# trigger_toggle_tx

### Power grid, trigger_toggle_tx

Pins as bars on the die edge. Tap cells in gray.
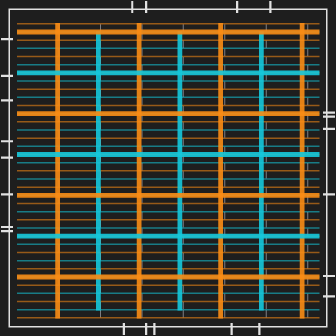

`config.mk`:
```
export PLATFORM = sky130hd
export DESIGN_NAME = trigger_toggle_tx
export DESIGN_NICKNAME = d
export VERILOG_FILES = /design/src/rtl/trigger_toggle_tx.sv
export SDC_FILE = /design/constraint.sdc
export NUM_CORES = 1
export LEC_CHECK = 0
export ABC_AREA = 0
export CAP_MARGIN = 10
export CORE_MARGIN = 2
export CORE_UTILIZATION = 55
export CTS_CLUSTER_DIAMETER = 80
export DETAILED_ROUTE_END_ITERATION = 16
export PLACE_DENSITY = 0.71
export SLEW_MARGIN = 20
export SYNTH_ARGS = -nofsm -noshare
export SYNTH_HDL_FRONTEND = slang
export SYNTH_SLANG_ARGS = --single-unit
```
`constraint.sdc`:
```
create_clock -name clk -period 3.3 [get_ports clk]
set_input_delay 0.495 -clock clk [delete_from_list [all_inputs] [get_ports clk]]
set_output_delay 0.495 -clock clk [all_outputs]
set_load 0.02 [all_outputs]
```
`src/rtl/trigger_toggle_tx.sv`:
```
// trigger_toggle_tx: converts per-channel request pulses into level toggles,
//   spacing toggles by a holdoff interval and queueing requests that arrive
//   while a channel is blocked. Optional overflow flags: TRIGGER_TX_OVF_EN.
// Ports: clk, rst_n (async active-low) | pulse_in[N] requests |
//   toggle_out[N] registered toggle levels | busy_out[N] hold/backlog status |
//   ovf_out[N], clr_ovf[N] sticky lost-request flag and its clear (macro only).
// Latency: pulse in IDLE with no backlog toggles on the edge ending that cycle.
module trigger_toggle_tx #(
  parameter int TRIGGER_NUM = 7,
  parameter int HOLDOFF     = 3,
  parameter int PEND_W      = 3
) (
  input  logic                   clk,
  input  logic                   rst_n,
  input  logic [TRIGGER_NUM-1:0] pulse_in,
  output logic [TRIGGER_NUM-1:0] toggle_out,
  output logic [TRIGGER_NUM-1:0] busy_out
`ifdef TRIGGER_TX_OVF_EN
  ,
  output logic [TRIGGER_NUM-1:0] ovf_out,
  input  logic [TRIGGER_NUM-1:0] clr_ovf
`endif
);

  typedef enum logic {
    IDLE = 1'b0,
    HOLD = 1'b1
  } state_t;

  // HOLD lasts HOLDOFF cycles: load HOLDOFF-1, leave on the edge where it is 0.
  localparam logic [7:0]        HOLD_LOAD = 8'(HOLDOFF - 1);
  localparam logic [7:0]        HOLD_ONE  = 8'd1;
  localparam logic [PEND_W-1:0] PEND_MAX  = '1;
  localparam logic [PEND_W-1:0] PEND_ONE  = PEND_W'(1);

  for (genvar g = 0; g < TRIGGER_NUM; g++) begin : g_ch
    state_t            state, state_nxt;
    logic [7:0]        holdoff, holdoff_nxt;
    logic [PEND_W-1:0] pending, pending_nxt;
    logic              toggle, toggle_nxt;

    always_ff @(posedge clk or negedge rst_n) begin
      if (!rst_n) begin
        state   <= IDLE;
        holdoff <= '0;
        pending <= '0;
        toggle  <= 1'b0;
      end else begin
        state   <= state_nxt;
        holdoff <= holdoff_nxt;
        pending <= pending_nxt;
        toggle  <= toggle_nxt;
      end
    end

    always_comb begin
      state_nxt   = state;
      holdoff_nxt = holdoff;
      pending_nxt = pending;
      toggle_nxt  = toggle;
      case (state)
        IDLE: begin
          if (pulse_in[g] || (pending != '0)) begin
            toggle_nxt  = ~toggle;
            holdoff_nxt = HOLD_LOAD;
            state_nxt   = HOLD;
            // A fresh pulse alongside a backlog: one is consumed, one is
            // added, so the count stays put.
            if (!pulse_in[g]) begin
              pending_nxt = pending - PEND_ONE;
            end
          end
        end
        HOLD: begin
          if (holdoff == '0) begin
            state_nxt = IDLE;
          end else begin
            holdoff_nxt = holdoff - HOLD_ONE;
          end
          // Requests during HOLD (including the exit edge) are queued;
          // at full count they are dropped.
          if (pulse_in[g] && (pending != PEND_MAX)) begin
            pending_nxt = pending + PEND_ONE;
          end
        end
        default: state_nxt = IDLE;
      endcase
    end

    assign toggle_out[g] = toggle;
    assign busy_out[g]   = (state == HOLD) || (pending != '0);

`ifdef TRIGGER_TX_OVF_EN
    logic lost;
    logic ovf;

    assign lost = (state == HOLD) && pulse_in[g] && (pending == PEND_MAX);

    // Set has priority so a loss coinciding with a clear is never hidden.
    always_ff @(posedge clk or negedge rst_n) begin
      if (!rst_n) begin
        ovf <= 1'b0;
      end else if (lost) begin
        ovf <= 1'b1;
      end else if (clr_ovf[g]) begin
        ovf <= 1'b0;
      end
    end

    assign ovf_out[g] = ovf;
`endif
  end

endmodule

```
# bypass_bin_seq

### src/rtl/bypass_bin_seq.sv
// Bypass-bin sequencer for the CABAC arithmetic decoder.
// A request asks for up to MAX_BINS equiprobable bins. Bits come from a
// 16-bit bit buffer that is fed one byte at a time. The buffer persists
// between requests. The datapath decodes up to two bins per cycle.
//
// Byte handshake: bs_data is transferred on a rising edge where
// bs_valid && bs_ready. bs_ready depends only on the registered bit count
// (count <= 8), so it never depends on bs_valid. This holds in every state.
module bypass_bin_seq #(
  parameter int MAX_BINS = 32,
  parameter int CNT_W    = 6
) (
  input  logic                clk,
  input  logic                rst_n,
  input  logic                start,
  input  logic [CNT_W-1:0]    num_bins,
  input  logic [8:0]          range_in,
  input  logic [15:0]         value_in,
  input  logic                bs_flush,
  input  logic                bs_valid,
  input  logic [7:0]          bs_data,
  output logic                bs_ready,
  output logic                busy,
  output logic                done,
  output logic [MAX_BINS-1:0] bins_out,
  output logic [15:0]         value_out
);

  localparam logic [1:0] S_IDLE = 2'd0;
  localparam logic [1:0] S_RUN  = 2'd1;
  localparam logic [1:0] S_DONE = 2'd2;

  logic [1:0]          state;
  logic [15:0]         bit_buf;    // valid bits left-aligned, next bit at [15]
  logic [4:0]          bit_cnt;    // 0..16 valid bits
  logic                live;       // holds bs_ready low until the first edge after reset
  logic [8:0]          range_q;
  logic [15:0]         value_q;
  logic [CNT_W-1:0]    remaining;
  logic [MAX_BINS-1:0] acc;
  logic [MAX_BINS-1:0] bins_q;
  logic [15:0]         value_out_q;
  logic                done_q;

  // One bypass bin: shift in a bit and compare against range<<7.
  // The value stays below the scaled range, so the result fits in 16 bits.
  function automatic logic [16:0] bin_step(input logic [15:0] v, input logic b,
                                           input logic [15:0] sc);
    logic [16:0] nv;
    nv = {v, b};
    if (nv >= {1'b0, sc}) bin_step = {1'b1, nv[15:0] - sc};
    else                  bin_step = {1'b0, nv[15:0]};
  endfunction

  logic [15:0]         scaled;
  logic [16:0]         step1;
  logic [16:0]         step2;
  logic [1:0]          k;
  logic [1:0]          consumed;
  logic [15:0]         run_value;
  logic [MAX_BINS-1:0] run_acc;
  logic [CNT_W-1:0]    rem_next;
  logic [CNT_W-1:0]    nb_clamped;
  logic                accept;
  logic                flush_now;
  logic [15:0]         base_buf;
  logic [4:0]          base_cnt;
  logic [15:0]         buf_next;
  logic [4:0]          cnt_next;

  assign scaled     = {range_q, 7'd0};
  assign step1      = bin_step(value_q, bit_buf[15], scaled);
  assign step2      = bin_step(step1[15:0], bit_buf[14], scaled);
  assign rem_next   = remaining - CNT_W'(k);
  assign nb_clamped = (num_bins > CNT_W'(MAX_BINS)) ? CNT_W'(MAX_BINS) : num_bins;
  assign bs_ready   = live && (bit_cnt <= 5'd8);
  assign accept     = bs_valid && bs_ready;
  assign flush_now  = (state == S_IDLE) && bs_flush;
  assign consumed   = (state == S_RUN) ? k : 2'd0;
  assign busy       = (state == S_RUN);
  assign done       = done_q;
  assign bins_out   = bins_q;
  assign value_out  = value_out_q;

  // Bins this cycle: k = min(2, remaining, buffered bits); select stage results.
  always_comb begin
    k = 2'd2;
    if (remaining < CNT_W'(2)) k = remaining[1:0];
    if ({3'd0, k} > bit_cnt) k = bit_cnt[1:0];
    run_value = value_q;
    run_acc   = acc;
    case (k)
      2'd2: begin
        run_value = step2[15:0];
        run_acc   = {acc[MAX_BINS-3:0], step1[16], step2[16]};
      end
      2'd1: begin
        run_value = step1[15:0];
        run_acc   = {acc[MAX_BINS-2:0], step1[16]};
      end
      default: ;
    endcase
  end

  // Next bit buffer: drop consumed bits (or flush), then append an accepted byte.
  always_comb begin
    base_buf = flush_now ? 16'd0 : (bit_buf << consumed);
    base_cnt = flush_now ? 5'd0 : (bit_cnt - {3'd0, consumed});
    buf_next = base_buf;
    cnt_next = base_cnt;
    if (accept) begin
      buf_next = base_buf | ({bs_data, 8'h00} >> base_cnt);
      cnt_next = base_cnt + 5'd8;
    end
  end

  // Bit buffer registers.
  always_ff @(posedge clk or negedge rst_n) begin
    if (!rst_n) begin
      bit_buf <= 16'd0;
      bit_cnt <= 5'd0;
      live    <= 1'b0;
    end else begin
      bit_buf <= buf_next;
      bit_cnt <= cnt_next;
      live    <= 1'b1;
    end
  end

  // Request FSM, bin accumulator and result registers.
  always_ff @(posedge clk or negedge rst_n) begin
    if (!rst_n) begin
      state       <= S_IDLE;
      range_q     <= 9'd0;
      value_q     <= 16'd0;
      remaining   <= '0;
      acc         <= '0;
      bins_q      <= '0;
      value_out_q <= 16'd0;
      done_q      <= 1'b0;
    end else begin
      done_q <= (state == S_DONE);
      case (state)
        S_IDLE: begin
          if (!bs_flush && start) begin
            range_q   <= range_in;
            value_q   <= value_in;
            remaining <= nb_clamped;
            acc       <= '0;
            if (nb_clamped == '0) begin
              state       <= S_DONE;
              bins_q      <= '0;
              value_out_q <= value_in;
            end else begin
              state <= S_RUN;
            end
          end
        end
        S_RUN: begin
          value_q   <= run_value;
          acc       <= run_acc;
          remaining <= rem_next;
          if (rem_next == '0) begin
            state       <= S_DONE;
            bins_q      <= run_acc;
            value_out_q <= run_value;
          end
        end
        S_DONE:  state <= S_IDLE;
        default: state <= S_IDLE;
      endcase
    end
  end

endmodule

### config.mk
export PLATFORM = sky130hd
export DESIGN_NAME = bypass_bin_seq
export DESIGN_NICKNAME = d
export VERILOG_FILES = /design/src/rtl/bypass_bin_seq.sv
export SDC_FILE = /design/constraint.sdc
export NUM_CORES = 1
export LEC_CHECK = 0
export ABC_AREA = 1
export CORE_MARGIN = 2
export CORE_UTILIZATION = 50
export DETAILED_ROUTE_END_ITERATION = 16
export PLACE_DENSITY = 0.75
export SLEW_MARGIN = 20
export SYNTH_ARGS = -nofsm -noshare
export SYNTH_HDL_FRONTEND = slang
export SYNTH_SLANG_ARGS = --single-unit
### constraint.sdc
create_clock -name clk -period 3.86 [get_ports clk]
set_clock_uncertainty 0.15 [all_clocks]
set_input_delay 1.158 -clock clk [delete_from_list [all_inputs] [get_ports clk]]
set_output_delay 1.158 -clock clk [all_outputs]
set_load 0.03 [all_outputs]
# booth_restoring_divider

$ cat config.mk
export PLATFORM = sky130hd
export DESIGN_NAME = booth_restoring_divider
export DESIGN_NICKNAME = d
export VERILOG_FILES = /design/src/rtl/booth_restoring_divider.sv
export SDC_FILE = /design/constraint.sdc
export NUM_CORES = 1
export LEC_CHECK = 0
export CELL_PAD_IN_SITES_DETAIL_PLACEMENT = 2
export CELL_PAD_IN_SITES_GLOBAL_PLACEMENT = 2
export CORE_ASPECT_RATIO = 1.5
export CORE_MARGIN = 2
export CORE_UTILIZATION = 38
export CTS_BUF_LIST = sky130_fd_sc_hd__clkbuf_4
export DETAILED_ROUTE_END_ITERATION = 10
export GPL_TIMING_DRIVEN = 0
export PLACE_DENSITY_LB_ADDON = 0.1
export SYNTH_ARGS = -nofsm -noshare
export SYNTH_HDL_FRONTEND = slang
export SYNTH_SLANG_ARGS = --single-unit
$ cat constraint.sdc
create_clock -name clk -period 7.2 [get_ports clk]
set_input_delay 1.44 -clock clk [delete_from_list [all_inputs] [get_ports clk]]
set_output_delay 1.44 -clock clk [all_outputs]
set_load 0.005 [all_outputs]
$ cat src/rtl/booth_restoring_divider.sv
// Sequential restoring divider: one quotient bit per clock on operand magnitudes,
// followed by a sign-fix step. Start/busy/done handshake for a shared-bus controller.
module booth_restoring_divider #(
    parameter int WIDTH = 16
) (
    input  logic             clk,
    input  logic             rst,
    input  logic             start,
    input  logic             Signed_Mode,
    input  logic [WIDTH-1:0] Dividend,
    input  logic [WIDTH-1:0] Divisor,
    output logic [WIDTH-1:0] Quotient,
    output logic [WIDTH-1:0] Remainder,
    output logic             busy,
    output logic             done,
    output logic             DIV_ZERO,
    output logic             OVF
);

    localparam int CW = $clog2(WIDTH);

    localparam logic [1:0] ST_IDLE    = 2'd0;
    localparam logic [1:0] ST_ITER    = 2'd1;
    localparam logic [1:0] ST_SIGNFIX = 2'd2;
    localparam logic [1:0] ST_DONE    = 2'd3;

    localparam logic [WIDTH-1:0] MOST_NEG = {1'b1, {(WIDTH-1){1'b0}}};

    logic [1:0]       r_state;
    logic [WIDTH-1:0] r_prem;
    logic [WIDTH-1:0] r_dq;
    logic [WIDTH-1:0] r_dvs;
    logic [CW-1:0]    r_cnt;
    logic             r_neg_q;
    logic             r_neg_r;
    logic             r_ovf_pend;
    logic [WIDTH-1:0] r_quotient;
    logic [WIDTH-1:0] r_remainder;
    logic             r_busy;
    logic             r_done;
    logic             r_div_zero;
    logic             r_ovf;

    logic             w_dvd_neg;
    logic             w_dvs_neg;
    logic [WIDTH-1:0] w_dvd_mag;
    logic [WIDTH-1:0] w_dvs_mag;
    logic             w_ovf_case;
    logic [WIDTH:0]   w_shift;
    logic [WIDTH:0]   w_trial;
    logic             w_trial_ok;
    logic [WIDTH-1:0] w_q_fix;
    logic [WIDTH-1:0] w_r_fix;

    assign w_dvd_neg  = Signed_Mode & Dividend[WIDTH-1];
    assign w_dvs_neg  = Signed_Mode & Divisor[WIDTH-1];
    assign w_dvd_mag  = w_dvd_neg ? -Dividend : Dividend;
    assign w_dvs_mag  = w_dvs_neg ? -Divisor  : Divisor;
    assign w_ovf_case = Signed_Mode && (Dividend == MOST_NEG) && (Divisor == {WIDTH{1'b1}});

    // The shifted partial remainder needs WIDTH+1 bits; the borrow out of the
    // trial subtraction (bit WIDTH) is the restore decision.
    assign w_shift    = {r_prem, r_dq[WIDTH-1]};
    assign w_trial    = w_shift - {1'b0, r_dvs};
    assign w_trial_ok = ~w_trial[WIDTH];

    assign w_q_fix = r_neg_q ? -r_dq   : r_dq;
    assign w_r_fix = r_neg_r ? -r_prem : r_prem;

    always_ff @(posedge clk) begin
        if (rst) begin
            r_state     <= ST_IDLE;
            r_prem      <= '0;
            r_dq        <= '0;
            r_dvs       <= '0;
            r_cnt       <= '0;
            r_neg_q     <= 1'b0;
            r_neg_r     <= 1'b0;
            r_ovf_pend  <= 1'b0;
            r_quotient  <= '0;
            r_remainder <= '0;
            r_busy      <= 1'b0;
            r_done      <= 1'b0;
            r_div_zero  <= 1'b0;
            r_ovf       <= 1'b0;
        end else begin
            case (r_state)
                ST_IDLE: begin
                    r_done <= 1'b0;
                    if (start) begin
                        r_prem     <= '0;
                        r_dq       <= w_dvd_mag;
                        r_dvs      <= w_dvs_mag;
                        r_cnt      <= CW'(WIDTH - 1);
                        r_neg_q    <= w_dvd_neg ^ w_dvs_neg;
                        r_neg_r    <= w_dvd_neg;
                        r_ovf_pend <= w_ovf_case;
                        r_ovf      <= 1'b0;
                        if (Divisor == '0) begin
                            // Divide-by-zero bypasses the iteration entirely.
                            r_quotient  <= '1;
                            r_remainder <= Dividend;
                            r_div_zero  <= 1'b1;
                            r_busy      <= 1'b0;
                            r_done      <= 1'b1;
                            r_state     <= ST_DONE;
                        end else begin
                            r_div_zero <= 1'b0;
                            r_busy     <= 1'b1;
                            r_state    <= ST_ITER;
                        end
                    end
                end
                ST_ITER: begin
                    if (w_trial_ok) begin
                        r_prem <= w_trial[WIDTH-1:0];
                        r_dq   <= {r_dq[WIDTH-2:0], 1'b1};
                    end else begin
                        r_prem <= w_shift[WIDTH-1:0];
                        r_dq   <= {r_dq[WIDTH-2:0], 1'b0};
                    end
                    if (r_cnt == '0) begin
                        r_state <= ST_SIGNFIX;
                    end else begin
                        r_cnt <= r_cnt - CW'(1);
                    end
                end
                ST_SIGNFIX: begin
                    r_quotient  <= w_q_fix;
                    r_remainder <= w_r_fix;
                    r_ovf       <= r_ovf_pend;
                    r_div_zero  <= 1'b0;
                    r_busy      <= 1'b0;
                    r_done      <= 1'b1;
                    r_state     <= ST_DONE;
                end
                ST_DONE: begin
                    r_done  <= 1'b0;
                    r_state <= ST_IDLE;
                end
                default: begin
                    r_state <= ST_IDLE;
                end
            endcase
        end
    end

    assign Quotient  = r_quotient;
    assign Remainder = r_remainder;
    assign busy      = r_busy;
    assign done      = r_done;
    assign DIV_ZERO  = r_div_zero;
    assign OVF       = r_ovf;

endmodule
### Track usage over the die, booth_restoring_divider

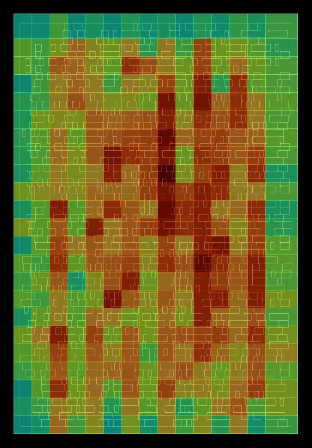
fin util: 45.8%
routed length per instance: 22.5 µm
Total GRT Usage: 28.2%
met2 usage: 54.1%

==> impl_metrics.toml, booth_restoring_divider <==
# physical design summary
[cts]
cts_resized = 0
htree_levels = 3
path_clk_slew_ns = 0.15
hold_buffers = 0

[detailed_routing]
drtIter0Drc = 173
via_per_inst = 5.87
drc = 0

[worst_setup_path]
critPathArrivalTime_ns = 4.31
worst_ep_required_time_ns = 7.57
critPathKind = "in -> reg"
rrSetupSlack_ns = 3.87
critPathTopFamily = "simple AND/OR/NAND/NOR gates"

[placed_design]
dpl.hpwl_um = 19300
place_worst_setup_slack_ns = 2.77

[grt]
grt_overflow = 0
use_met1_pct = 28.3
grt_max_degree = 16

[sta]
fin_skew_ns = 0.0320
rsz0062_at_grt = "no"
max_slew.worst_pin.slew_ns = 0.885
tns_ns = 0

[logic_synthesis]
ys_chip_area_um2 = 6270
yosys_warnings = 0
ys_sh_simple_pct = 20.0
topCellsByArea = "dfxtp_1, ha_1, a21oi_1"
synthTopCellsByCount = "dfxtp_1, nand2_1, nor2_1"
compound_area_share_pct = 27.9

[floorplan]
core_um2 = 16200
ioPinCount = 72

[outcome]
status = "completed"

[layout]
finalNonFillerCells = 1067
[booth_restoring_divider: area by class of cell]
class / count / area (µm²)
fill: 1874 / 8770
multi-input combinational: 598 / 4060
inverter: 38 / 143
timing repair buffer: 70 / 701
antenna: 1 / 2.50
clock inverter: 6 / 111
sequential: 93 / 1860
clock buffer: 10 / 75.1
tap: 206 / 258
buffer: 45 / 208
[booth_restoring_divider: sequential cells by signal (all words and copies together), names as in the netlist, 2 cells and up]
register and flops:
Quotient 16, Remainder 16, r_dq 16, r_dvs 16
r_prem 16, r_cnt 4, r_state 2
### Track usage over the die, bypass_bin_seq

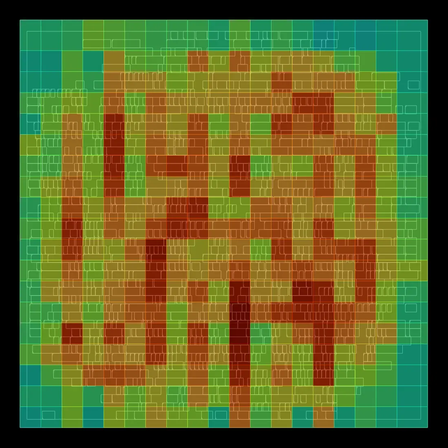
met2 usage: 43.6%
routed length per instance: 16.2 µm
grt met3 use: 4.69%
met1 Usage GRT: 35.4%

==> impl_metrics.toml, bypass_bin_seq <==
# physical design summary
[detailed_routing]
met2WireLength_um = 12000
met1Wirelength_um = 10600
wl_um = 24600
drc = 0
top_layer = "met4"
drt_first_pass_iters = 5

[worst_setup_path]
slowest_stage = "dfrtp_1"
critPathArrivalTime_ns = 4.03
crit_start = "remaining[4]"
critPathCapture = "value_out[6]"
slowest_delay_ns = 0.40
crit_path_start_kind = "flip-flop"

[logic_synthesis]
avgSynthCellArea_um2 = 7.52
synth-edff-count = 0
ys_seq_share_pct = 40.1
ys_sh_mux_pct = 0.236
netlist_area_um2 = 8490
synth-main-ff-cell = "dfrtp_1"
logic_family = "simple AND/OR/NAND/NOR gates"
ys_ff = 136
synth.net_count = 1203

[layout]
drive_gt1_share_pct = 18.6
seq_cells = 136
fill_cells = 1365
buf_share_pct = 15.3
n_all_buffers = 182
clockBufferCount = 19
logic_gate_count = 796
final_core_util_pct = 67.3

[outcome]
status = "completed"

[grt]
grt_pass1_wl_um = 38000
antenna_found_initial = 0
grt_max_degree = 70
grt_pass1_vias = 7733
grt_overflow = 0

[hold_path]
hold_path_startpoint = "value_out[9]"

[placed_design]
numPortBuffers = 94
dp.cells = 1463

[floorplan]
ioPinCount = 95
core.rowCount = 47
die_width_um = 134
dieArea_um2 = 18000
core_um2 = 16600
die_h_um = 134

[cts]
cts.sinks = 136
cts_setup_buffers = 3
clockBufferDepth = 2
cts_resized = 10
cts_tree = "done"

[sta]
fin_crit_sh_pct = 99.9
holdWs_ns = 0.325
setup_viol_count_final = 0
period_needed_ns = 3.86

[flow_run]
maxCapViolations = 0
[bypass_bin_seq: cell usage in the layout, fill, tap and decap left out, drive strengths merged, types with 4 or more instances in the layout]
cell and instances:
nand3 36, a31oi 4, nand2 334, nor2 49, o22ai 35, o211ai 7, ha 26, inv 151
clkinv 7, buf 88, nand4 20, clkbuf 20, xnor2 7, xor2 10, o21ai 157, o221ai 15
fa 4, clkdlybuf4s50 93, a21oi 68, dfrtp 136
[bypass_bin_seq: tightest hold or removal path: stages, from the launching register on]
cell,delay (ns)
dfrtp_1,0.34
nand2_1,0.05
nand2_1,0.05
### Routed clock nets over the placement, trigger_toggle_tx

Bar = 20 µm.
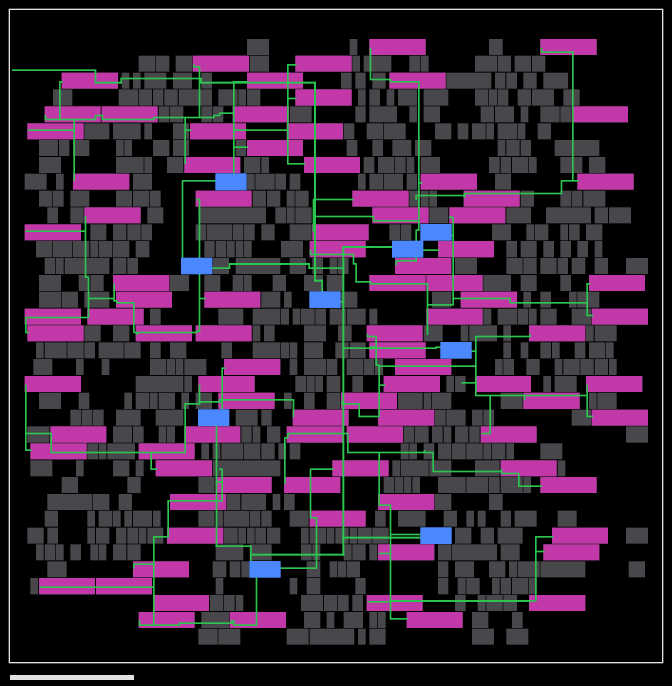
Key: green = clock wires [length 1,160 µm]; magenta = flip-flops [count 91]; blue = cells driving clock nets [count 9]
There are 10 routed clock nets.
Clock Skew: 0.0114 ns

## Picture notes: 'Power grid' of trigger_toggle_tx
Key: cyan = VDD; orange = VSS
The core has 36 rows. 37 met1 rails follow the rows. 7 straps on met4. 23 signal pins sit on the boundary. 133 tap cells.
area of the core: 9860 µm²
die outline width: 105 µm
die height: 105 µm

==> impl_metrics.toml, trigger_toggle_tx <==
# physical design summary
[outcome]
status = "completed"

[layout]
buf_share_pct = 3.91
largest_class = "combinational gates"
regArea_um2 = 2280
finalInstanceArea_um2 = 6080
areaGrowthSynthToFinish_pct = 7.92
layout.nets = 649
fill_cells = 838
comb_share_pct = 50.5
final_core_util_pct = 61.7

[cts]
path_clk_slew_ns = 0.09
cts_resized = 0
htree_levels = 3
hold_buffers = 0
clock_latency_ns = 0.36
cts-root-buf = "clkbuf_8"
cts_buffers = 9

[detailed_routing]
met1Wirelength_um = 5110
drt_first_pass_iters = 4
wl_um = 10300
drtIter0Drc = 231
via_per_inst = 5.89
drc = 0

[grt]
use_met3_pct = 4.08
grt_pass1_vias = 4095
busiest_layer = "met2"
gr-usage-all-layers_pct = 19.6
grt_util_met2_pct = 31.6
antenna_found_initial = 0
grt_overflow = 0
grt_max_degree = 48
use_met1_pct = 27.3

[worst_setup_path]
rrSetupSlack_ns = 1.10
crit_chain = "or3_1 > or2_2 > clkdlybuf4s50_1"
reg2reg_depth = 6
critPathArrivalTime_ns = 2.32
critPathKind = "reg -> out"
path_depth = 3
r2r-end = "g_ch[4].pending[1]"
path_buffers = 1
worstPathMaxFanout = 22
slowest_delay_ns = 0.61
slowest_stage = "dfrtp_1"

[logic_synthesis]
synthTopCellsByCount = "dfrtp_1, nor2_1, a21oi_1"
synth_cells = 623
logic_family = "simple AND/OR/NAND/NOR gates"
ys_sh_simple_pct = 23.8
compound_area_share_pct = 18.2
ys_seq_share_pct = 40.4
yosys.cell_types.count = 69

[floorplan]
ioPinCount = 23

[sta]
fmax_mhz = 356
drv_slew = 0
tns_ns = 0
max_slew.worst_pin.slew_ns = 0.781
rsz0062_at_grt = "no"

[placed_design]
numPortBuffers = 22
dpl.hpwl_um = 7080
dp.cells = 741
[trigger_toggle_tx: state kept, by name, summed over array words and instances (netlist names)]
name	cells
g_ch.toggle	7
g_ch.pending	21
g_ch.state	7
g_ch.holdoff	56

# branch_rs_flat

$ cat config.mk
export PLATFORM = sky130hd
export DESIGN_NAME = branch_rs_flat
export DESIGN_NICKNAME = d
export VERILOG_FILES = /design/src/rtl/branch_rs_pkg.sv /design/src/rtl/branch_rs_if.sv /design/src/rtl/branch_rs_oldest_select.sv /design/src/rtl/branch_rs.sv /design/src/flat_wrapper.sv
export SDC_FILE = /design/constraint.sdc
export NUM_CORES = 1
export LEC_CHECK = 0
export CELL_PAD_IN_SITES_DETAIL_PLACEMENT = 1
export CELL_PAD_IN_SITES_GLOBAL_PLACEMENT = 2
export CORE_MARGIN = 5
export CORE_UTILIZATION = 40
export CTS_BUF_LIST = sky130_fd_sc_hd__clkbuf_8
export DETAILED_ROUTE_END_ITERATION = 16
export MAX_ROUTING_LAYER = met4
export PLACE_DENSITY_LB_ADDON = 0.1
export SLEW_MARGIN = 20
export SYNTH_ARGS = -nofsm -noshare
export SYNTH_HDL_FRONTEND = slang
export SYNTH_SLANG_ARGS = --single-unit
$ cat constraint.sdc
create_clock -name clk -period 5.98 [get_ports clk]
set_input_delay 1.495 -clock clk [delete_from_list [all_inputs] [get_ports clk]]
set_output_delay 1.495 -clock clk [all_outputs]
set_load 0.02 [all_outputs]
$ cat src/rtl/branch_rs_pkg.sv
// Shared out-of-order types for the branch reservation station: entry layout, register/tag widths
// and the default depth.
package branch_rs_pkg;

    localparam int unsigned PHYS_REG_BITS   = 6;
    localparam int unsigned ROB_BITS        = 5;
    localparam int unsigned BRANCH_RS_DEPTH = 4;

    typedef enum logic [2:0] {
        BR_BEQ,
        BR_BNE,
        BR_BLT,
        BR_BGE,
        BR_BLTU,
        BR_BGEU,
        BR_JALR
    } br_op_t;

    typedef struct packed {
        logic [31:0]              pc;
        logic [31:0]              immediate;
        br_op_t                   alu_op;
        logic [PHYS_REG_BITS-1:0] prs1;
        logic [PHYS_REG_BITS-1:0] prs2;
        logic                     rs1_ready;
        logic                     rs2_ready;
        logic [PHYS_REG_BITS-1:0] prd;
        logic [ROB_BITS-1:0]      rob_tag;
        logic                     reg_write;
    } rs_entry_t;

endpackage

$ cat src/rtl/branch_rs_if.sv
// Dispatch / wakeup / issue bundle of the branch reservation station.
// master = dispatch/rename + branch unit side, slave = the reservation station.
interface branch_rs_if #(
    parameter int unsigned DEPTH      = branch_rs_pkg::BRANCH_RS_DEPTH,
    parameter int unsigned NUM_WAKEUP = 2
) ();
    import branch_rs_pkg::*;

    localparam int unsigned CntW = $clog2(DEPTH + 1);

    logic                                flush;
    logic                                dispatch_valid;
    rs_entry_t                           dispatch_entry;
    logic                                dispatch_ready;
    logic [NUM_WAKEUP-1:0]               wakeup_valid;
    logic [NUM_WAKEUP*PHYS_REG_BITS-1:0] wakeup_prd;
    logic                                fu_ready;
    logic                                issue_en;
    rs_entry_t                           issue_entry;
    logic [PHYS_REG_BITS-1:0]            issue_prs1;
    logic [PHYS_REG_BITS-1:0]            issue_prs2;
    logic [CntW-1:0]                     occupancy;

    modport master (
        output flush, dispatch_valid, dispatch_entry, wakeup_valid, wakeup_prd, fu_ready,
        input  dispatch_ready, issue_en, issue_entry, issue_prs1, issue_prs2, occupancy
    );

    modport slave (
        input  flush, dispatch_valid, dispatch_entry, wakeup_valid, wakeup_prd, fu_ready,
        output dispatch_ready, issue_en, issue_entry, issue_prs1, issue_prs2, occupancy
    );

endinterface

$ cat src/rtl/branch_rs_oldest_select.sv
// Priority pick of the lowest-numbered (oldest) ready slot: found flag, one-hot and binary index.
module rs_oldest_select #(
    parameter int unsigned DEPTH = 4
) (
    input  logic [DEPTH-1:0]         i_ready,
    output logic                     o_found,
    output logic [DEPTH-1:0]         o_onehot,
    output logic [$clog2(DEPTH)-1:0] o_index
);
    localparam int unsigned IdxW = $clog2(DEPTH);

    // Scan youngest to oldest so the oldest ready slot is the last writer.
    always_comb begin
        o_found  = 1'b0;
        o_onehot = '0;
        o_index  = '0;
        for (int i = int'(DEPTH) - 1; i >= 0; i--) begin
            if (i_ready[i]) begin
                o_found     = 1'b1;
                o_onehot    = '0;
                o_onehot[i] = 1'b1;
                o_index     = IdxW'(i);
            end
        end
    end

endmodule

$ cat src/rtl/branch_rs.sv
// Branch reservation station: age-ordered compacting queue with wakeup snooping (including the
// entry being dispatched) and oldest-ready, zero-cycle issue to the branch unit.
module branch_rs import branch_rs_pkg::*; #(
    parameter int unsigned DEPTH      = BRANCH_RS_DEPTH,
    parameter int unsigned NUM_WAKEUP = 2
) (
    input logic        clk,
    input logic        rst_n,
    branch_rs_if.slave rs
);
    localparam int unsigned IdxW = $clog2(DEPTH);
    localparam int unsigned CntW = $clog2(DEPTH + 1);

    rs_entry_t        r_entries [DEPTH];
    logic [CntW-1:0]  r_count;

    logic [DEPTH-1:0] w_ready;
    logic [DEPTH-1:0] w_sel_onehot;
    logic             w_found;
    logic [IdxW-1:0]  w_sel_idx;
    logic             w_issue;
    logic             w_accept;
    rs_entry_t        w_sel_entry;
    rs_entry_t        w_new;
    rs_entry_t        w_woken [DEPTH];
    rs_entry_t        w_shift [DEPTH];
    rs_entry_t        w_next  [DEPTH];
    logic [CntW-1:0]  w_cnt_after_issue;
    logic [CntW-1:0]  w_count_d;

    function automatic logic woken(input logic [PHYS_REG_BITS-1:0]            prs,
                                   input logic [NUM_WAKEUP-1:0]               vld,
                                   input logic [NUM_WAKEUP*PHYS_REG_BITS-1:0] prd);
        logic hit;
        hit = 1'b0;
        for (int i = 0; i < int'(NUM_WAKEUP); i++) begin
            hit |= vld[i] && (prd[i*PHYS_REG_BITS +: PHYS_REG_BITS] == prs);
        end
        return hit;
    endfunction

    // Eligibility uses registered ready bits only; this cycle's wakeups count from next cycle.
    always_comb begin
        for (int i = 0; i < int'(DEPTH); i++) begin
            w_ready[i] = (CntW'(i) < r_count) && r_entries[i].rs1_ready
                         && r_entries[i].rs2_ready;
        end
    end

    rs_oldest_select #(
        .DEPTH (DEPTH)
    ) u_select (
        .i_ready  (w_ready),
        .o_found  (w_found),
        .o_onehot (w_sel_onehot),
        .o_index  (w_sel_idx)
    );

    always_comb begin
        w_sel_entry = '0;
        for (int i = 0; i < int'(DEPTH); i++) begin
            if (w_sel_onehot[i]) w_sel_entry = r_entries[i];
        end
    end

    assign rs.dispatch_ready = (r_count < CntW'(DEPTH));
    assign w_issue           = rs.fu_ready && w_found && !rs.flush;
    assign w_accept          = rs.dispatch_valid && rs.dispatch_ready && !rs.flush;

    assign rs.issue_en    = w_issue;
    assign rs.issue_entry = w_issue ? w_sel_entry : '0;
    assign rs.issue_prs1  = rs.issue_entry.prs1;
    assign rs.issue_prs2  = rs.issue_entry.prs2;
    assign rs.occupancy   = r_count;

    always_comb begin
        w_new           = rs.dispatch_entry;
        w_new.rs1_ready = rs.dispatch_entry.rs1_ready
                          | woken(rs.dispatch_entry.prs1, rs.wakeup_valid, rs.wakeup_prd);
        w_new.rs2_ready = rs.dispatch_entry.rs2_ready
                          | woken(rs.dispatch_entry.prs2, rs.wakeup_valid, rs.wakeup_prd);

        for (int i = 0; i < int'(DEPTH); i++) begin
            w_woken[i]           = r_entries[i];
            w_woken[i].rs1_ready = r_entries[i].rs1_ready
                                   | woken(r_entries[i].prs1, rs.wakeup_valid, rs.wakeup_prd);
            w_woken[i].rs2_ready = r_entries[i].rs2_ready
                                   | woken(r_entries[i].prs2, rs.wakeup_valid, rs.wakeup_prd);
        end

        for (int i = 0; i < int'(DEPTH) - 1; i++) begin
            w_shift[i] = w_woken[i+1];
        end
        w_shift[DEPTH-1] = '0;

        // Issue compacts first, so a same-cycle dispatch lands in the freed tail slot.
        w_cnt_after_issue = r_count - CntW'(w_issue);
        for (int i = 0; i < int'(DEPTH); i++) begin
            w_next[i] = (w_issue && (IdxW'(i) >= w_sel_idx)) ? w_shift[i] : w_woken[i];
            if (w_accept && (CntW'(i) == w_cnt_after_issue)) w_next[i] = w_new;
        end

        w_count_d = rs.flush ? '0 : (w_cnt_after_issue + CntW'(w_accept));
    end

    always_ff @(posedge clk or negedge rst_n) begin
        if (!rst_n) begin
            r_count <= '0;
            for (int i = 0; i < int'(DEPTH); i++) r_entries[i] <= '0;
        end else begin
            r_count <= w_count_d;
            for (int i = 0; i < int'(DEPTH); i++) r_entries[i] <= w_next[i];
        end
    end

    a_no_dispatch_when_full: assert property (@(posedge clk) disable iff (!rst_n)
        !(rs.dispatch_valid && !rs.dispatch_ready));
    a_occupancy_bound: assert property (@(posedge clk) disable iff (!rst_n)
        r_count <= CntW'(DEPTH));

endmodule

$ cat src/flat_wrapper.sv
// flat-port wrapper written by rule: the top's interface ports become plain ports
module branch_rs_flat import branch_rs_pkg::*;
#(
    parameter int unsigned DEPTH      = BRANCH_RS_DEPTH,
    parameter int unsigned NUM_WAKEUP = 2
)
  (clk, rst_n, rs_flush, rs_dispatch_valid, rs_dispatch_entry, rs_wakeup_valid, rs_wakeup_prd, rs_fu_ready, rs_dispatch_ready, rs_issue_en, rs_issue_entry, rs_issue_prs1, rs_issue_prs2, rs_occupancy);
  branch_rs_if #(.DEPTH(DEPTH), .NUM_WAKEUP(NUM_WAKEUP)) rs_i ();
  input logic clk;
  input logic rst_n;
  input wire logic [$bits(rs_i.flush)-1:0] rs_flush;
  input wire logic [$bits(rs_i.dispatch_valid)-1:0] rs_dispatch_valid;
  input wire logic [$bits(rs_i.dispatch_entry)-1:0] rs_dispatch_entry;
  input wire logic [$bits(rs_i.wakeup_valid)-1:0] rs_wakeup_valid;
  input wire logic [$bits(rs_i.wakeup_prd)-1:0] rs_wakeup_prd;
  input wire logic [$bits(rs_i.fu_ready)-1:0] rs_fu_ready;
  output wire logic [$bits(rs_i.dispatch_ready)-1:0] rs_dispatch_ready;
  output wire logic [$bits(rs_i.issue_en)-1:0] rs_issue_en;
  output wire logic [$bits(rs_i.issue_entry)-1:0] rs_issue_entry;
  output wire logic [$bits(rs_i.issue_prs1)-1:0] rs_issue_prs1;
  output wire logic [$bits(rs_i.issue_prs2)-1:0] rs_issue_prs2;
  output wire logic [$bits(rs_i.occupancy)-1:0] rs_occupancy;
  assign rs_i.flush = rs_flush;
  assign rs_i.dispatch_valid = rs_dispatch_valid;
  assign rs_i.dispatch_entry = rs_dispatch_entry;
  assign rs_i.wakeup_valid = rs_wakeup_valid;
  assign rs_i.wakeup_prd = rs_wakeup_prd;
  assign rs_i.fu_ready = rs_fu_ready;
  assign rs_dispatch_ready = rs_i.dispatch_ready;
  assign rs_issue_en = rs_i.issue_en;
  assign rs_issue_entry = rs_i.issue_entry;
  assign rs_issue_prs1 = rs_i.issue_prs1;
  assign rs_issue_prs2 = rs_i.issue_prs2;
  assign rs_occupancy = rs_i.occupancy;
  branch_rs #(.DEPTH(DEPTH), .NUM_WAKEUP(NUM_WAKEUP)) u_core (.clk(clk), .rst_n(rst_n), .rs(rs_i));
endmodule
# uart_tx_periph

==> config.mk <==
export PLATFORM = sky130hd
export DESIGN_NAME = uart_tx_periph
export DESIGN_NICKNAME = d
export VERILOG_FILES = /design/src/rtl/uart_pkg.sv /design/src/rtl/uart_fifo.sv /design/src/rtl/uart_tx_periph.sv
export SDC_FILE = /design/constraint.sdc
export NUM_CORES = 1
export LEC_CHECK = 0
export ABC_AREA = 1
export ABC_CLOCK_PERIOD_IN_PS = 3700
export CORE_MARGIN = 5
export CORE_UTILIZATION = 30
export DETAILED_ROUTE_END_ITERATION = 8
export SLEW_MARGIN = 20
export SYNTH_ARGS = -nofsm -noshare
export SYNTH_HDL_FRONTEND = slang
export SYNTH_SLANG_ARGS = --single-unit
export TNS_END_PERCENT = 100
==> constraint.sdc <==
create_clock -name clk -period 3.7 [get_ports clk]
set_clock_uncertainty 0.15 [all_clocks]
set_input_delay 0.925 -clock clk [delete_from_list [all_inputs] [get_ports clk]]
set_output_delay 0.925 -clock clk [all_outputs]
set_load 0.01 [all_outputs]
==> src/rtl/uart_pkg.sv <==
// Shared definitions for the UART transmit peripheral: register map, STATUS/CTRL bit positions, serializer states.
// Latency: n/a (package only).
// Backpressure: n/a (package only).
package uart_pkg;

  // Register offsets, selected by addr[3:2]
  localparam logic [1:0] REG_STATUS = 2'd0;
  localparam logic [1:0] REG_DIV    = 2'd1;
  localparam logic [1:0] REG_TXDATA = 2'd2;
  localparam logic [1:0] REG_CTRL   = 2'd3;

  // STATUS bit positions
  localparam int STAT_FULL  = 0;
  localparam int STAT_EMPTY = 1;
  localparam int STAT_BUSY  = 2;
  localparam int STAT_OVF   = 3;

  // CTRL bit positions
  localparam int CTRL_EN     = 0;
  localparam int CTRL_IRQ_EN = 1;

  typedef enum logic [1:0] {
    S_IDLE  = 2'd0,
    S_START = 2'd1,
    S_DATA  = 2'd2,
    S_STOP  = 2'd3
  } tx_state_e;

  // A divisor of zero would never end a bit; treat it as one cycle per bit.
  function automatic logic [15:0] eff_div(input logic [15:0] div);
    return (div == 16'd0) ? 16'd1 : div;
  endfunction

endpackage

==> src/rtl/uart_fifo.sv <==
// Circular FIFO with power-of-two depth; pointers wrap naturally, count is one bit wider than the pointers.
// Latency: a pushed entry is visible on pop_dat_o the cycle after the push edge; pop_dat_o is combinational from rd_ptr.
// Backpressure: push ignored while full, pop ignored while empty; callers check full_o/empty_o.
// Ports: clk, resetn; push_i/push_dat_i write side; pop_i/pop_dat_o read side; full_o, empty_o, count_o status.
module uart_fifo #(
  parameter int unsigned DEPTH = 8,
  parameter int unsigned WIDTH = 8
) (
  input  logic                     clk,
  input  logic                     resetn,
  input  logic                     push_i,
  input  logic [WIDTH-1:0]         push_dat_i,
  input  logic                     pop_i,
  output logic [WIDTH-1:0]         pop_dat_o,
  output logic                     full_o,
  output logic                     empty_o,
  output logic [$clog2(DEPTH):0]   count_o
);

  localparam int unsigned AW = $clog2(DEPTH);

  logic [WIDTH-1:0] mem_q [DEPTH];
  logic [AW-1:0]    wr_ptr_q, rd_ptr_q;
  logic [AW:0]      count_q;
  logic             do_push, do_pop;

  assign do_push = push_i & ~full_o;
  assign do_pop  = pop_i & ~empty_o;

  // DEPTH is a power of two, so full is exactly the count MSB.
  assign full_o    = count_q[AW];
  assign empty_o   = (count_q == '0);
  assign count_o   = count_q;
  assign pop_dat_o = mem_q[rd_ptr_q];

  always_ff @(posedge clk or negedge resetn) begin
    if (!resetn) begin
      wr_ptr_q <= '0;
      rd_ptr_q <= '0;
      count_q  <= '0;
    end else begin
      if (do_push) wr_ptr_q <= wr_ptr_q + AW'(1);
      if (do_pop)  rd_ptr_q <= rd_ptr_q + AW'(1);
      case ({do_push, do_pop})
        2'b10:   count_q <= count_q + (AW+1)'(1);
        2'b01:   count_q <= count_q - (AW+1)'(1);
        default: count_q <= count_q;
      endcase
    end
  end

  // Storage needs no reset: entries are only read after being written.
  always_ff @(posedge clk) begin
    if (do_push) mem_q[wr_ptr_q] <= push_dat_i;
  end

endmodule

==> src/rtl/uart_tx_periph.sv <==
// UART transmitter peripheral: slave-bus register block, TX FIFO and 8N1 serializer with programmable divisor.
// Latency: bus response one cycle after acceptance; a byte written to an empty FIFO with the line idle starts its frame one edge later.
// Backpressure: none on the bus (gnt = req); a TXDATA write to a full FIFO is dropped and flagged in STATUS.overflow.
// Ports: clk, resetn; req/addr/we/be/wdata -> gnt/rvalid/rdata/err bus; tx serial line (idle high); irq level interrupt.
module uart_tx_periph
  import uart_pkg::*;
#(
  parameter int unsigned FIFO_DEPTH = 8,
  parameter logic [15:0] DIV_RESET  = 16'd16
) (
  input  logic        clk,
  input  logic        resetn,
  input  logic        req,
  input  logic [31:0] addr,
  input  logic        we,
  input  logic [3:0]  be,
  input  logic [31:0] wdata,
  output logic [31:0] rdata,
  output logic        gnt,
  output logic        rvalid,
  output logic        err,
  output logic        tx,
  output logic        irq
);

  localparam int unsigned CW = $clog2(FIFO_DEPTH) + 1;

  // ---------------- bus / register state ----------------
  logic        live_q;
  logic        accept;
  logic [1:0]  reg_sel;
  logic [15:0] div_q, div_d;
  logic        en_q, en_d, irq_en_q, irq_en_d;
  logic        ovf_q, ovf_d;
  logic        rvalid_q;
  logic [31:0] rdata_q, rdata_d;
  logic        err_q, err_d;
  logic        irq_q, irq_d;
  logic [31:0] status_w;

  // ---------------- FIFO ----------------
  logic          fifo_push, fifo_pop, fifo_full, fifo_empty;
  logic [7:0]    fifo_dat;
  logic [CW-1:0] fifo_count;

  // ---------------- serializer ----------------
  tx_state_e   state_q, state_d;
  logic [15:0] cyc_q, cyc_d;
  logic [15:0] bdiv_q, bdiv_d;
  logic [2:0]  bit_q, bit_d;
  logic [7:0]  byte_q, byte_d;
  logic        tx_q, tx_d;
  logic        bit_end, start_ok;

  logic unused_bits;
  assign unused_bits = ^{addr[31:4], addr[1:0], wdata[31:16], be[3:2], fifo_count};

  assign gnt     = req;
  // Reset release is synchronous externally; the first edge after it is still not a transfer edge.
  assign accept  = req & live_q;
  assign reg_sel = addr[3:2];

  always_comb begin
    status_w            = '0;
    status_w[STAT_FULL] = fifo_full;
    status_w[STAT_EMPTY]= fifo_empty;
    status_w[STAT_BUSY] = (state_q != S_IDLE);
    status_w[STAT_OVF]  = ovf_q;
  end

  // Register decode. All read data reflects state before the accepting edge.
  always_comb begin
    rdata_d   = '0;
    err_d     = 1'b0;
    div_d     = div_q;
    en_d      = en_q;
    irq_en_d  = irq_en_q;
    ovf_d     = ovf_q;
    fifo_push = 1'b0;
    if (accept) begin
      case (reg_sel)
        REG_STATUS: begin
          if (we) begin
            err_d = 1'b1;
          end else begin
            rdata_d = status_w;
            ovf_d   = 1'b0;
          end
        end
        REG_DIV: begin
          if (we) begin
            if (be[0]) div_d[7:0]  = wdata[7:0];
            if (be[1]) div_d[15:8] = wdata[15:8];
          end else begin
            rdata_d = {16'b0, div_q};
          end
        end
        REG_TXDATA: begin
          // Full is judged before the edge: a same-cycle pop does not make room.
          if (we && be[0]) begin
            if (fifo_full) ovf_d     = 1'b1;
            else           fifo_push = 1'b1;
          end
        end
        default: begin // REG_CTRL
          if (we) begin
            if (be[0]) begin
              en_d     = wdata[CTRL_EN];
              irq_en_d = wdata[CTRL_IRQ_EN];
            end
          end else begin
            rdata_d[CTRL_EN]     = en_q;
            rdata_d[CTRL_IRQ_EN] = irq_en_q;
          end
        end
      endcase
    end
  end

  uart_fifo #(
    .DEPTH (FIFO_DEPTH),
    .WIDTH (8)
  ) u_fifo (
    .clk        (clk),
    .resetn     (resetn),
    .push_i     (fifo_push),
    .push_dat_i (wdata[7:0]),
    .pop_i      (fifo_pop),
    .pop_dat_o  (fifo_dat),
    .full_o     (fifo_full),
    .empty_o    (fifo_empty),
    .count_o    (fifo_count)
  );

  // Serializer. Divisor is latched per frame so DIV writes only affect the next frame.
  assign bit_end  = (cyc_q == bdiv_q - 16'd1);
  assign start_ok = en_q & ~fifo_empty;

  always_comb begin
    state_d  = state_q;
    cyc_d    = cyc_q;
    bdiv_d   = bdiv_q;
    bit_d    = bit_q;
    byte_d   = byte_q;
    fifo_pop = 1'b0;
    case (state_q)
      S_IDLE: begin
        if (start_ok) begin
          fifo_pop = 1'b1;
          state_d  = S_START;
          byte_d   = fifo_dat;
          bdiv_d   = eff_div(div_q);
          cyc_d    = '0;
        end
      end
      S_START: begin
        if (bit_end) begin
          state_d = S_DATA;
          cyc_d   = '0;
          bit_d   = '0;
        end else begin
          cyc_d = cyc_q + 16'd1;
        end
      end
      S_DATA: begin
        if (bit_end) begin
          cyc_d = '0;
          if (bit_q == 3'd7) state_d = S_STOP;
          else               bit_d   = bit_q + 3'd1;
        end else begin
          cyc_d = cyc_q + 16'd1;
        end
      end
      default: begin // S_STOP
        if (bit_end) begin
          cyc_d = '0;
          // Chain straight into the next frame when more data is waiting.
          if (start_ok) begin
            fifo_pop = 1'b1;
            state_d  = S_START;
            byte_d   = fifo_dat;
            bdiv_d   = eff_div(div_q);
          end else begin
            state_d = S_IDLE;
          end
        end else begin
          cyc_d = cyc_q + 16'd1;
        end
      end
    endcase

    // Line level is registered from the next state so tx is glitch-free.
    case (state_d)
      S_START: tx_d = 1'b0;
      S_DATA:  tx_d = byte_d[bit_d];
      default: tx_d = 1'b1;
    endcase
  end

  assign irq_d = irq_en_q & fifo_empty & (state_q == S_IDLE);

  always_ff @(posedge clk or negedge resetn) begin
    if (!resetn) begin
      live_q   <= 1'b0;
      div_q    <= DIV_RESET;
      en_q     <= 1'b0;
      irq_en_q <= 1'b0;
      ovf_q    <= 1'b0;
      rvalid_q <= 1'b0;
      rdata_q  <= '0;
      err_q    <= 1'b0;
      irq_q    <= 1'b0;
      state_q  <= S_IDLE;
      cyc_q    <= '0;
      bdiv_q   <= 16'd1;
      bit_q    <= '0;
      byte_q   <= '0;
      tx_q     <= 1'b1;
    end else begin
      live_q   <= 1'b1;
      div_q    <= div_d;
      en_q     <= en_d;
      irq_en_q <= irq_en_d;
      ovf_q    <= ovf_d;
      rvalid_q <= accept;
      rdata_q  <= rdata_d;
      err_q    <= err_d;
      irq_q    <= irq_d;
      state_q  <= state_d;
      cyc_q    <= cyc_d;
      bdiv_q   <= bdiv_d;
      bit_q    <= bit_d;
      byte_q   <= byte_d;
      tx_q     <= tx_d;
    end
  end

  assign rvalid = rvalid_q;
  assign rdata  = rdata_q;
  assign err    = err_q;
  assign tx     = tx_q;
  assign irq    = irq_q;

endmodule

# cache_mem_arbiter

`config.mk`:
```
export PLATFORM = sky130hd
export DESIGN_NAME = cache_mem_arbiter
export DESIGN_NICKNAME = d
export VERILOG_FILES = /design/src/rtl/cache_mem_arbiter.sv
export SDC_FILE = /design/constraint.sdc
export NUM_CORES = 1
export LEC_CHECK = 0
export ABC_CLOCK_PERIOD_IN_PS = 2500
export CAP_MARGIN = 25
export CORE_AREA = 2 2 103 105
export DETAILED_ROUTE_END_ITERATION = 8
export DIE_AREA = 0 0 105 107
export PLACE_DENSITY = 0.67
export SLEW_MARGIN = 20
export SYNTH_ARGS = -nofsm -noshare
export SYNTH_HDL_FRONTEND = slang
export SYNTH_SLANG_ARGS = --single-unit
```
`constraint.sdc`:
```
create_clock -name CLK -period 2.5 [get_ports CLK]
set_clock_uncertainty 0.1 [all_clocks]
set_input_delay 0.375 -clock CLK [delete_from_list [all_inputs] [get_ports CLK]]
set_output_delay 0.375 -clock CLK [all_outputs]
set_load 0.02 [all_outputs]
```
`src/rtl/cache_mem_arbiter.sv`:
```
// Arbitrates a single RAM port between an instruction-fill and a data requester.
// Data normally wins, but a waiting instruction fill is forced through after STARVE_LIMIT data grants.
module cache_mem_arbiter #(
    parameter int unsigned STARVE_LIMIT = 4,
    parameter int unsigned ADDR_W       = 32
) (
    input  logic              CLK,
    input  logic              nRST,
    input  logic              iREN,
    input  logic [ADDR_W-1:0] iaddr,
    output logic [ADDR_W-1:0] iload,
    output logic              iwait,
    input  logic              dREN,
    input  logic              dWEN,
    input  logic [ADDR_W-1:0] daddr,
    input  logic [ADDR_W-1:0] dstore,
    output logic [ADDR_W-1:0] dload,
    output logic              dwait,
    output logic              ramREN,
    output logic              ramWEN,
    output logic [ADDR_W-1:0] ramaddr,
    output logic [ADDR_W-1:0] ramstore,
    input  logic [ADDR_W-1:0] ramload,
    input  logic [1:0]        ramstate
);

    localparam int unsigned SW = (STARVE_LIMIT > 0) ? $clog2(STARVE_LIMIT + 1) : 1;
    localparam logic [SW-1:0] LIMIT = SW'(STARVE_LIMIT);

    typedef enum logic [1:0] {IDLE, IGNT, DGNT} state_t;
    typedef enum logic [1:0] {RAM_FREE, RAM_BUSY, RAM_ACCESS, RAM_ERROR} ramstate_t;

    state_t         state_q, state_d;
    logic [SW-1:0]  streak_q, streak_d;
    ramstate_t      ram_st;
    logic           dreq;
    logic           ram_done;
    logic           icomp;
    logic           dcomp;

    assign ram_st   = ramstate_t'(ramstate);
    assign dreq     = dREN | dWEN;
    assign ram_done = (ram_st == RAM_ACCESS);
    assign icomp    = (state_q == IGNT) && iREN && ram_done;
    assign dcomp    = (state_q == DGNT) && dreq && ram_done;

    always_ff @(posedge CLK) begin
        if (!nRST) begin
            state_q  <= IDLE;
            streak_q <= '0;
        end else begin
            state_q  <= state_d;
            streak_q <= streak_d;
        end
    end

    always_comb begin
        state_d = state_q;
        case (state_q)
            IDLE: begin
                if (dreq && ((streak_q < LIMIT) || !iREN)) begin
                    state_d = DGNT;
                end else if (iREN) begin
                    state_d = IGNT;
                end
            end
            IGNT: begin
                if (!iREN || icomp) begin
                    state_d = IDLE;
                end
            end
            DGNT: begin
                if (!dreq || dcomp) begin
                    state_d = IDLE;
                end
            end
            default: state_d = IDLE;
        endcase

        // Clearing wins over incrementing when iREN falls on a data completion.
        streak_d = streak_q;
        if (!iREN || icomp) begin
            streak_d = '0;
        end else if (dcomp && (streak_q < LIMIT)) begin
            streak_d = streak_q + SW'(1);
        end
    end

    always_comb begin
        ramREN   = 1'b0;
        ramWEN   = 1'b0;
        ramaddr  = '0;
        ramstore = '0;
        iwait    = 1'b1;
        dwait    = 1'b1;
        iload    = '0;
        dload    = '0;
        case (state_q)
            IGNT: begin
                if (iREN) begin
                    ramREN  = 1'b1;
                    ramaddr = iaddr;
                    if (ram_done) begin
                        iwait = 1'b0;
                        iload = ramload;
                    end
                end
            end
            DGNT: begin
                if (dreq) begin
                    ramaddr = daddr;
                    if (dWEN) begin
                        ramWEN   = 1'b1;
                        ramstore = dstore;
                    end else begin
                        ramREN = 1'b1;
                    end
                    if (ram_done) begin
                        dwait = 1'b0;
                        dload = ramload;
                    end
                end
            end
            default: ;
        endcase
    end

endmodule
```
### Routed clock nets over the placement, cache_mem_arbiter

Bar = 20 µm.
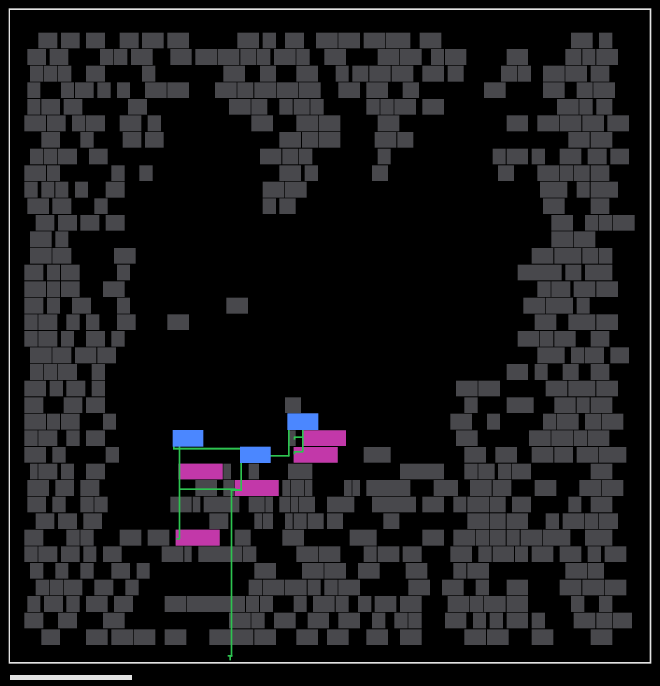
Key: blue = cells driving clock nets [count 3]; green = clock wires [length 101 µm]; magenta = flip-flops [count 5]
There are 4 routed clock nets.
clock power share: 12.2%
Worst-Skew Late Latency: 0.22 ns

==> impl_metrics.toml, cache_mem_arbiter <==
# physical design summary
[worst_setup_path]
critPathArrivalTime_ns = 1.92
end_kind = "output pin"
crit_start = "state_q[0]"
crit_chain = "inv_1 > ha_1 > buf_6 > and3_1 > clkdlybuf4s50_1"

[logic_synthesis]
synth.net_count = 368
xor_share_pct = 0.558
netlist_area_um2 = 1570
avgSynthCellArea_um2 = 6.85

[power_and_ir_drop]
seqPwrFrac_pct = 7.6
power_density_nw_per_um2 = 271
p_comb_uw = 962

[placed_design]
place_worst_setup_slack_ns = -0.250
numPortBuffers = 266

[floorplan]
die_h_um = 107

[detailed_routing]
drt_first_pass_iters = 4
top_layer = "met4"

[outcome]
status = "completed"

[sta]
postLayoutSetupSlackWorst_ns = 0.109

[grt]
gr-usage-all-layers_pct = 16.8
cache_mem_arbiter: state kept, by name (all words and copies together) (netlist names):
| signal | cells |
|---|---|
| state_q | 2 |
| streak_q | 3 |
cache_mem_arbiter: cell type report:
cell class | count | area (µm²)
well taps | 136 | 170
repair buffers | 282 | 2770
fillers | 1026 | 5670
flip-flops and latches | 5 | 100
clock buffers | 4 | 45.0
multi-input cells | 194 | 1330
inverters | 4 | 15.0
cache_mem_arbiter: worst min-delay path, cell delays in order (launching register included):
cell and delay (ns):
dfxtp_1 0.32, nand2_1 0.06, o22ai_1 0.07
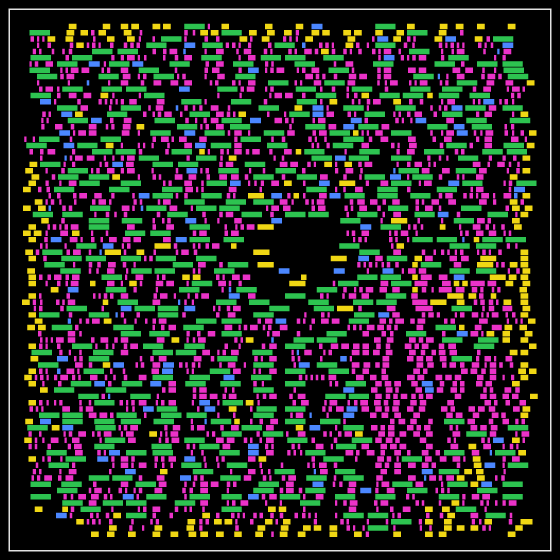
*Placement by cell class, branch_rs_flat*
Key: blue = clock drivers and dummy loads [cells 119]; magenta = all other logic [cells 1,592]; yellow = other buffers and delay cells [cells 257]; green = flip-flops [cells 375]
fin util: 48.2%
flop share of the area: 38.9%
area of the core: 50,000 µm²
Core Rows: 82

==> impl_metrics.toml, branch_rs_flat <==
# physical design summary
[worst_setup_path]
slowest_delay_ns = 0.75
end_kind = "output pin"
crit_chain = "o311a_4 > buf_4 > buf_4 > a222oi_1 > a21oi_1 > clkdlybuf4s50_1"
path_buffers = 3
critPathTopFamily = "buffers and inverters"
critPathMostFrequentCell = "buf_4"

[floorplan]
dieArea_um2 = 54900

[logic_synthesis]
ys_chip_area_um2 = 20100
synth-edff-count = 0
top_area_share_pct = 46.7
ys_sh_mux_pct = 14.0
logic_family = "AND-OR/OR-AND gates"
synth_stat.cells = 2176
topCellsByArea = "dfrtp_1, mux2i_1, a21oi_1"

[power_and_ir_drop]
p_comb_share_pct = 30.1
power_density_nw_per_um2 = 437

[layout]
clockBufferCount = 91
top_register = "u_core.r_entries"
logic_gate_count = 1586
clkCellAreaFrac_pct = 5.70
layout_top_cells = "dfrtp_1, nand2_1, mux2i_1"

[cts]
htree_levels = 3
cts_tree = "done"

[detailed_routing]
dr_wl_met3_um = 3530
wire_per_inst_um = 23.0
wl_um = 69400
top_layer = "met4"

[sta]
slew_headroom_pct = 35.1
setup_viol_count_final = 0
postLayoutSetupSlackWorst_ns = 0.508

[placed_design]
numPortBuffers = 221

[grt]
use_met3_pct = 4.69
gr-usage-all-layers_pct = 25.8

[outcome]
status = "completed"
[branch_rs_flat: path summary, 6_finish.rpt]
check | start | endpoint | cells after the start
worst max-delay path | u_core.rs.occupancy[2] | rs_issue_entry[91] | 6
worst min-delay path | u_core.r_entries[50] | u_core.r_entries[50] | 2
worst max register to register | u_core.rs.occupancy[2] | u_core.r_entries[209] | 11
worst min register to register | u_core.r_entries[50] | u_core.r_entries[50] | 2
max in group asynchronous | rst_n | u_core.r_entries[305] | 2
min in group asynchronous | rst_n | u_core.r_entries[27] | 1
### Placement by cell class, uart_tx_periph

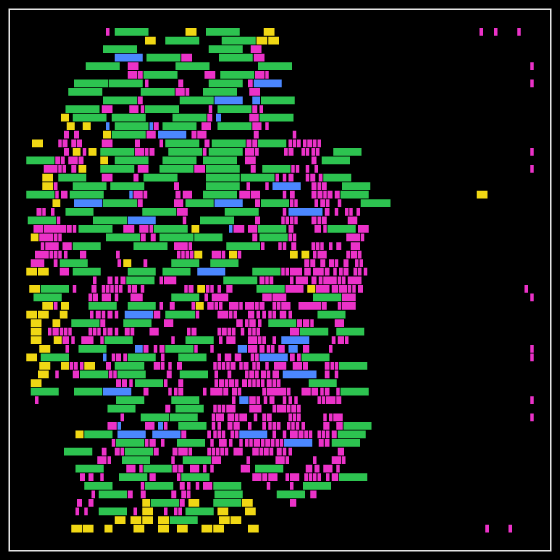
Key: magenta = all other logic [cells 649]; green = flip-flops [cells 159]; yellow = other buffers and delay cells [cells 70]; blue = clock drivers and dummy loads [cells 32]
Final Instance Area: 9300 µm²
Core Rows: 59
fin util: 35.9%
flop share of the area: 46.3%

### Routed clock nets over the placement, uart_tx_periph

Bar = 50 µm.
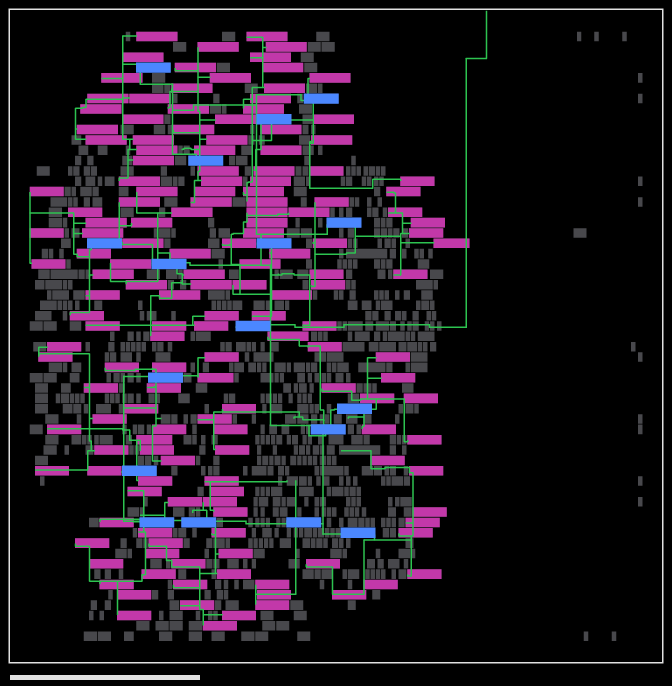
Key: green = clock wires [length 2,060 µm]; blue = cells driving clock nets [count 17]; magenta = flip-flops [count 159]
There are 18 routed clock nets.
Worst-Skew Late Latency: 0.43 ns
clock power share: 26.3%
Clock net power: 1690 µW

==> impl_metrics.toml, uart_tx_periph <==
# physical design summary
[outcome]
status = "completed"

[placed_design]
dpl.hpwl_um = 12500

[cts]
hold_buffers = 0
cts_buffers = 17

[sta]
hold_viol = 0
postLayoutSetupSlackWorst_ns = 0.326
setup_viol_count_final = 0
max_slew.worst_pin.slew_ns = 0.947

[grt]
use_met3_pct = 2.83
busiest_layer = "met2"
grt_pass1_vias = 5667
grt_max_degree = 50
grt_overflow = 0

[logic_synthesis]
synth_stat.cells = 829
topCellsByArea = "dfrtp_1, edfxtp_1, nand2_1"
ys_chip_area_um2 = 7830
synth_cells = 829
synthAdderAreaFrac_pct = 2.17
ys_sh_simple_pct = 21.6
compound_area_share_pct = 8.50
top_area_share_pct = 29.4

[layout]
layout.nets = 982
seq_cells = 159
antenna_cells = 0
layout_top_cells = "nand2_1, dfrtp_1, nor2_1"

[worst_setup_path]
critPathTopFamily = "simple AND/OR/NAND/NOR gates"
critPathArrivalTime_ns = 3.54

[floorplan]
ioPinCount = 109
taps = 335
core_um2 = 25900

[power_and_ir_drop]
pg_seq_uw = 2390

[hold_path]
hp-class = "in -> async"

[detailed_routing]
wire_per_inst_um = 13.9
drtIter0Drc = 370
met2WireLength_um = 8190
## uart_tx_periph: registers in the layout, indices dropped and copies added (netlist names)
name             count
u_fifo.wr_ptr_q      3
byte_q               8
err                  1
tx                   1
ovf_q                1
div_q               16
cyc_q               16
irq_en_q             1
irq                  1
u_fifo.mem_q        64
rdata               16
rvalid               1
bdiv_q              16
en_q                 1
state_q              2
u_fifo.rd_ptr_q      3
bit_q                3
u_fifo.count_o       4
live_q               1

# uart_tx_arbiter

### Placement by cell class, uart_tx_arbiter

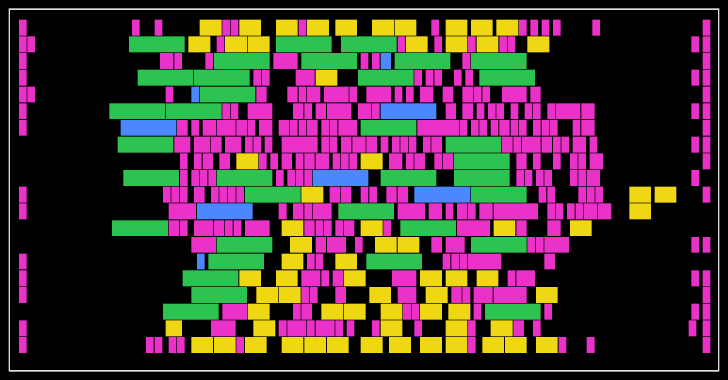

## config.mk

```make
export PLATFORM = sky130hd
export DESIGN_NAME = uart_tx_arbiter
export DESIGN_NICKNAME = d
export VERILOG_FILES = /design/src/rtl/uart_tx_arbiter.sv
export SDC_FILE = /design/constraint.sdc
export NUM_CORES = 1
export LEC_CHECK = 0
export ABC_AREA = 1
export CORE_ASPECT_RATIO = 0.5
export CORE_UTILIZATION = 42
export DETAILED_ROUTE_END_ITERATION = 6
export HOLD_SLACK_MARGIN = 0.02
export PLACE_DENSITY = 0.87
export SLEW_MARGIN = 30
export SYNTH_ARGS = -nofsm -noshare
export SYNTH_HDL_FRONTEND = slang
export SYNTH_SLANG_ARGS = --single-unit
export TNS_END_PERCENT = 50
```

## constraint.sdc

```tcl
create_clock -name clk_i -period 4.4 [get_ports clk_i]
set_input_delay 0.44 -clock clk_i [delete_from_list [all_inputs] [get_ports clk_i]]
set_output_delay 0.44 -clock clk_i [all_outputs]
set_load 0.01 [all_outputs]
```

## src/rtl/uart_tx_arbiter.sv

```systemverilog
// uart_tx_arbiter: shares one UART transmit device among NumSrc byte-stream
// requesters. Grants are round-robin and held for a whole message (until the
// owner's last byte or an idle-gap timeout). Each byte is sent as a status
// poll followed by a TX register write once the TX FIFO reports not-full.
module uart_tx_arbiter #(
    parameter int unsigned NumSrc       = 4,
    parameter logic [31:0] UartBase     = 32'h0,
    parameter logic [31:0] TxOffset     = 32'h0,
    parameter logic [31:0] StatusOffset = 32'h4,
    parameter int unsigned MaxGap       = 64
) (
    input  logic                  clk_i,
    input  logic                  rst_i,
    input  logic [NumSrc-1:0]     src_valid_i,
    input  logic [8*NumSrc-1:0]   src_data_i,
    input  logic [NumSrc-1:0]     src_last_i,
    output logic [NumSrc-1:0]     src_ready_o,
    output logic [NumSrc-1:0]     grant_o,
    output logic                  busy_o,
    output logic                  dev_req_o,
    output logic [31:0]           dev_addr_o,
    output logic                  dev_we_o,
    output logic [3:0]            dev_be_o,
    output logic [31:0]           dev_wdata_o,
    input  logic                  dev_rvalid_i,
    input  logic [31:0]           dev_rdata_i
);

    localparam int unsigned IdxW       = (NumSrc > 1) ? $clog2(NumSrc) : 1;
    localparam int unsigned GapW       = $clog2(MaxGap + 1);
    localparam logic [31:0] StatusAddr = UartBase + StatusOffset;
    localparam logic [31:0] TxAddr     = UartBase + TxOffset;
    localparam logic [GapW-1:0] GapLast = GapW'(MaxGap - 1);

    typedef enum logic [2:0] {
        IDLE  = 3'd0,
        POLL  = 3'd1,
        PWAIT = 3'd2,
        WRITE = 3'd3,
        WWAIT = 3'd4,
        HOLD  = 3'd5
    } state_e;

    state_e          state_q;
    logic [IdxW-1:0] ptr_q;
    logic [IdxW-1:0] owner_q;
    logic            last_q;
    logic [GapW-1:0] gap_q;

    logic [IdxW-1:0] pick_idx;
    logic            pick_vld;
    logic            owner_vld;
    logic            owner_last;
    logic [7:0]      owner_byte;
    logic            pop;
    logic            unused_rdata;

    // Successor of a source index, wrapping at NumSrc.
    function automatic logic [IdxW-1:0] next_idx(input logic [IdxW-1:0] idx);
        if (int'(idx) == int'(NumSrc) - 1) begin
            return '0;
        end
        return idx + 1'b1;
    endfunction

    // One-hot vector for a source index.
    function automatic logic [NumSrc-1:0] to_onehot(input logic [IdxW-1:0] idx);
        logic [NumSrc-1:0] oh;
        oh      = '0;
        oh[idx] = 1'b1;
        return oh;
    endfunction

    assign owner_vld    = src_valid_i[owner_q];
    assign owner_last   = src_last_i[owner_q];
    assign owner_byte   = src_data_i[{owner_q, 3'b000} +: 8];
    assign unused_rdata = ^dev_rdata_i[31:1];

    // The byte is popped in the same cycle the not-full status returns, so the
    // ready pulse cannot be registered; it only ever targets the owner.
    assign pop         = (state_q == PWAIT) && dev_rvalid_i && !dev_rdata_i[0] && owner_vld;
    assign src_ready_o = pop ? grant_o : '0;

    // Round-robin pick: first valid source at or after the pointer, with wrap.
    // Scanning from the farthest offset down lets the nearest one win.
    always_comb begin
        pick_vld = 1'b0;
        pick_idx = '0;
        for (int i = int'(NumSrc) - 1; i >= 0; i--) begin
            if (src_valid_i[IdxW'((int'(ptr_q) + i) % int'(NumSrc))]) begin
                pick_vld = 1'b1;
                pick_idx = IdxW'((int'(ptr_q) + i) % int'(NumSrc));
            end
        end
    end

    // Message FSM with registered grant and device-port outputs.
    always_ff @(posedge clk_i or posedge rst_i) begin
        if (rst_i) begin
            state_q     <= IDLE;
            ptr_q       <= '0;
            owner_q     <= '0;
            last_q      <= 1'b0;
            gap_q       <= '0;
            grant_o     <= '0;
            busy_o      <= 1'b0;
            dev_req_o   <= 1'b0;
            dev_addr_o  <= '0;
            dev_we_o    <= 1'b0;
            dev_be_o    <= '0;
            dev_wdata_o <= '0;
        end else begin
            dev_req_o <= 1'b0;
            case (state_q)
                IDLE: begin
                    if (pick_vld) begin
                        owner_q    <= pick_idx;
                        grant_o    <= to_onehot(pick_idx);
                        busy_o     <= 1'b1;
                        dev_req_o  <= 1'b1;
                        dev_addr_o <= StatusAddr;
                        dev_we_o   <= 1'b0;
                        dev_be_o   <= 4'b0001;
                        state_q    <= POLL;
                    end
                end
                POLL: begin
                    state_q <= PWAIT;
                end
                PWAIT: begin
                    if (dev_rvalid_i) begin
                        if (dev_rdata_i[0]) begin
                            // FIFO full: re-poll immediately.
                            dev_req_o  <= 1'b1;
                            dev_addr_o <= StatusAddr;
                            dev_we_o   <= 1'b0;
                            dev_be_o   <= 4'b0001;
                            state_q    <= POLL;
                        end else if (owner_vld) begin
                            // dev_wdata_o doubles as the captured byte register.
                            last_q      <= owner_last;
                            dev_req_o   <= 1'b1;
                            dev_addr_o  <= TxAddr;
                            dev_we_o    <= 1'b1;
                            dev_be_o    <= 4'b0001;
                            dev_wdata_o <= {24'h0, owner_byte};
                            state_q     <= WRITE;
                        end else begin
                            gap_q   <= '0;
                            state_q <= HOLD;
                        end
                    end
                end
                WRITE: begin
                    state_q <= WWAIT;
                end
                WWAIT: begin
                    if (dev_rvalid_i) begin
                        if (last_q) begin
                            grant_o <= '0;
                            busy_o  <= 1'b0;
                            ptr_q   <= next_idx(owner_q);
                            state_q <= IDLE;
                        end else if (owner_vld) begin
                            dev_req_o  <= 1'b1;
                            dev_addr_o <= StatusAddr;
                            dev_we_o   <= 1'b0;
                            dev_be_o   <= 4'b0001;
                            state_q    <= POLL;
                        end else begin
                            gap_q   <= '0;
                            state_q <= HOLD;
                        end
                    end
                end
                HOLD: begin
                    if (owner_vld) begin
                        // Status seen before the gap may be stale, so poll again.
                        gap_q      <= '0;
                        dev_req_o  <= 1'b1;
                        dev_addr_o <= StatusAddr;
                        dev_we_o   <= 1'b0;
                        dev_be_o   <= 4'b0001;
                        state_q    <= POLL;
                    end else if (gap_q == GapLast) begin
                        grant_o <= '0;
                        busy_o  <= 1'b0;
                        ptr_q   <= next_idx(owner_q);
                        state_q <= IDLE;
                    end else begin
                        gap_q <= gap_q + 1'b1;
                    end
                end
                default: begin
                    state_q <= IDLE;
                end
            endcase
        end
    end

endmodule

```

# seg7_scan_driver

<file path="src/rtl/seg7_scan_driver.sv">
// rtl/seg7_scan_driver.sv - time-multiplexed seven-segment scan driver with frame-synchronous commit
// Optional feature macro: SEG7_LZ_BLANK_EN (leading-zero blanking of the committed value)
module seg7_scan_driver #(
    parameter int DIGITS         = 4,
    parameter int REFRESH_DIV    = 50000,
    parameter bit SEG_ACTIVE_LOW = 1'b1,
    parameter bit AN_ACTIVE_LOW  = 1'b1
) (
    input  logic                  clk,
    input  logic                  rst,
    input  logic                  load,
    input  logic [4*DIGITS-1:0]   value,
    input  logic [DIGITS-1:0]     dp_in,
    output logic [6:0]            seg,
    output logic                  dp,
    output logic [DIGITS-1:0]     an,
    output logic                  pending,
    output logic                  frame_tick
);

    localparam int PW = (REFRESH_DIV > 1) ? $clog2(REFRESH_DIV) : 1;
    localparam int IW = (DIGITS > 1) ? $clog2(DIGITS) : 1;
    localparam logic [PW-1:0]     PRESC_LAST = PW'(REFRESH_DIV - 1);
    localparam logic [IW-1:0]     IDX_LAST   = IW'(DIGITS - 1);
    localparam logic [6:0]        SEG_OFF    = SEG_ACTIVE_LOW ? 7'h7F : 7'h00;
    localparam logic              DP_OFF     = SEG_ACTIVE_LOW;
    localparam logic [DIGITS-1:0] AN_OFF     = {DIGITS{AN_ACTIVE_LOW}};

    logic [PW-1:0]       presc_q, presc_d;
    logic [IW-1:0]       idx_q, idx_d;
    logic [4*DIGITS-1:0] disp_q, disp_d;
    logic [DIGITS-1:0]   disp_dp_q, disp_dp_d;
    logic [4*DIGITS-1:0] shadow_q, shadow_d;
    logic [DIGITS-1:0]   shadow_dp_q, shadow_dp_d;
    logic                pending_q, pending_d;
    logic [6:0]          seg_q, seg_d;
    logic                dp_q, dp_d;
    logic [DIGITS-1:0]   an_q, an_d;
    logic                frame_tick_q, frame_tick_d;

    logic                slot_end;
    logic                wrap;
    logic [3:0]          nibble;
    logic                dp_bit;
    logic                blank;
    logic [DIGITS-1:0]   an_onehot;
    logic [DIGITS-1:0]   an_active;
    logic [6:0]          seg_low;

    // Active-low {g,f,e,d,c,b,a} glyph for one hex nibble
    function automatic logic [6:0] hex_glyph(input logic [3:0] n);
        case (n)
            4'h0:    hex_glyph = 7'b1000000;
            4'h1:    hex_glyph = 7'b1111001;
            4'h2:    hex_glyph = 7'b0100100;
            4'h3:    hex_glyph = 7'b0110000;
            4'h4:    hex_glyph = 7'b0011001;
            4'h5:    hex_glyph = 7'b0010010;
            4'h6:    hex_glyph = 7'b0000010;
            4'h7:    hex_glyph = 7'b1111000;
            4'h8:    hex_glyph = 7'b0000000;
            4'h9:    hex_glyph = 7'b0010000;
            4'hA:    hex_glyph = 7'b0001000;
            4'hB:    hex_glyph = 7'b0000011;
            4'hC:    hex_glyph = 7'b1000110;
            4'hD:    hex_glyph = 7'b0100001;
            4'hE:    hex_glyph = 7'b0000110;
            default: hex_glyph = 7'b0001110;
        endcase
    endfunction

    // Prescaler/index advance, shadow capture and frame-boundary commit
    always_comb begin
        slot_end     = (presc_q == PRESC_LAST);
        wrap         = slot_end && (idx_q == IDX_LAST);
        presc_d      = slot_end ? '0 : presc_q + 1'b1;
        idx_d        = idx_q;
        disp_d       = disp_q;
        disp_dp_d    = disp_dp_q;
        shadow_d     = shadow_q;
        shadow_dp_d  = shadow_dp_q;
        pending_d    = pending_q;
        frame_tick_d = wrap;

        if (slot_end) begin
            idx_d = wrap ? '0 : idx_q + 1'b1;
        end

        if (load) begin
            shadow_d    = value;
            shadow_dp_d = dp_in;
        end

        if (wrap) begin
            // A load landing on the boundary bypasses the shadow entirely
            if (load) begin
                disp_d    = value;
                disp_dp_d = dp_in;
            end else if (pending_q) begin
                disp_d    = shadow_q;
                disp_dp_d = shadow_dp_q;
            end
            pending_d = 1'b0;
        end else if (load) begin
            pending_d = 1'b1;
        end
    end

`ifdef SEG7_LZ_BLANK_EN
    logic [DIGITS-1:0] lz_mask;
    logic              all_zero;

    // Mark digits whose nibble and every higher nibble are zero; digit 0 always shows
    always_comb begin
        lz_mask  = '0;
        all_zero = 1'b1;
        for (int k = DIGITS - 1; k >= 1; k--) begin
            all_zero   = all_zero && (disp_q[4*k +: 4] == 4'h0);
            lz_mask[k] = all_zero;
        end
    end
`endif

    // Select the current digit and form the next registered output drive
    always_comb begin
        nibble    = 4'h0;
        dp_bit    = 1'b0;
        blank     = 1'b0;
        an_onehot = '0;
        for (int k = 0; k < DIGITS; k++) begin
            if (idx_q == IW'(k)) begin
                nibble       = disp_q[4*k +: 4];
                dp_bit       = disp_dp_q[k];
                an_onehot[k] = 1'b1;
`ifdef SEG7_LZ_BLANK_EN
                blank        = lz_mask[k];
`endif
            end
        end
        seg_low   = blank ? 7'h7F : hex_glyph(nibble);
        seg_d     = SEG_ACTIVE_LOW ? seg_low : ~seg_low;
        dp_d      = SEG_ACTIVE_LOW ? ~dp_bit : dp_bit;
        // Count 0 of each slot keeps every anode off so the previous digit cannot ghost
        an_active = (presc_q != '0) ? an_onehot : '0;
        an_d      = AN_ACTIVE_LOW ? ~an_active : an_active;
    end

    // State and output registers with synchronous reset
    always_ff @(posedge clk) begin
        if (rst) begin
            presc_q      <= '0;
            idx_q        <= '0;
            disp_q       <= '0;
            disp_dp_q    <= '0;
            shadow_q     <= '0;
            shadow_dp_q  <= '0;
            pending_q    <= 1'b0;
            seg_q        <= SEG_OFF;
            dp_q         <= DP_OFF;
            an_q         <= AN_OFF;
            frame_tick_q <= 1'b0;
        end else begin
            presc_q      <= presc_d;
            idx_q        <= idx_d;
            disp_q       <= disp_d;
            disp_dp_q    <= disp_dp_d;
            shadow_q     <= shadow_d;
            shadow_dp_q  <= shadow_dp_d;
            pending_q    <= pending_d;
            seg_q        <= seg_d;
            dp_q         <= dp_d;
            an_q         <= an_d;
            frame_tick_q <= frame_tick_d;
        end
    end

    assign seg        = seg_q;
    assign dp         = dp_q;
    assign an         = an_q;
    assign pending    = pending_q;
    assign frame_tick = frame_tick_q;

endmodule

</file>
<file path="config.mk">
export PLATFORM = sky130hd
export DESIGN_NAME = seg7_scan_driver
export DESIGN_NICKNAME = d
export VERILOG_FILES = /design/src/rtl/seg7_scan_driver.sv
export SDC_FILE = /design/constraint.sdc
export NUM_CORES = 1
export LEC_CHECK = 0
export ABC_AREA = 1
export CAP_MARGIN = 40
export CORE_MARGIN = 2
export CORE_UTILIZATION = 51
export CTS_CLUSTER_SIZE = 24
export DETAILED_ROUTE_END_ITERATION = 12
export GPL_ROUTABILITY_DRIVEN = 0
export GPL_TIMING_DRIVEN = 0
export HOLD_SLACK_MARGIN = 0.15
export MAX_ROUTING_LAYER = met4
export PLACE_DENSITY = 0.8
export SYNTH_ARGS = -nofsm -noshare
export SYNTH_HDL_FRONTEND = slang
export SYNTH_SLANG_ARGS = --single-unit
</file>
<file path="constraint.sdc">
create_clock -name clk -period 1.87 [get_ports clk]
set_clock_uncertainty 0.05 [all_clocks]
set_input_delay 0.2805 -clock clk [delete_from_list [all_inputs] [get_ports clk]]
set_output_delay 0.2805 -clock clk [all_outputs]
set_load 0.01 [all_outputs]
</file>
# no_akt_gen

## config.mk

```make
export PLATFORM = sky130hd
export DESIGN_NAME = no_akt_gen
export DESIGN_NICKNAME = d
export VERILOG_FILES = /design/src/rtl/no_akt_gen.sv
export SDC_FILE = /design/constraint.sdc
export NUM_CORES = 1
export LEC_CHECK = 0
export CAP_MARGIN = 20
export CORE_MARGIN = 2
export CORE_UTILIZATION = 30
export CTS_CLUSTER_SIZE = 20
export DETAILED_ROUTE_END_ITERATION = 16
export REMOVE_ABC_BUFFERS = 1
export SLEW_MARGIN = 20
export SYNTH_ARGS = -nofsm -noshare
export SYNTH_HDL_FRONTEND = slang
export SYNTH_SLANG_ARGS = --single-unit
```

## constraint.sdc

```tcl
create_clock -name clk_i -period 2.9 [get_ports clk_i]
set_input_delay 0.725 -clock clk_i [delete_from_list [all_inputs] [get_ports clk_i]]
set_output_delay 0.725 -clock clk_i [all_outputs]
set_load 0.02 [all_outputs]
```

## src/rtl/no_akt_gen.sv

```systemverilog
// -----------------------------------------------------------------------------
// no_akt_gen
// Gene-regulatory-network node holding its state in two copies:
//   - s0 (slow copy) applies pdk1_s0_i once every SLOW_DIV accepted start_s0_i
//   - s1 (fast copy) applies pdk1_s1_i on every accepted start_s1_i
// Also counts applied updates (saturating), flags when the copies agree
// (match_o, one cycle after the equalising update) and latches the fast-copy
// update count at the first match (found_o / match_step_o).
//
// Ports:
//   clk_i          clock, all logic on rising edge
//   rst_i          synchronous active-high reset
//   reset_nos_i    node re-initialisation strobe (loads init_state_i)
//   init_state_i   value loaded into both copies by reset_nos_i
//   start_s0_i     slow-copy update strobe
//   start_s1_i     fast-copy update strobe
//   hold_i         freeze; update strobes ignored while high
//   pdk1_s0_i      next-state value for s0
//   pdk1_s1_i      next-state value for s1
//   s0_o, s1_o     registered state copies
//   akt_s0_o/_s1_o same values as s0_o/s1_o
//   cnt_s0_o/_s1_o applied-update counters, saturating
//   match_o        registered: copies equal and armed
//   found_o        sticky first-match flag
//   match_step_o   cnt_s1 value captured at the first match
// -----------------------------------------------------------------------------
module no_akt_gen #(
    parameter int unsigned WIDTH    = 1,
    parameter int unsigned SLOW_DIV = 2,
    parameter int unsigned CNT_W    = 16
) (
    input  logic             clk_i,
    input  logic             rst_i,
    input  logic             reset_nos_i,
    input  logic [WIDTH-1:0] init_state_i,
    input  logic             start_s0_i,
    input  logic             start_s1_i,
    input  logic             hold_i,
    input  logic [WIDTH-1:0] pdk1_s0_i,
    input  logic [WIDTH-1:0] pdk1_s1_i,
    output logic [WIDTH-1:0] s0_o,
    output logic [WIDTH-1:0] s1_o,
    output logic [WIDTH-1:0] akt_s0_o,
    output logic [WIDTH-1:0] akt_s1_o,
    output logic [CNT_W-1:0] cnt_s0_o,
    output logic [CNT_W-1:0] cnt_s1_o,
    output logic             match_o,
    output logic             found_o,
    output logic [CNT_W-1:0] match_step_o
);

    // With SLOW_DIV=1 the phase register degenerates to a constant 0 that
    // always equals PH_LAST, so s0 applies on every strobe without a special case.
    localparam int unsigned     PH_W    = (SLOW_DIV > 1) ? $clog2(SLOW_DIV) : 1;
    localparam logic [PH_W-1:0] PH_LAST = PH_W'(SLOW_DIV - 1);
    localparam logic [CNT_W-1:0] CNT_MAX = {CNT_W{1'b1}};

    logic [WIDTH-1:0] s0_q, s0_d;
    logic [WIDTH-1:0] s1_q, s1_d;
    logic [PH_W-1:0]  phase_q, phase_d;
    logic [CNT_W-1:0] cnt_s0_q, cnt_s0_d;
    logic [CNT_W-1:0] cnt_s1_q, cnt_s1_d;
    logic             armed_q, armed_d;
    logic             match_q, match_d;
    logic             found_q, found_d;
    logic [CNT_W-1:0] step_q, step_d;

    // Saturating increment: counters stick at all-ones instead of wrapping.
    function automatic logic [CNT_W-1:0] sat_inc(input logic [CNT_W-1:0] v);
        logic [CNT_W-1:0] r;
        if (v == CNT_MAX) begin
            r = v;
        end else begin
            r = v + CNT_W'(1);
        end
        return r;
    endfunction

    // Next-state logic: re-init, match/first-match capture, gated update strobes.
    always_comb begin
        s0_d     = s0_q;
        s1_d     = s1_q;
        phase_d  = phase_q;
        cnt_s0_d = cnt_s0_q;
        cnt_s1_d = cnt_s1_q;
        armed_d  = armed_q;
        match_d  = match_q;
        found_d  = found_q;
        step_d   = step_q;

        if (reset_nos_i) begin
            // Phase preloaded so the first start_s0 after re-init applies.
            s0_d     = init_state_i;
            s1_d     = init_state_i;
            phase_d  = PH_LAST;
            cnt_s0_d = {CNT_W{1'b0}};
            cnt_s1_d = {CNT_W{1'b0}};
            armed_d  = 1'b0;
            match_d  = 1'b0;
            found_d  = 1'b0;
            step_d   = {CNT_W{1'b0}};
        end else begin
            // Match looks at the current copies, hence one cycle behind updates;
            // it keeps evaluating while hold is high.
            match_d = armed_q & (s0_q == s1_q);

            // First-match capture tracks the match transition itself so a match
            // that rises during hold is not lost.
            if (match_d && !found_q) begin
                found_d = 1'b1;
                step_d  = cnt_s1_q;
            end else begin
                found_d = found_q;
                step_d  = step_q;
            end

            if (!hold_i) begin
                if (start_s0_i) begin
                    if (phase_q == PH_LAST) begin
                        s0_d     = pdk1_s0_i;
                        phase_d  = {PH_W{1'b0}};
                        cnt_s0_d = sat_inc(cnt_s0_q);
                    end else begin
                        phase_d  = phase_q + PH_W'(1);
                    end
                end else begin
                    phase_d = phase_q;
                end

                if (start_s1_i) begin
                    s1_d     = pdk1_s1_i;
                    cnt_s1_d = sat_inc(cnt_s1_q);
                    armed_d  = 1'b1;
                end else begin
                    s1_d = s1_q;
                end
            end else begin
                phase_d = phase_q;
            end
        end
    end

    // State registers with synchronous reset.
    always_ff @(posedge clk_i) begin
        if (rst_i) begin
            s0_q     <= {WIDTH{1'b0}};
            s1_q     <= {WIDTH{1'b0}};
            phase_q  <= {PH_W{1'b0}};
            cnt_s0_q <= {CNT_W{1'b0}};
            cnt_s1_q <= {CNT_W{1'b0}};
            armed_q  <= 1'b0;
            match_q  <= 1'b0;
            found_q  <= 1'b0;
            step_q   <= {CNT_W{1'b0}};
        end else begin
            s0_q     <= s0_d;
            s1_q     <= s1_d;
            phase_q  <= phase_d;
            cnt_s0_q <= cnt_s0_d;
            cnt_s1_q <= cnt_s1_d;
            armed_q  <= armed_d;
            match_q  <= match_d;
            found_q  <= found_d;
            step_q   <= step_d;
        end
    end

    assign s0_o         = s0_q;
    assign s1_o         = s1_q;
    assign akt_s0_o     = s0_q;
    assign akt_s1_o     = s1_q;
    assign cnt_s0_o     = cnt_s0_q;
    assign cnt_s1_o     = cnt_s1_q;
    assign match_o      = match_q;
    assign found_o      = found_q;
    assign match_step_o = step_q;

endmodule

```

# alu_issue

[src/rtl/alu_issue.sv]
// alu_issue: single-issue decode/issue unit for RV32I OP and OP-IMM.
// Decodes one instruction at a time, reads operands from a 32x32 register
// file, drives a registered ALU, waits out its latency and writes back.
module alu_issue #(
    parameter int ALU_LATENCY = 1
) (
    input  logic        clk_i,
    input  logic        rst_n_i,
    input  logic        instr_valid_i,
    output logic        instr_ready_o,
    input  logic [31:0] instr_i,
    output logic [31:0] alu_rs1_o,
    output logic [31:0] alu_rs2_o,
    output logic [2:0]  alu_funct3_o,
    output logic        alu_funct7_o,
    input  logic [31:0] alu_rd_i,
    input  logic        alu_z_i,
    output logic        retire_valid_o,
    output logic [4:0]  retire_rd_addr_o,
    output logic [31:0] retire_data_o,
    output logic        retire_z_o,
    output logic        illegal_o,
    input  logic [4:0]  dbg_addr_i,
    output logic [31:0] dbg_data_o
);

    typedef enum logic [1:0] {
        IDLE = 2'd0,
        EXEC = 2'd1,
        WB   = 2'd2
    } state_t;

    // EXEC lasts ALU_LATENCY cycles, so the counter starts one below it.
    localparam logic [2:0] CNT_INIT = 3'(ALU_LATENCY - 1);

    state_t      state_q;
    logic [2:0]  cnt_q;
    logic [4:0]  rd_q;
    logic [31:0] regs_q [32];

    logic [31:0] alu_rs1_q;
    logic [31:0] alu_rs2_q;
    logic [2:0]  alu_funct3_q;
    logic        alu_funct7_q;
    logic        retire_valid_q;
    logic [4:0]  retire_rd_addr_q;
    logic [31:0] retire_data_q;
    logic        retire_z_q;
    logic        illegal_q;

    logic [6:0]  opcode_s;
    logic [2:0]  funct3_s;
    logic [6:0]  funct7_s;
    logic        legal_s;
    logic [31:0] op_b_s;
    logic        f7_sel_s;

    assign opcode_s = instr_i[6:0];
    assign funct3_s = instr_i[14:12];
    assign funct7_s = instr_i[31:25];

    // Decode legality, operand B source and the SUB/SRA select bit.
    always_comb begin
        legal_s  = 1'b0;
        op_b_s   = 32'd0;
        f7_sel_s = 1'b0;
        case (opcode_s)
            7'b0110011: begin
                op_b_s   = regs_q[instr_i[24:20]];
                f7_sel_s = instr_i[30];
                legal_s  = (funct7_s == 7'b0000000) ||
                           ((funct7_s == 7'b0100000) &&
                            ((funct3_s == 3'b000) || (funct3_s == 3'b101)));
            end
            7'b0010011: begin
                if ((funct3_s == 3'b001) || (funct3_s == 3'b101)) begin
                    op_b_s   = {27'd0, instr_i[24:20]};
                    f7_sel_s = instr_i[30];
                    legal_s  = (funct7_s == 7'b0000000) ||
                               ((funct7_s == 7'b0100000) && (funct3_s == 3'b101));
                end else begin
                    op_b_s   = {{20{instr_i[31]}}, instr_i[31:20]};
                    f7_sel_s = 1'b0;
                    legal_s  = 1'b1;
                end
            end
            default: begin
                legal_s = 1'b0;
            end
        endcase
    end

    // Issue FSM: accept/decode in IDLE, count ALU latency, capture result.
    always_ff @(posedge clk_i or negedge rst_n_i) begin
        if (!rst_n_i) begin
            state_q          <= IDLE;
            cnt_q            <= 3'd0;
            rd_q             <= 5'd0;
            alu_rs1_q        <= 32'd0;
            alu_rs2_q        <= 32'd0;
            alu_funct3_q     <= 3'd0;
            alu_funct7_q     <= 1'b0;
            retire_valid_q   <= 1'b0;
            retire_rd_addr_q <= 5'd0;
            retire_data_q    <= 32'd0;
            retire_z_q       <= 1'b0;
            illegal_q        <= 1'b0;
        end else begin
            retire_valid_q <= 1'b0;
            illegal_q      <= 1'b0;
            case (state_q)
                IDLE: begin
                    if (instr_valid_i && legal_s) begin
                        alu_rs1_q    <= regs_q[instr_i[19:15]];
                        alu_rs2_q    <= op_b_s;
                        alu_funct3_q <= funct3_s;
                        alu_funct7_q <= f7_sel_s;
                        rd_q         <= instr_i[11:7];
                        cnt_q        <= CNT_INIT;
                        state_q      <= EXEC;
                    end else if (instr_valid_i) begin
                        illegal_q <= 1'b1;
                    end else begin
                        state_q <= IDLE;
                    end
                end
                EXEC: begin
                    if (cnt_q == 3'd0) begin
                        state_q <= WB;
                    end else begin
                        cnt_q <= cnt_q - 3'd1;
                    end
                end
                WB: begin
                    retire_valid_q   <= 1'b1;
                    retire_rd_addr_q <= rd_q;
                    retire_data_q    <= alu_rd_i;
                    retire_z_q       <= alu_z_i;
                    state_q          <= IDLE;
                end
                default: begin
                    state_q <= IDLE;
                end
            endcase
        end
    end

    // Register file: cleared on reset, written at the write-back edge; x0 stays 0.
    always_ff @(posedge clk_i or negedge rst_n_i) begin
        if (!rst_n_i) begin
            for (int i = 0; i < 32; i++) begin
                regs_q[i] <= 32'd0;
            end
        end else if ((state_q == WB) && (rd_q != 5'd0)) begin
            regs_q[rd_q] <= alu_rd_i;
        end else begin
            regs_q[0] <= 32'd0;
        end
    end

    assign instr_ready_o    = (state_q == IDLE);
    assign alu_rs1_o        = alu_rs1_q;
    assign alu_rs2_o        = alu_rs2_q;
    assign alu_funct3_o     = alu_funct3_q;
    assign alu_funct7_o     = alu_funct7_q;
    assign retire_valid_o   = retire_valid_q;
    assign retire_rd_addr_o = retire_rd_addr_q;
    assign retire_data_o    = retire_data_q;
    assign retire_z_o       = retire_z_q;
    assign illegal_o        = illegal_q;
    assign dbg_data_o       = regs_q[dbg_addr_i];

endmodule

[config.mk]
export PLATFORM = sky130hd
export DESIGN_NAME = alu_issue
export DESIGN_NICKNAME = d
export VERILOG_FILES = /design/src/rtl/alu_issue.sv
export SDC_FILE = /design/constraint.sdc
export NUM_CORES = 2
export LEC_CHECK = 0
export ABC_AREA = 0
export CAP_MARGIN = 5
export CORE_MARGIN = 1.5
export CORE_UTILIZATION = 41
export CTS_CLUSTER_DIAMETER = 200
export CTS_CLUSTER_SIZE = 20
export DETAILED_ROUTE_END_ITERATION = 16
export PLACE_DENSITY = 0.58
export RECOVER_POWER = 25
export SYNTH_ARGS = -nofsm -noshare
export SYNTH_HDL_FRONTEND = slang
export SYNTH_SLANG_ARGS = --single-unit
[constraint.sdc]
create_clock -name clk_i -period 8.9 [get_ports clk_i]
set_clock_uncertainty 0.15 [all_clocks]
set_input_delay 1.78 -clock clk_i [delete_from_list [all_inputs] [get_ports clk_i]]
set_output_delay 1.78 -clock clk_i [all_outputs]
set_load 0.005 [all_outputs]

==> notes/layouts.md <==
Pictures saved along the way, in no particular order.

Track usage over the die.
panel A
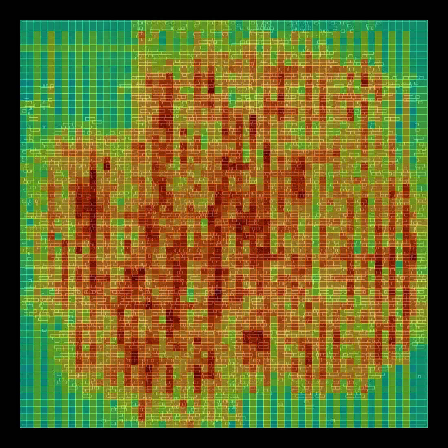
panel B
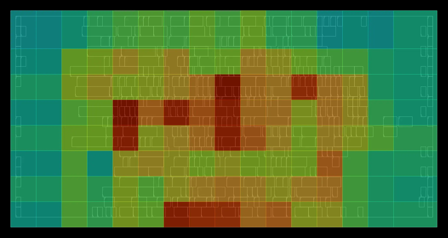
panel C
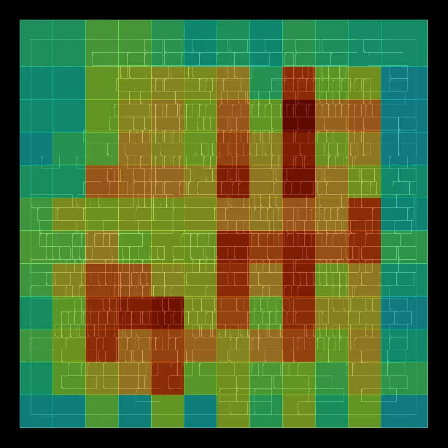
panel D
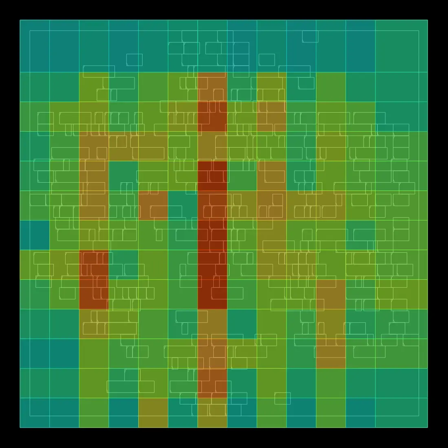
- panel A = alu_issue
- panel C = seg7_scan_driver
- panel B = uart_tx_arbiter
- panel D = no_akt_gen
Of these, most wire per cell: panel A
Of these, highest track usage: panel A

### Power grid, no_akt_gen

Pins as bars on the die edge. Tap cells in gray.
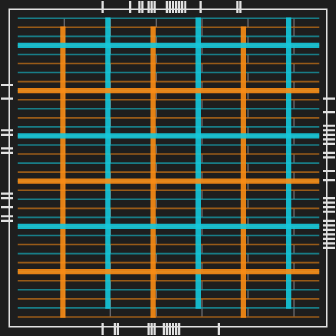
Key: orange = VSS; cyan = VDD
6 straps on met5. 105 tap cells. 63 signal pins sit on the boundary.
die height: 95.0 µm
area of the core: 8130 µm²

==> impl_metrics.toml, no_akt_gen <==
# physical design summary
[outcome]
status = "completed"

[logic_synthesis]
postSynth.asyncResetShare_pct = 0
synth_stat.cells = 271
logic_family = "simple AND/OR/NAND/NOR gates"
topCellsByArea = "dfxtp_1, nor2_1, mux2i_1"
synthTopCellsByCount = "dfxtp_1, nor2_1, nand2_1"

[grt]
grt_max_degree = 23
grt_pass1_vias = 1942
grt_overflow = 0

[sta]
fin_crit_sh_pct = 75.6
fmax_mhz = 456

[cts]
htree_levels = 2

[power_and_ir_drop]
pg_seq_uw = 752
p_comb_uw = 77.3
seqPwrFrac_pct = 61.3
p_leak_uw = 0.00107
switchingPower_uw = 277

[layout]
antenna_cells = 0
regArea_um2 = 1080
drive_gt1_share_pct = 7.88
logic_gate_count = 201
areaGrowthSynthToFinish_pct = 31.8
buf_share_pct = 20.0

[detailed_routing]
drc = 0
drtIter0Drc = 64
met1Wirelength_um = 2550

[placed_design]
post_dp_cell_area_um2 = 3200

[hold_path]
whs_path_depth = 2

[worst_setup_path]
rrSetupSlack_ns = 1.15

[floorplan]
core.rowCount = 33
fp_util_pct = 30.5
## no_akt_gen: worst max path at each step
stage          slack (ns)            to          from  depth (start not counted)
2_1_floorplan        1.15   cnt_s1_o[5]        hold_i                          4
3_3_place_gp         0.59   cnt_s1_o[5]        hold_i                          5
3_5_place_dp         0.53   cnt_s1_o[7]        hold_i                          5
4_1_cts              0.68   cnt_s1_o[2]   cnt_s1_o[2]                          1
5_1_grt              0.63  cnt_s1_o[12]  cnt_s1_o[12]                          1
6_report             0.71   cnt_s1_o[2]   cnt_s1_o[2]                          1
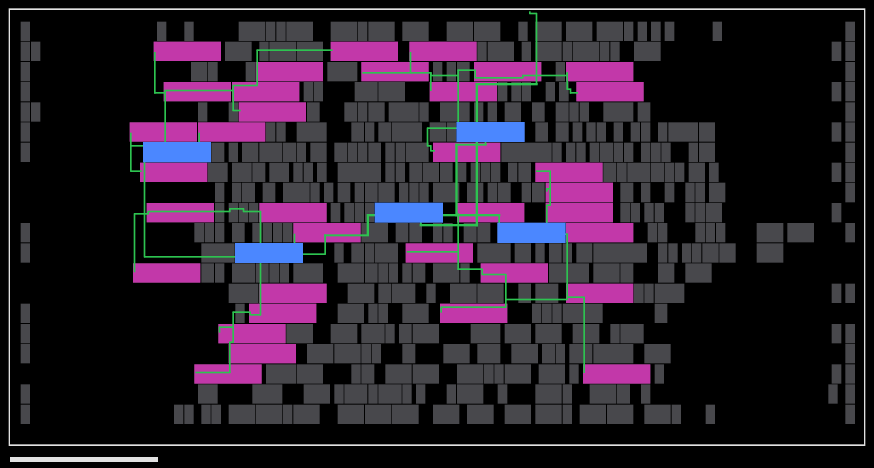
*Routed clock nets over the placement, uart_tx_arbiter*
Bar = 20 µm.
Key: green = clock wires [length 409 µm]; blue = cells driving clock nets [count 5]; magenta = flip-flops [count 35]
There are 6 routed clock nets.
Worst-Skew Late Latency: 0.27 ns
clock power share: 17.3%

Notes on 'Placement by cell class' of uart_tx_arbiter above:
Key: yellow = other buffers and delay cells [cells 68]; blue = clock drivers and dummy loads [cells 8]; magenta = all other logic [cells 313]; green = flip-flops [cells 35]
Final Instance Area: 3360 µm²
fin util: 54.8%

==> impl_metrics.toml, uart_tx_arbiter <==
# physical design summary
[worst_setup_path]
end_kind = "output pin"
r2r-end = "grant_o[2]"
crit_start = "owner_q[0]"
rrSetupSlack_ns = 2.01
critPathCapture = "src_ready_o[1]"
critPathKind = "reg -> out"
slowest_delay_ns = 0.78
r2r_start = "owner_q[0]"

[logic_synthesis]
ys_sh_simple_pct = 28.8
synthTopCellsByCount = "nand2_1, buf_4, nor2_1"
ys_chip_area_um2 = 2690
synth-edff-count = 0
compound_area_share_pct = 11.2
postSynth.asyncResetShare_pct = 100
logic_family = "simple AND/OR/NAND/NOR gates"
synth_stat.cells = 357
ys_seq_share_pct = 32.5
yosys.cell_types.count = 38

[grt]
grt_pass1_wl_um = 9320
gr-usage-all-layers_pct = 17.7

[flow_run]
maxCapViolations = 0
log.warning_count = 57

[floorplan]
core.rowCount = 20

[layout]
fill_cells = 556
reg_top3 = "dev_wdata_o (8), gap_q (7)"
finalNonFillerCells = 512
areaGrowthSynthToFinish_pct = 24.6
antenna_cells = 0

[detailed_routing]
ant_nets = 0
drc = 0
via_per_inst = 4.48
wl_um = 5450

[placed_design]
post_dp_cell_area_um2 = 3220
place_worst_setup_slack_ns = 1.56

[sta]
drv_slew = 0
tns_ns = 0
setup_viol_count_final = 0
hold_viol = 0
slew_headroom_pct = 54.2
max_slew.worst_pin.slew_ns = 0.687

[outcome]
status = "completed"

[cts]
clockBufferDepth = 2
cts_buffers = 5
cts-root-buf = "clkbuf_16"
htree_levels = 2

[power_and_ir_drop]
p_comb_uw = 1010
switchingPower_uw = 823
p_total_uw = 1880
p_clk_uw = 325
pg_seq_uw = 549

[hold_path]
hold_path_startpoint = "dev_be_o[0]"
min_to = "dev_be_o[0]"
-- uart_tx_arbiter: routing by layer --
layer | vias to the layer above | GRT usage [%] | wire [µm]
li1 | 1163 | - | -
met2 | 78 | 31.0 | 2670
met3 | 12 | 3.50 | 221
met4 | 0 | 6.68 | 116
met5 | - | 0 | 0
met1 | 1040 | 22.0 | 2450
-- uart_tx_arbiter: cell type report --
cell class,count,area share (%)
Multi-Input combinational cell,281,42.6
Sequential cell,35,26.1
Tap cell,88,3.28
Clock buffer,7,3.95
Timing Repair Buffer,68,20.2
Inverter,32,3.73
Clock inverter,1,0.149
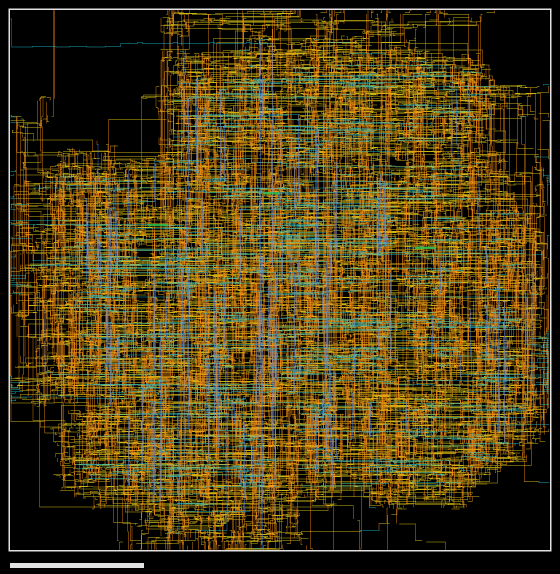
*Routed metal, one color a layer, alu_issue*
Bar = 100 µm.
Key: cyan = met3 [wire length 21.1 mm]; yellow = met1 [wire length 98.6 mm]; green = met5 [wire length 38.6 µm]; orange = met2 [wire length 112 mm]; blue = met4 [wire length 10,900 µm]
DR vias: 44,400
Detailed Route WL: 243,000 µm
routed length per instance: 37.9 µm
Total GRT Usage: 29.8%

### Power grid, alu_issue

Pins as bars on the die edge. Tap cells in gray.
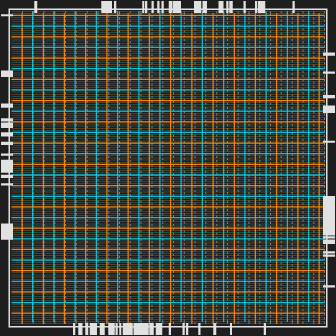
Key: orange = VSS; cyan = VDD
148 met1 rails follow the rows. 29 straps on met4. 29 straps on met5.
Peak supply drop: 0.135 mV
die outline width: 404 µm
area of the core: 160,000 µm²

==> impl_metrics.toml, alu_issue <==
# physical design summary
[cts]
cts_buffers = 67
cts_resized = 0
cts_tree = "done"

[layout]
layout_top_cell = "dfrtp_1"
fill_cells = 14200
layout_top_cells = "dfrtp_1, mux2_2, mux4_2"
finalNonFillerCells = 6403
clockBufferCount = 69
n_all_buffers = 324

[logic_synthesis]
yosys_warnings = 0
yosys.cell_count.top_type = "dfrtp_1"
yosys.cell_types.count = 64
synthAdderAreaFrac_pct = 0.0379
topCellsByArea = "dfrtp_1, mux4_2, mux2_2"
avgSynthCellArea_um2 = 15.3
synth.net_count = 4399
synth_stat.cells = 4324
ys_ff = 1142
xor_share_pct = 0.0133

[placed_design]
dp.cells = 6326
numPortBuffers = 213
post_dp_cell_area_um2 = 70100
dpl.hpwl_um = 140000

[outcome]
status = "finished, violations left"
violations = "max-capacitance violations, max-slew violations"

[worst_setup_path]
slowest_stage = "clkbuf_2"
rrSetupSlack_ns = 2.81
critPathKind = "in -> async"
crit_start = "rst_n_i"
r2r_start = "state_q[0]"
path_depth = 3
path_buffers = 3
crit_chain = "clkbuf_2 > clkbuf_1 > buf_4"
critPathCapture = "regs_q[943]"
worstPathMaxFanout = 138
end_kind = "async pin"
r2r-end = "regs_q[649]"

[sta]
rsz0062_at_grt = "no"
drv_slew = 240
fin_crit_sh_pct = 77.2
max_slew.worst_pin.slew_ns = 3.99
hold_viol = 0

[floorplan]
taps = 2160
ioPinCount = 214
core.rowCount = 147
dieArea_um2 = 163000

[power_and_ir_drop]
p_int_uw = 7420
pg_seq_uw = 5480
p_comb_share_pct = 14.4
seqPwrFrac_pct = 53.6
power_density_nw_per_um2 = 142
maxPowerGroup = "sequential cells"

[grt]
use_met1_pct = 41.4
antenna_found_initial = 12

[detailed_routing]
met1Wirelength_um = 98600
dr_wl_met3_um = 21100

[flow_run]
maxCapViolations = 5
alu_issue: stage by stage:
| step | total power, µW | utilization [%] | hold WS, ns |
|---|---|---|---|
| global placement | 7040 | 43.7 | 0.309 |
| floorplan | 6410 | - | 0.294 |
| finish | 10200 | 44.8 | 0.330 |
| CTS | 10300 | 44.8 | 0.334 |
| global route | 10600 | 44.8 | 0.350 |
| detailed placement | 7060 | 43.7 | 0.313 |
alu_issue: worst reg2reg max path: cells and delay by family (launching register included):
kind / cells / cell delay [ns]
buffers and inverters: 2 / 2.90
flip-flops: 1 / 0.39
multiplexers: 1 / 0.45
AND/OR/NAND/NOR: 3 / 2.07
### Power grid, seg7_scan_driver

Pins as bars on the die edge. Tap cells in gray.
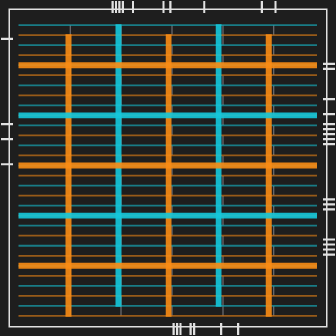
Key: orange = VSS; cyan = VDD
5 straps on met5. 37 signal pins sit on the boundary.
die height: 85.7 µm
Peak supply drop: 0.429 mV
area of the core: 6390 µm²
die outline width: 85.7 µm

==> impl_metrics.toml, seg7_scan_driver <==
# physical design summary
[cts]
clockBufferDepth = 2
cts-root-buf = "clkbuf_8"
cts_resized = 24
cts_tree = "done"
htree_levels = 3

[power_and_ir_drop]
p_comb_uw = 225
maxPowerGroup = "sequential cells"
p_clk_uw = 1150
p_int_uw = 2260
switchingPower_uw = 694
clkPwrFrac_pct = 38.8

[hold_path]
whs_path_depth = 1
min_to = "presc_q[0]"

[flow_run]
log.warning_count = 35

[grt]
use_met1_pct = 23.4
grt_pass1_vias = 2955
gr-usage-all-layers_pct = 21.9
antenna_found_initial = 0

[logic_synthesis]
postSynth.asyncResetShare_pct = 0
ys_seq_share_pct = 42.4
top_area_share_pct = 42.4
avgSynthCellArea_um2 = 7.23
netlist_area_um2 = 3400
compound_area_share_pct = 4.08
synthTopCellsByCount = "nand2_1, dfxtp_1, nor2_1"
xor_share_pct = 0.772
yosys.cell_count.top_type = "nand2_1"
synth_cells = 471
synthAdderAreaFrac_pct = 4.41

[layout]
drive_gt1_share_pct = 14.9
clockBufferCount = 13
largest_class = "combinational gates"
fill_cells = 498
seq_cells = 72
regArea_um2 = 1450

[outcome]
status = "completed"

[detailed_routing]
met1Wirelength_um = 3340
met2WireLength_um = 3910
drt_first_pass_iters = 5
drc = 0
via_per_inst = 5.17
dr_wl_met3_um = 342

[sta]
max_slew.worst_pin.slew_ns = 0.503
fmax_mhz = 545
tns_ns = 0
drv_slew = 0
postLayoutSetupSlackWorst_ns = 0.0341

[placed_design]
place_worst_setup_slack_ns = -0.238
dp.cells = 584

[worst_setup_path]
path_buffers = 3
r2r_start = "idx_q[0]"
worstPathMaxFanout = 8
reg2reg_depth = 9
critPathKind = "reg -> reg"

[floorplan]
fp_util_pct = 53.3
taps = 77
==> seg7_scan_driver: worst register-to-register path, delay by kind of cell (launching register included) <==
kind                     cells  cell delay [ns]
AND/OR/NAND/NOR              2             0.12
flip-flops                   1             0.40
adder cells (fa/ha/maj)      2             0.41
buffers and inverters        3             0.38
AND-OR/OR-AND                2             0.37
==> seg7_scan_driver: per-stage QoR <==
step	cell area (µm²)	hold WS (ns)	total power [µW]
final	4320	0.396	2960
after global routing	4320	0.413	3060
after CTS	4150	0.440	2980
after detailed placement	3860	0.431	1850
after global placement	3860	0.414	1840
after floorplan	3410	0.307	1740

# j1_instr_encoder

### Power grid, j1_instr_encoder

Pins as bars on the die edge. Tap cells in gray.
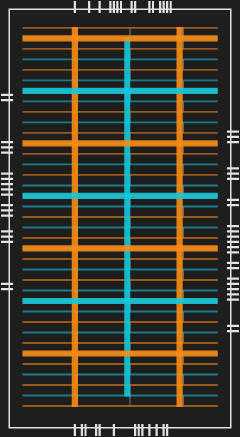
### Placement by cell class, j1_instr_encoder

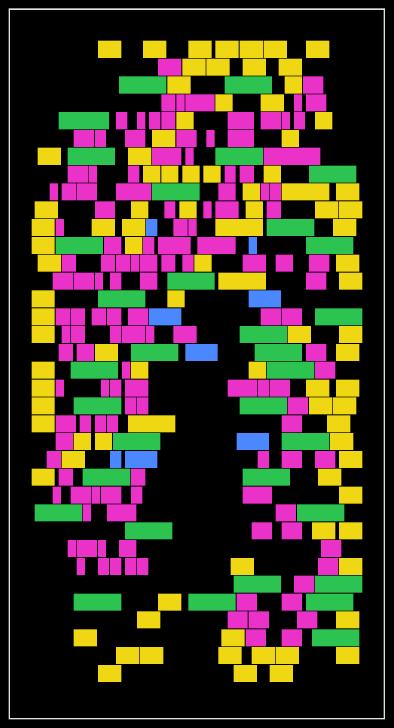
File: src/rtl/j1_instr_encoder_pkg.sv
// j1_instr_encoder_pkg: J1 instruction types, the INV constant and the request-to-word encoder
package j1_instr_encoder_pkg;

    typedef enum logic [2:0] {
        KIND_LIT     = 3'd0,
        KIND_UBRANCH = 3'd1,
        KIND_ZBRANCH = 3'd2,
        KIND_CALL    = 3'd3,
        KIND_ALU     = 3'd4
    } req_kind_t;

    typedef enum logic [2:0] {
        TAG_UBRANCH = 3'd0,
        TAG_ZBRANCH = 3'd1,
        TAG_CALL    = 3'd2,
        TAG_ALU     = 3'd3
    } tag_t;

    typedef enum logic [3:0] {
        OP_T         = 4'd0,
        OP_N         = 4'd1,
        OP_T_PLUS_N  = 4'd2,
        OP_T_AND_N   = 4'd3,
        OP_T_OR_N    = 4'd4,
        OP_T_XOR_N   = 4'd5,
        OP_INV_T     = 4'd6,
        OP_N_EQ_T    = 4'd7,
        OP_N_LT_T    = 4'd8,
        OP_N_RSH_T   = 4'd9,
        OP_T_MINUS_1 = 4'd10,
        OP_R         = 4'd11,
        OP_MEM_T     = 4'd12,
        OP_N_LSH_T   = 4'd13,
        OP_DEPTH     = 4'd14,
        OP_N_ULT_T   = 4'd15
    } op_t;

    typedef logic [15:0] instr_t;

    typedef enum logic [1:0] {
        ST_IDLE = 2'd0,
        ST_WORD = 2'd1,
        ST_INV  = 2'd2
    } state_t;

    // ALU word that inverts T with every other field cleared
    localparam instr_t INSTR_INV_T = {TAG_ALU, 1'b0, OP_INV_T, 8'h00};

    // Literals carry 15 bits; a set bit 15 is stored inverted and fixed up by a following INV word
    function automatic instr_t encode_word(input req_kind_t kind, input logic [15:0] value);
        tag_t tag;
        tag = kind == KIND_UBRANCH ? TAG_UBRANCH :
              kind == KIND_ZBRANCH ? TAG_ZBRANCH :
              kind == KIND_CALL    ? TAG_CALL    : TAG_ALU;
        return kind == KIND_LIT ? {1'b1, value[15] ? ~value[14:0] : value[14:0]}
                                : {tag, value[12:0]};
    endfunction

endpackage

File: src/rtl/j1_instr_encoder.sv
// j1_instr_encoder: encodes symbolic requests into J1 words with sequential addresses (option: J1_ENC_RANGE_CHECK_EN)
module j1_instr_encoder
    import j1_instr_encoder_pkg::*;
#(
    parameter logic [12:0] START_ADDR = 13'h0000
) (
    input  logic        clk,
    input  logic        reset_n,
    input  logic        req_valid,
    output logic        req_ready,
    input  logic [2:0]  req_kind,
    input  logic [15:0] req_value,
    input  logic        org_valid,
    input  logic [12:0] org_addr,
    output logic        ins_valid,
    input  logic        ins_ready,
    output logic [15:0] ins_data,
    output logic [12:0] ins_addr,
    output logic        err
);

    state_t state;
    logic   inv_pending;
    logic   accept;
    logic   legal;

    assign req_ready = reset_n && !org_valid &&
                       (state == ST_IDLE || (state == ST_WORD && ins_ready && !inv_pending));
    assign accept    = req_valid && req_ready;
    assign ins_valid = state != ST_IDLE;

`ifdef J1_ENC_RANGE_CHECK_EN
    assign legal = req_kind <= 3'd4 &&
                   (req_kind == KIND_LIT ||
                    (req_value[15:13] == 3'b000 && !(req_kind == KIND_ALU && req_value[4])));
`else
    assign legal = req_kind <= 3'd4;
`endif

    // Output FSM, address counter and reject pulse; a rejected request leaves word, state and address alone
    always_ff @(posedge clk) begin
        if (!reset_n) begin
            state       <= ST_IDLE;
            inv_pending <= 1'b0;
            ins_data    <= '0;
            ins_addr    <= START_ADDR;
            err         <= 1'b0;
        end else begin
            err <= accept && !legal;
            if (ins_valid && ins_ready)
                ins_addr <= ins_addr + 13'd1;
            else if (state == ST_IDLE && org_valid)
                ins_addr <= org_addr;
            if (accept && legal) begin
                ins_data    <= encode_word(req_kind_t'(req_kind), req_value);
                inv_pending <= req_kind == KIND_LIT && req_value[15];
                state       <= ST_WORD;
            end else if (state == ST_WORD && ins_ready && inv_pending) begin
                ins_data    <= INSTR_INV_T;
                inv_pending <= 1'b0;
                state       <= ST_INV;
            end else if (state != ST_IDLE && ins_ready) begin
                state <= ST_IDLE;
            end
        end
    end

endmodule

File: config.mk
export PLATFORM = sky130hd
export DESIGN_NAME = j1_instr_encoder
export DESIGN_NICKNAME = d
export VERILOG_FILES = /design/src/rtl/j1_instr_encoder_pkg.sv /design/src/rtl/j1_instr_encoder.sv
export SDC_FILE = /design/constraint.sdc
export NUM_CORES = 1
export LEC_CHECK = 0
export CORE_AREA = 3 3 54 105
export DETAILED_ROUTE_END_ITERATION = 8
export DIE_AREA = 0 0 57 108
export PLACE_DENSITY = 0.76
export RECOVER_POWER = 25
export REMOVE_ABC_BUFFERS = 1
export SLEW_MARGIN = 20
export SYNTH_ARGS = -nofsm -noshare
export SYNTH_HDL_FRONTEND = slang
export SYNTH_SLANG_ARGS = --single-unit
export TNS_END_PERCENT = 100
File: constraint.sdc
create_clock -name clk -period 1.8 [get_ports clk]
set_input_delay 0.36 -clock clk [delete_from_list [all_inputs] [get_ports clk]]
set_output_delay 0.36 -clock clk [all_outputs]
set_load 0.01 [all_outputs]
==> impl_metrics.toml <==
# physical design summary
[logic_synthesis]
ys_sh_mux_pct = 0
netlist_area_um2 = 1690
synth-edff-count = 0
synth_cells = 177
ys_chip_area_um2 = 1690

[grt]
grt_overflow = 0
gr-usage-all-layers_pct = 15.1
grt_pass1_wl_um = 7550

[worst_setup_path]
slowest_stage = "clkdlybuf4s50_1"
slowest_delay_ns = 0.49

[detailed_routing]
wire_per_inst_um = 14.5
met1Wirelength_um = 1710
met2WireLength_um = 2660
dr_wl_met3_um = 296

[layout]
n_all_buffers = 93
finalNonFillerCells = 325
layout_top_cell = "clkdlybuf4s50_1"
buf_share_pct = 34.1
largest_class = "combinational gates"
antenna_cells = 0
clkCellAreaFrac_pct = 3.06

[cts]
cts_setup_buffers = 0
hold_buffers = 0

[power_and_ir_drop]
swShare_pct = 25.9

[sta]
rsz0062_at_grt = "no"
setup_viol_count_final = 0
fin_crit_sh_pct = 96.4
hold_viol = 0

[outcome]
status = "completed"

[placed_design]
gp_congestion = 0.820

[floorplan]
dieArea_um2 = 6160
fp_util_pct = 34.0

[hold_path]
hp-class = "reg -> reg"
Notes on 'Power grid' of j1_instr_encoder above:
Key: orange = VSS; cyan = VDD
57 tap cells. 69 signal pins sit on the boundary. The core has 36 rows.
Peak supply drop: 0.547 mV
die outline width: 57 µm
area of the core: 4950 µm²

Notes on 'Placement by cell class' of j1_instr_encoder above:
Key: green = flip-flops [cells 33]; magenta = all other logic [cells 134]; yellow = other buffers and delay cells [cells 93]; blue = clock drivers and dummy loads [cells 8]
Final Instance Area: 2700 µm²
flop share of the area: 24.5%
fin util: 54.4%
Core Rows: 36

[final timing paths]
kind / startpoint / slack [ns] / cells after the start / to
worst max-delay path: ins_ready / 0.07 / 4 / req_ready
worst min-delay path: ins_data[15] / 0.46 / 1 / ins_data[15]
worst max register to register: ins_addr[0] / 0.26 / 6 / ins_addr[12]
worst min register to register: ins_data[15] / 0.46 / 1 / ins_data[15]
[sequential cells by signal, indices dropped and copies added (netlist names)]
name,flops
ins_data,16
ins_addr,13
state,2
err,1
inv_pending,1


==> notes/layouts.md <==
Pictures saved along the way, in no particular order.

Power grid.
Pins as bars on the die edge. Tap cells in gray.
Plate I
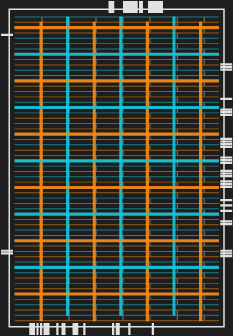
Plate II
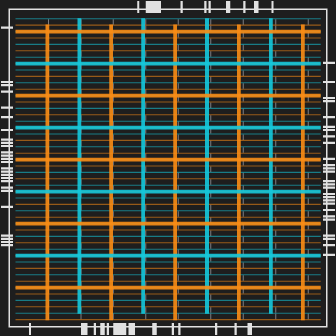
Plate III
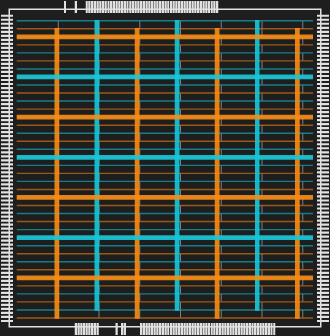
Plate IV
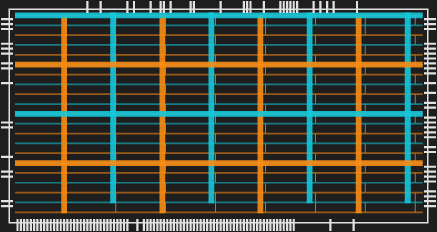
Plate V
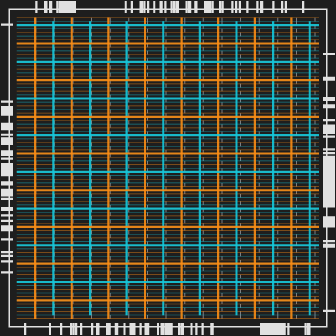
Plate VI
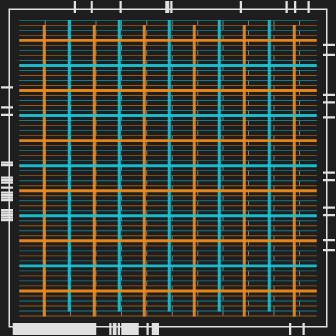
The one with the fewest pins is Plate I.
The one with the smallest die is Plate IV.
Plate I is booth_restoring_divider.
Plate V is branch_rs_flat.
Plate IV is uart_tx_arbiter.
Plate VI is uart_tx_periph.
Plate II is bypass_bin_seq.
Plate III is cache_mem_arbiter.


==> notes/layouts.md <==
Pictures saved along the way, in no particular order.

Routed metal, one color a layer.
shot_01.png
Bar = 20 µm.
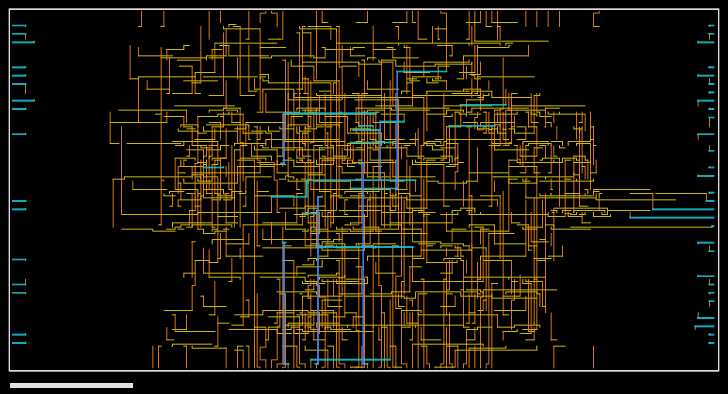
shot_02.png
Bar = 20 µm.
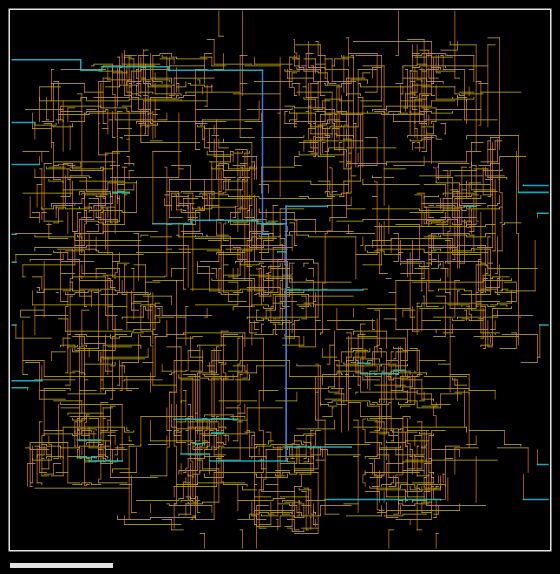
shot_03.png
Bar = 50 µm.
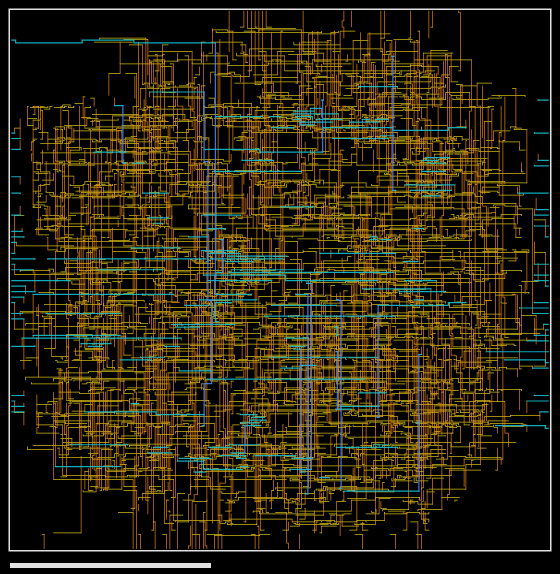
shot_04.png
Bar = 50 µm.
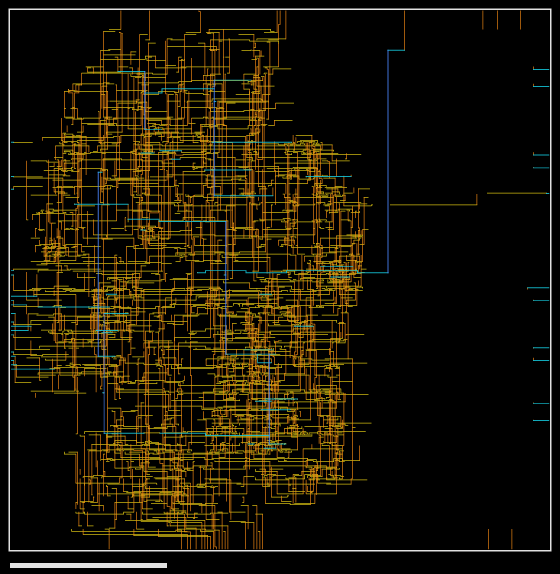
shot_05.png
Bar = 20 µm.
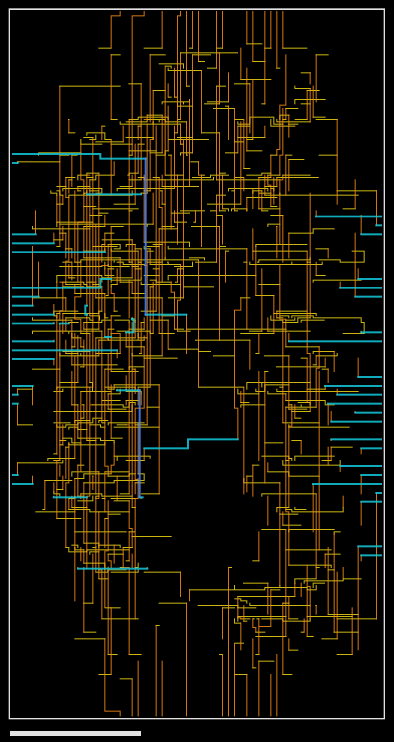
shot_06.png
Bar = 50 µm.
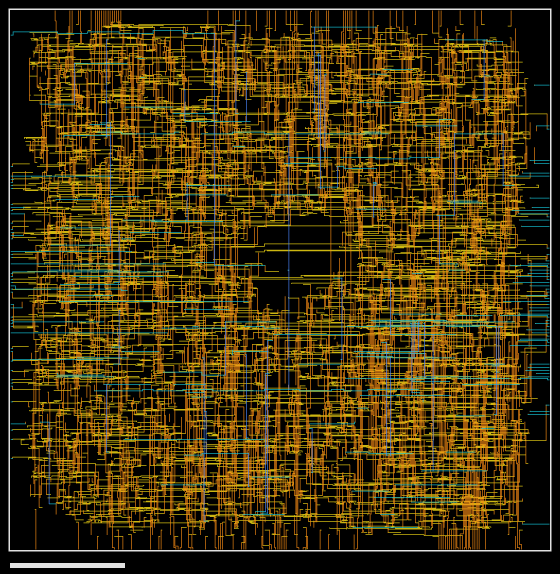
| picture | from |
|---|---|
| shot_04.png | uart_tx_periph |
| shot_02.png | trigger_toggle_tx |
| shot_05.png | j1_instr_encoder |
| shot_06.png | branch_rs_flat |
| shot_03.png | bypass_bin_seq |
| shot_01.png | uart_tx_arbiter |
The one with the least wire is shot_05.png.
The one with the most wire is shot_06.png.

Power figures rest on the tool's default switching activity, not on a simulated workload.
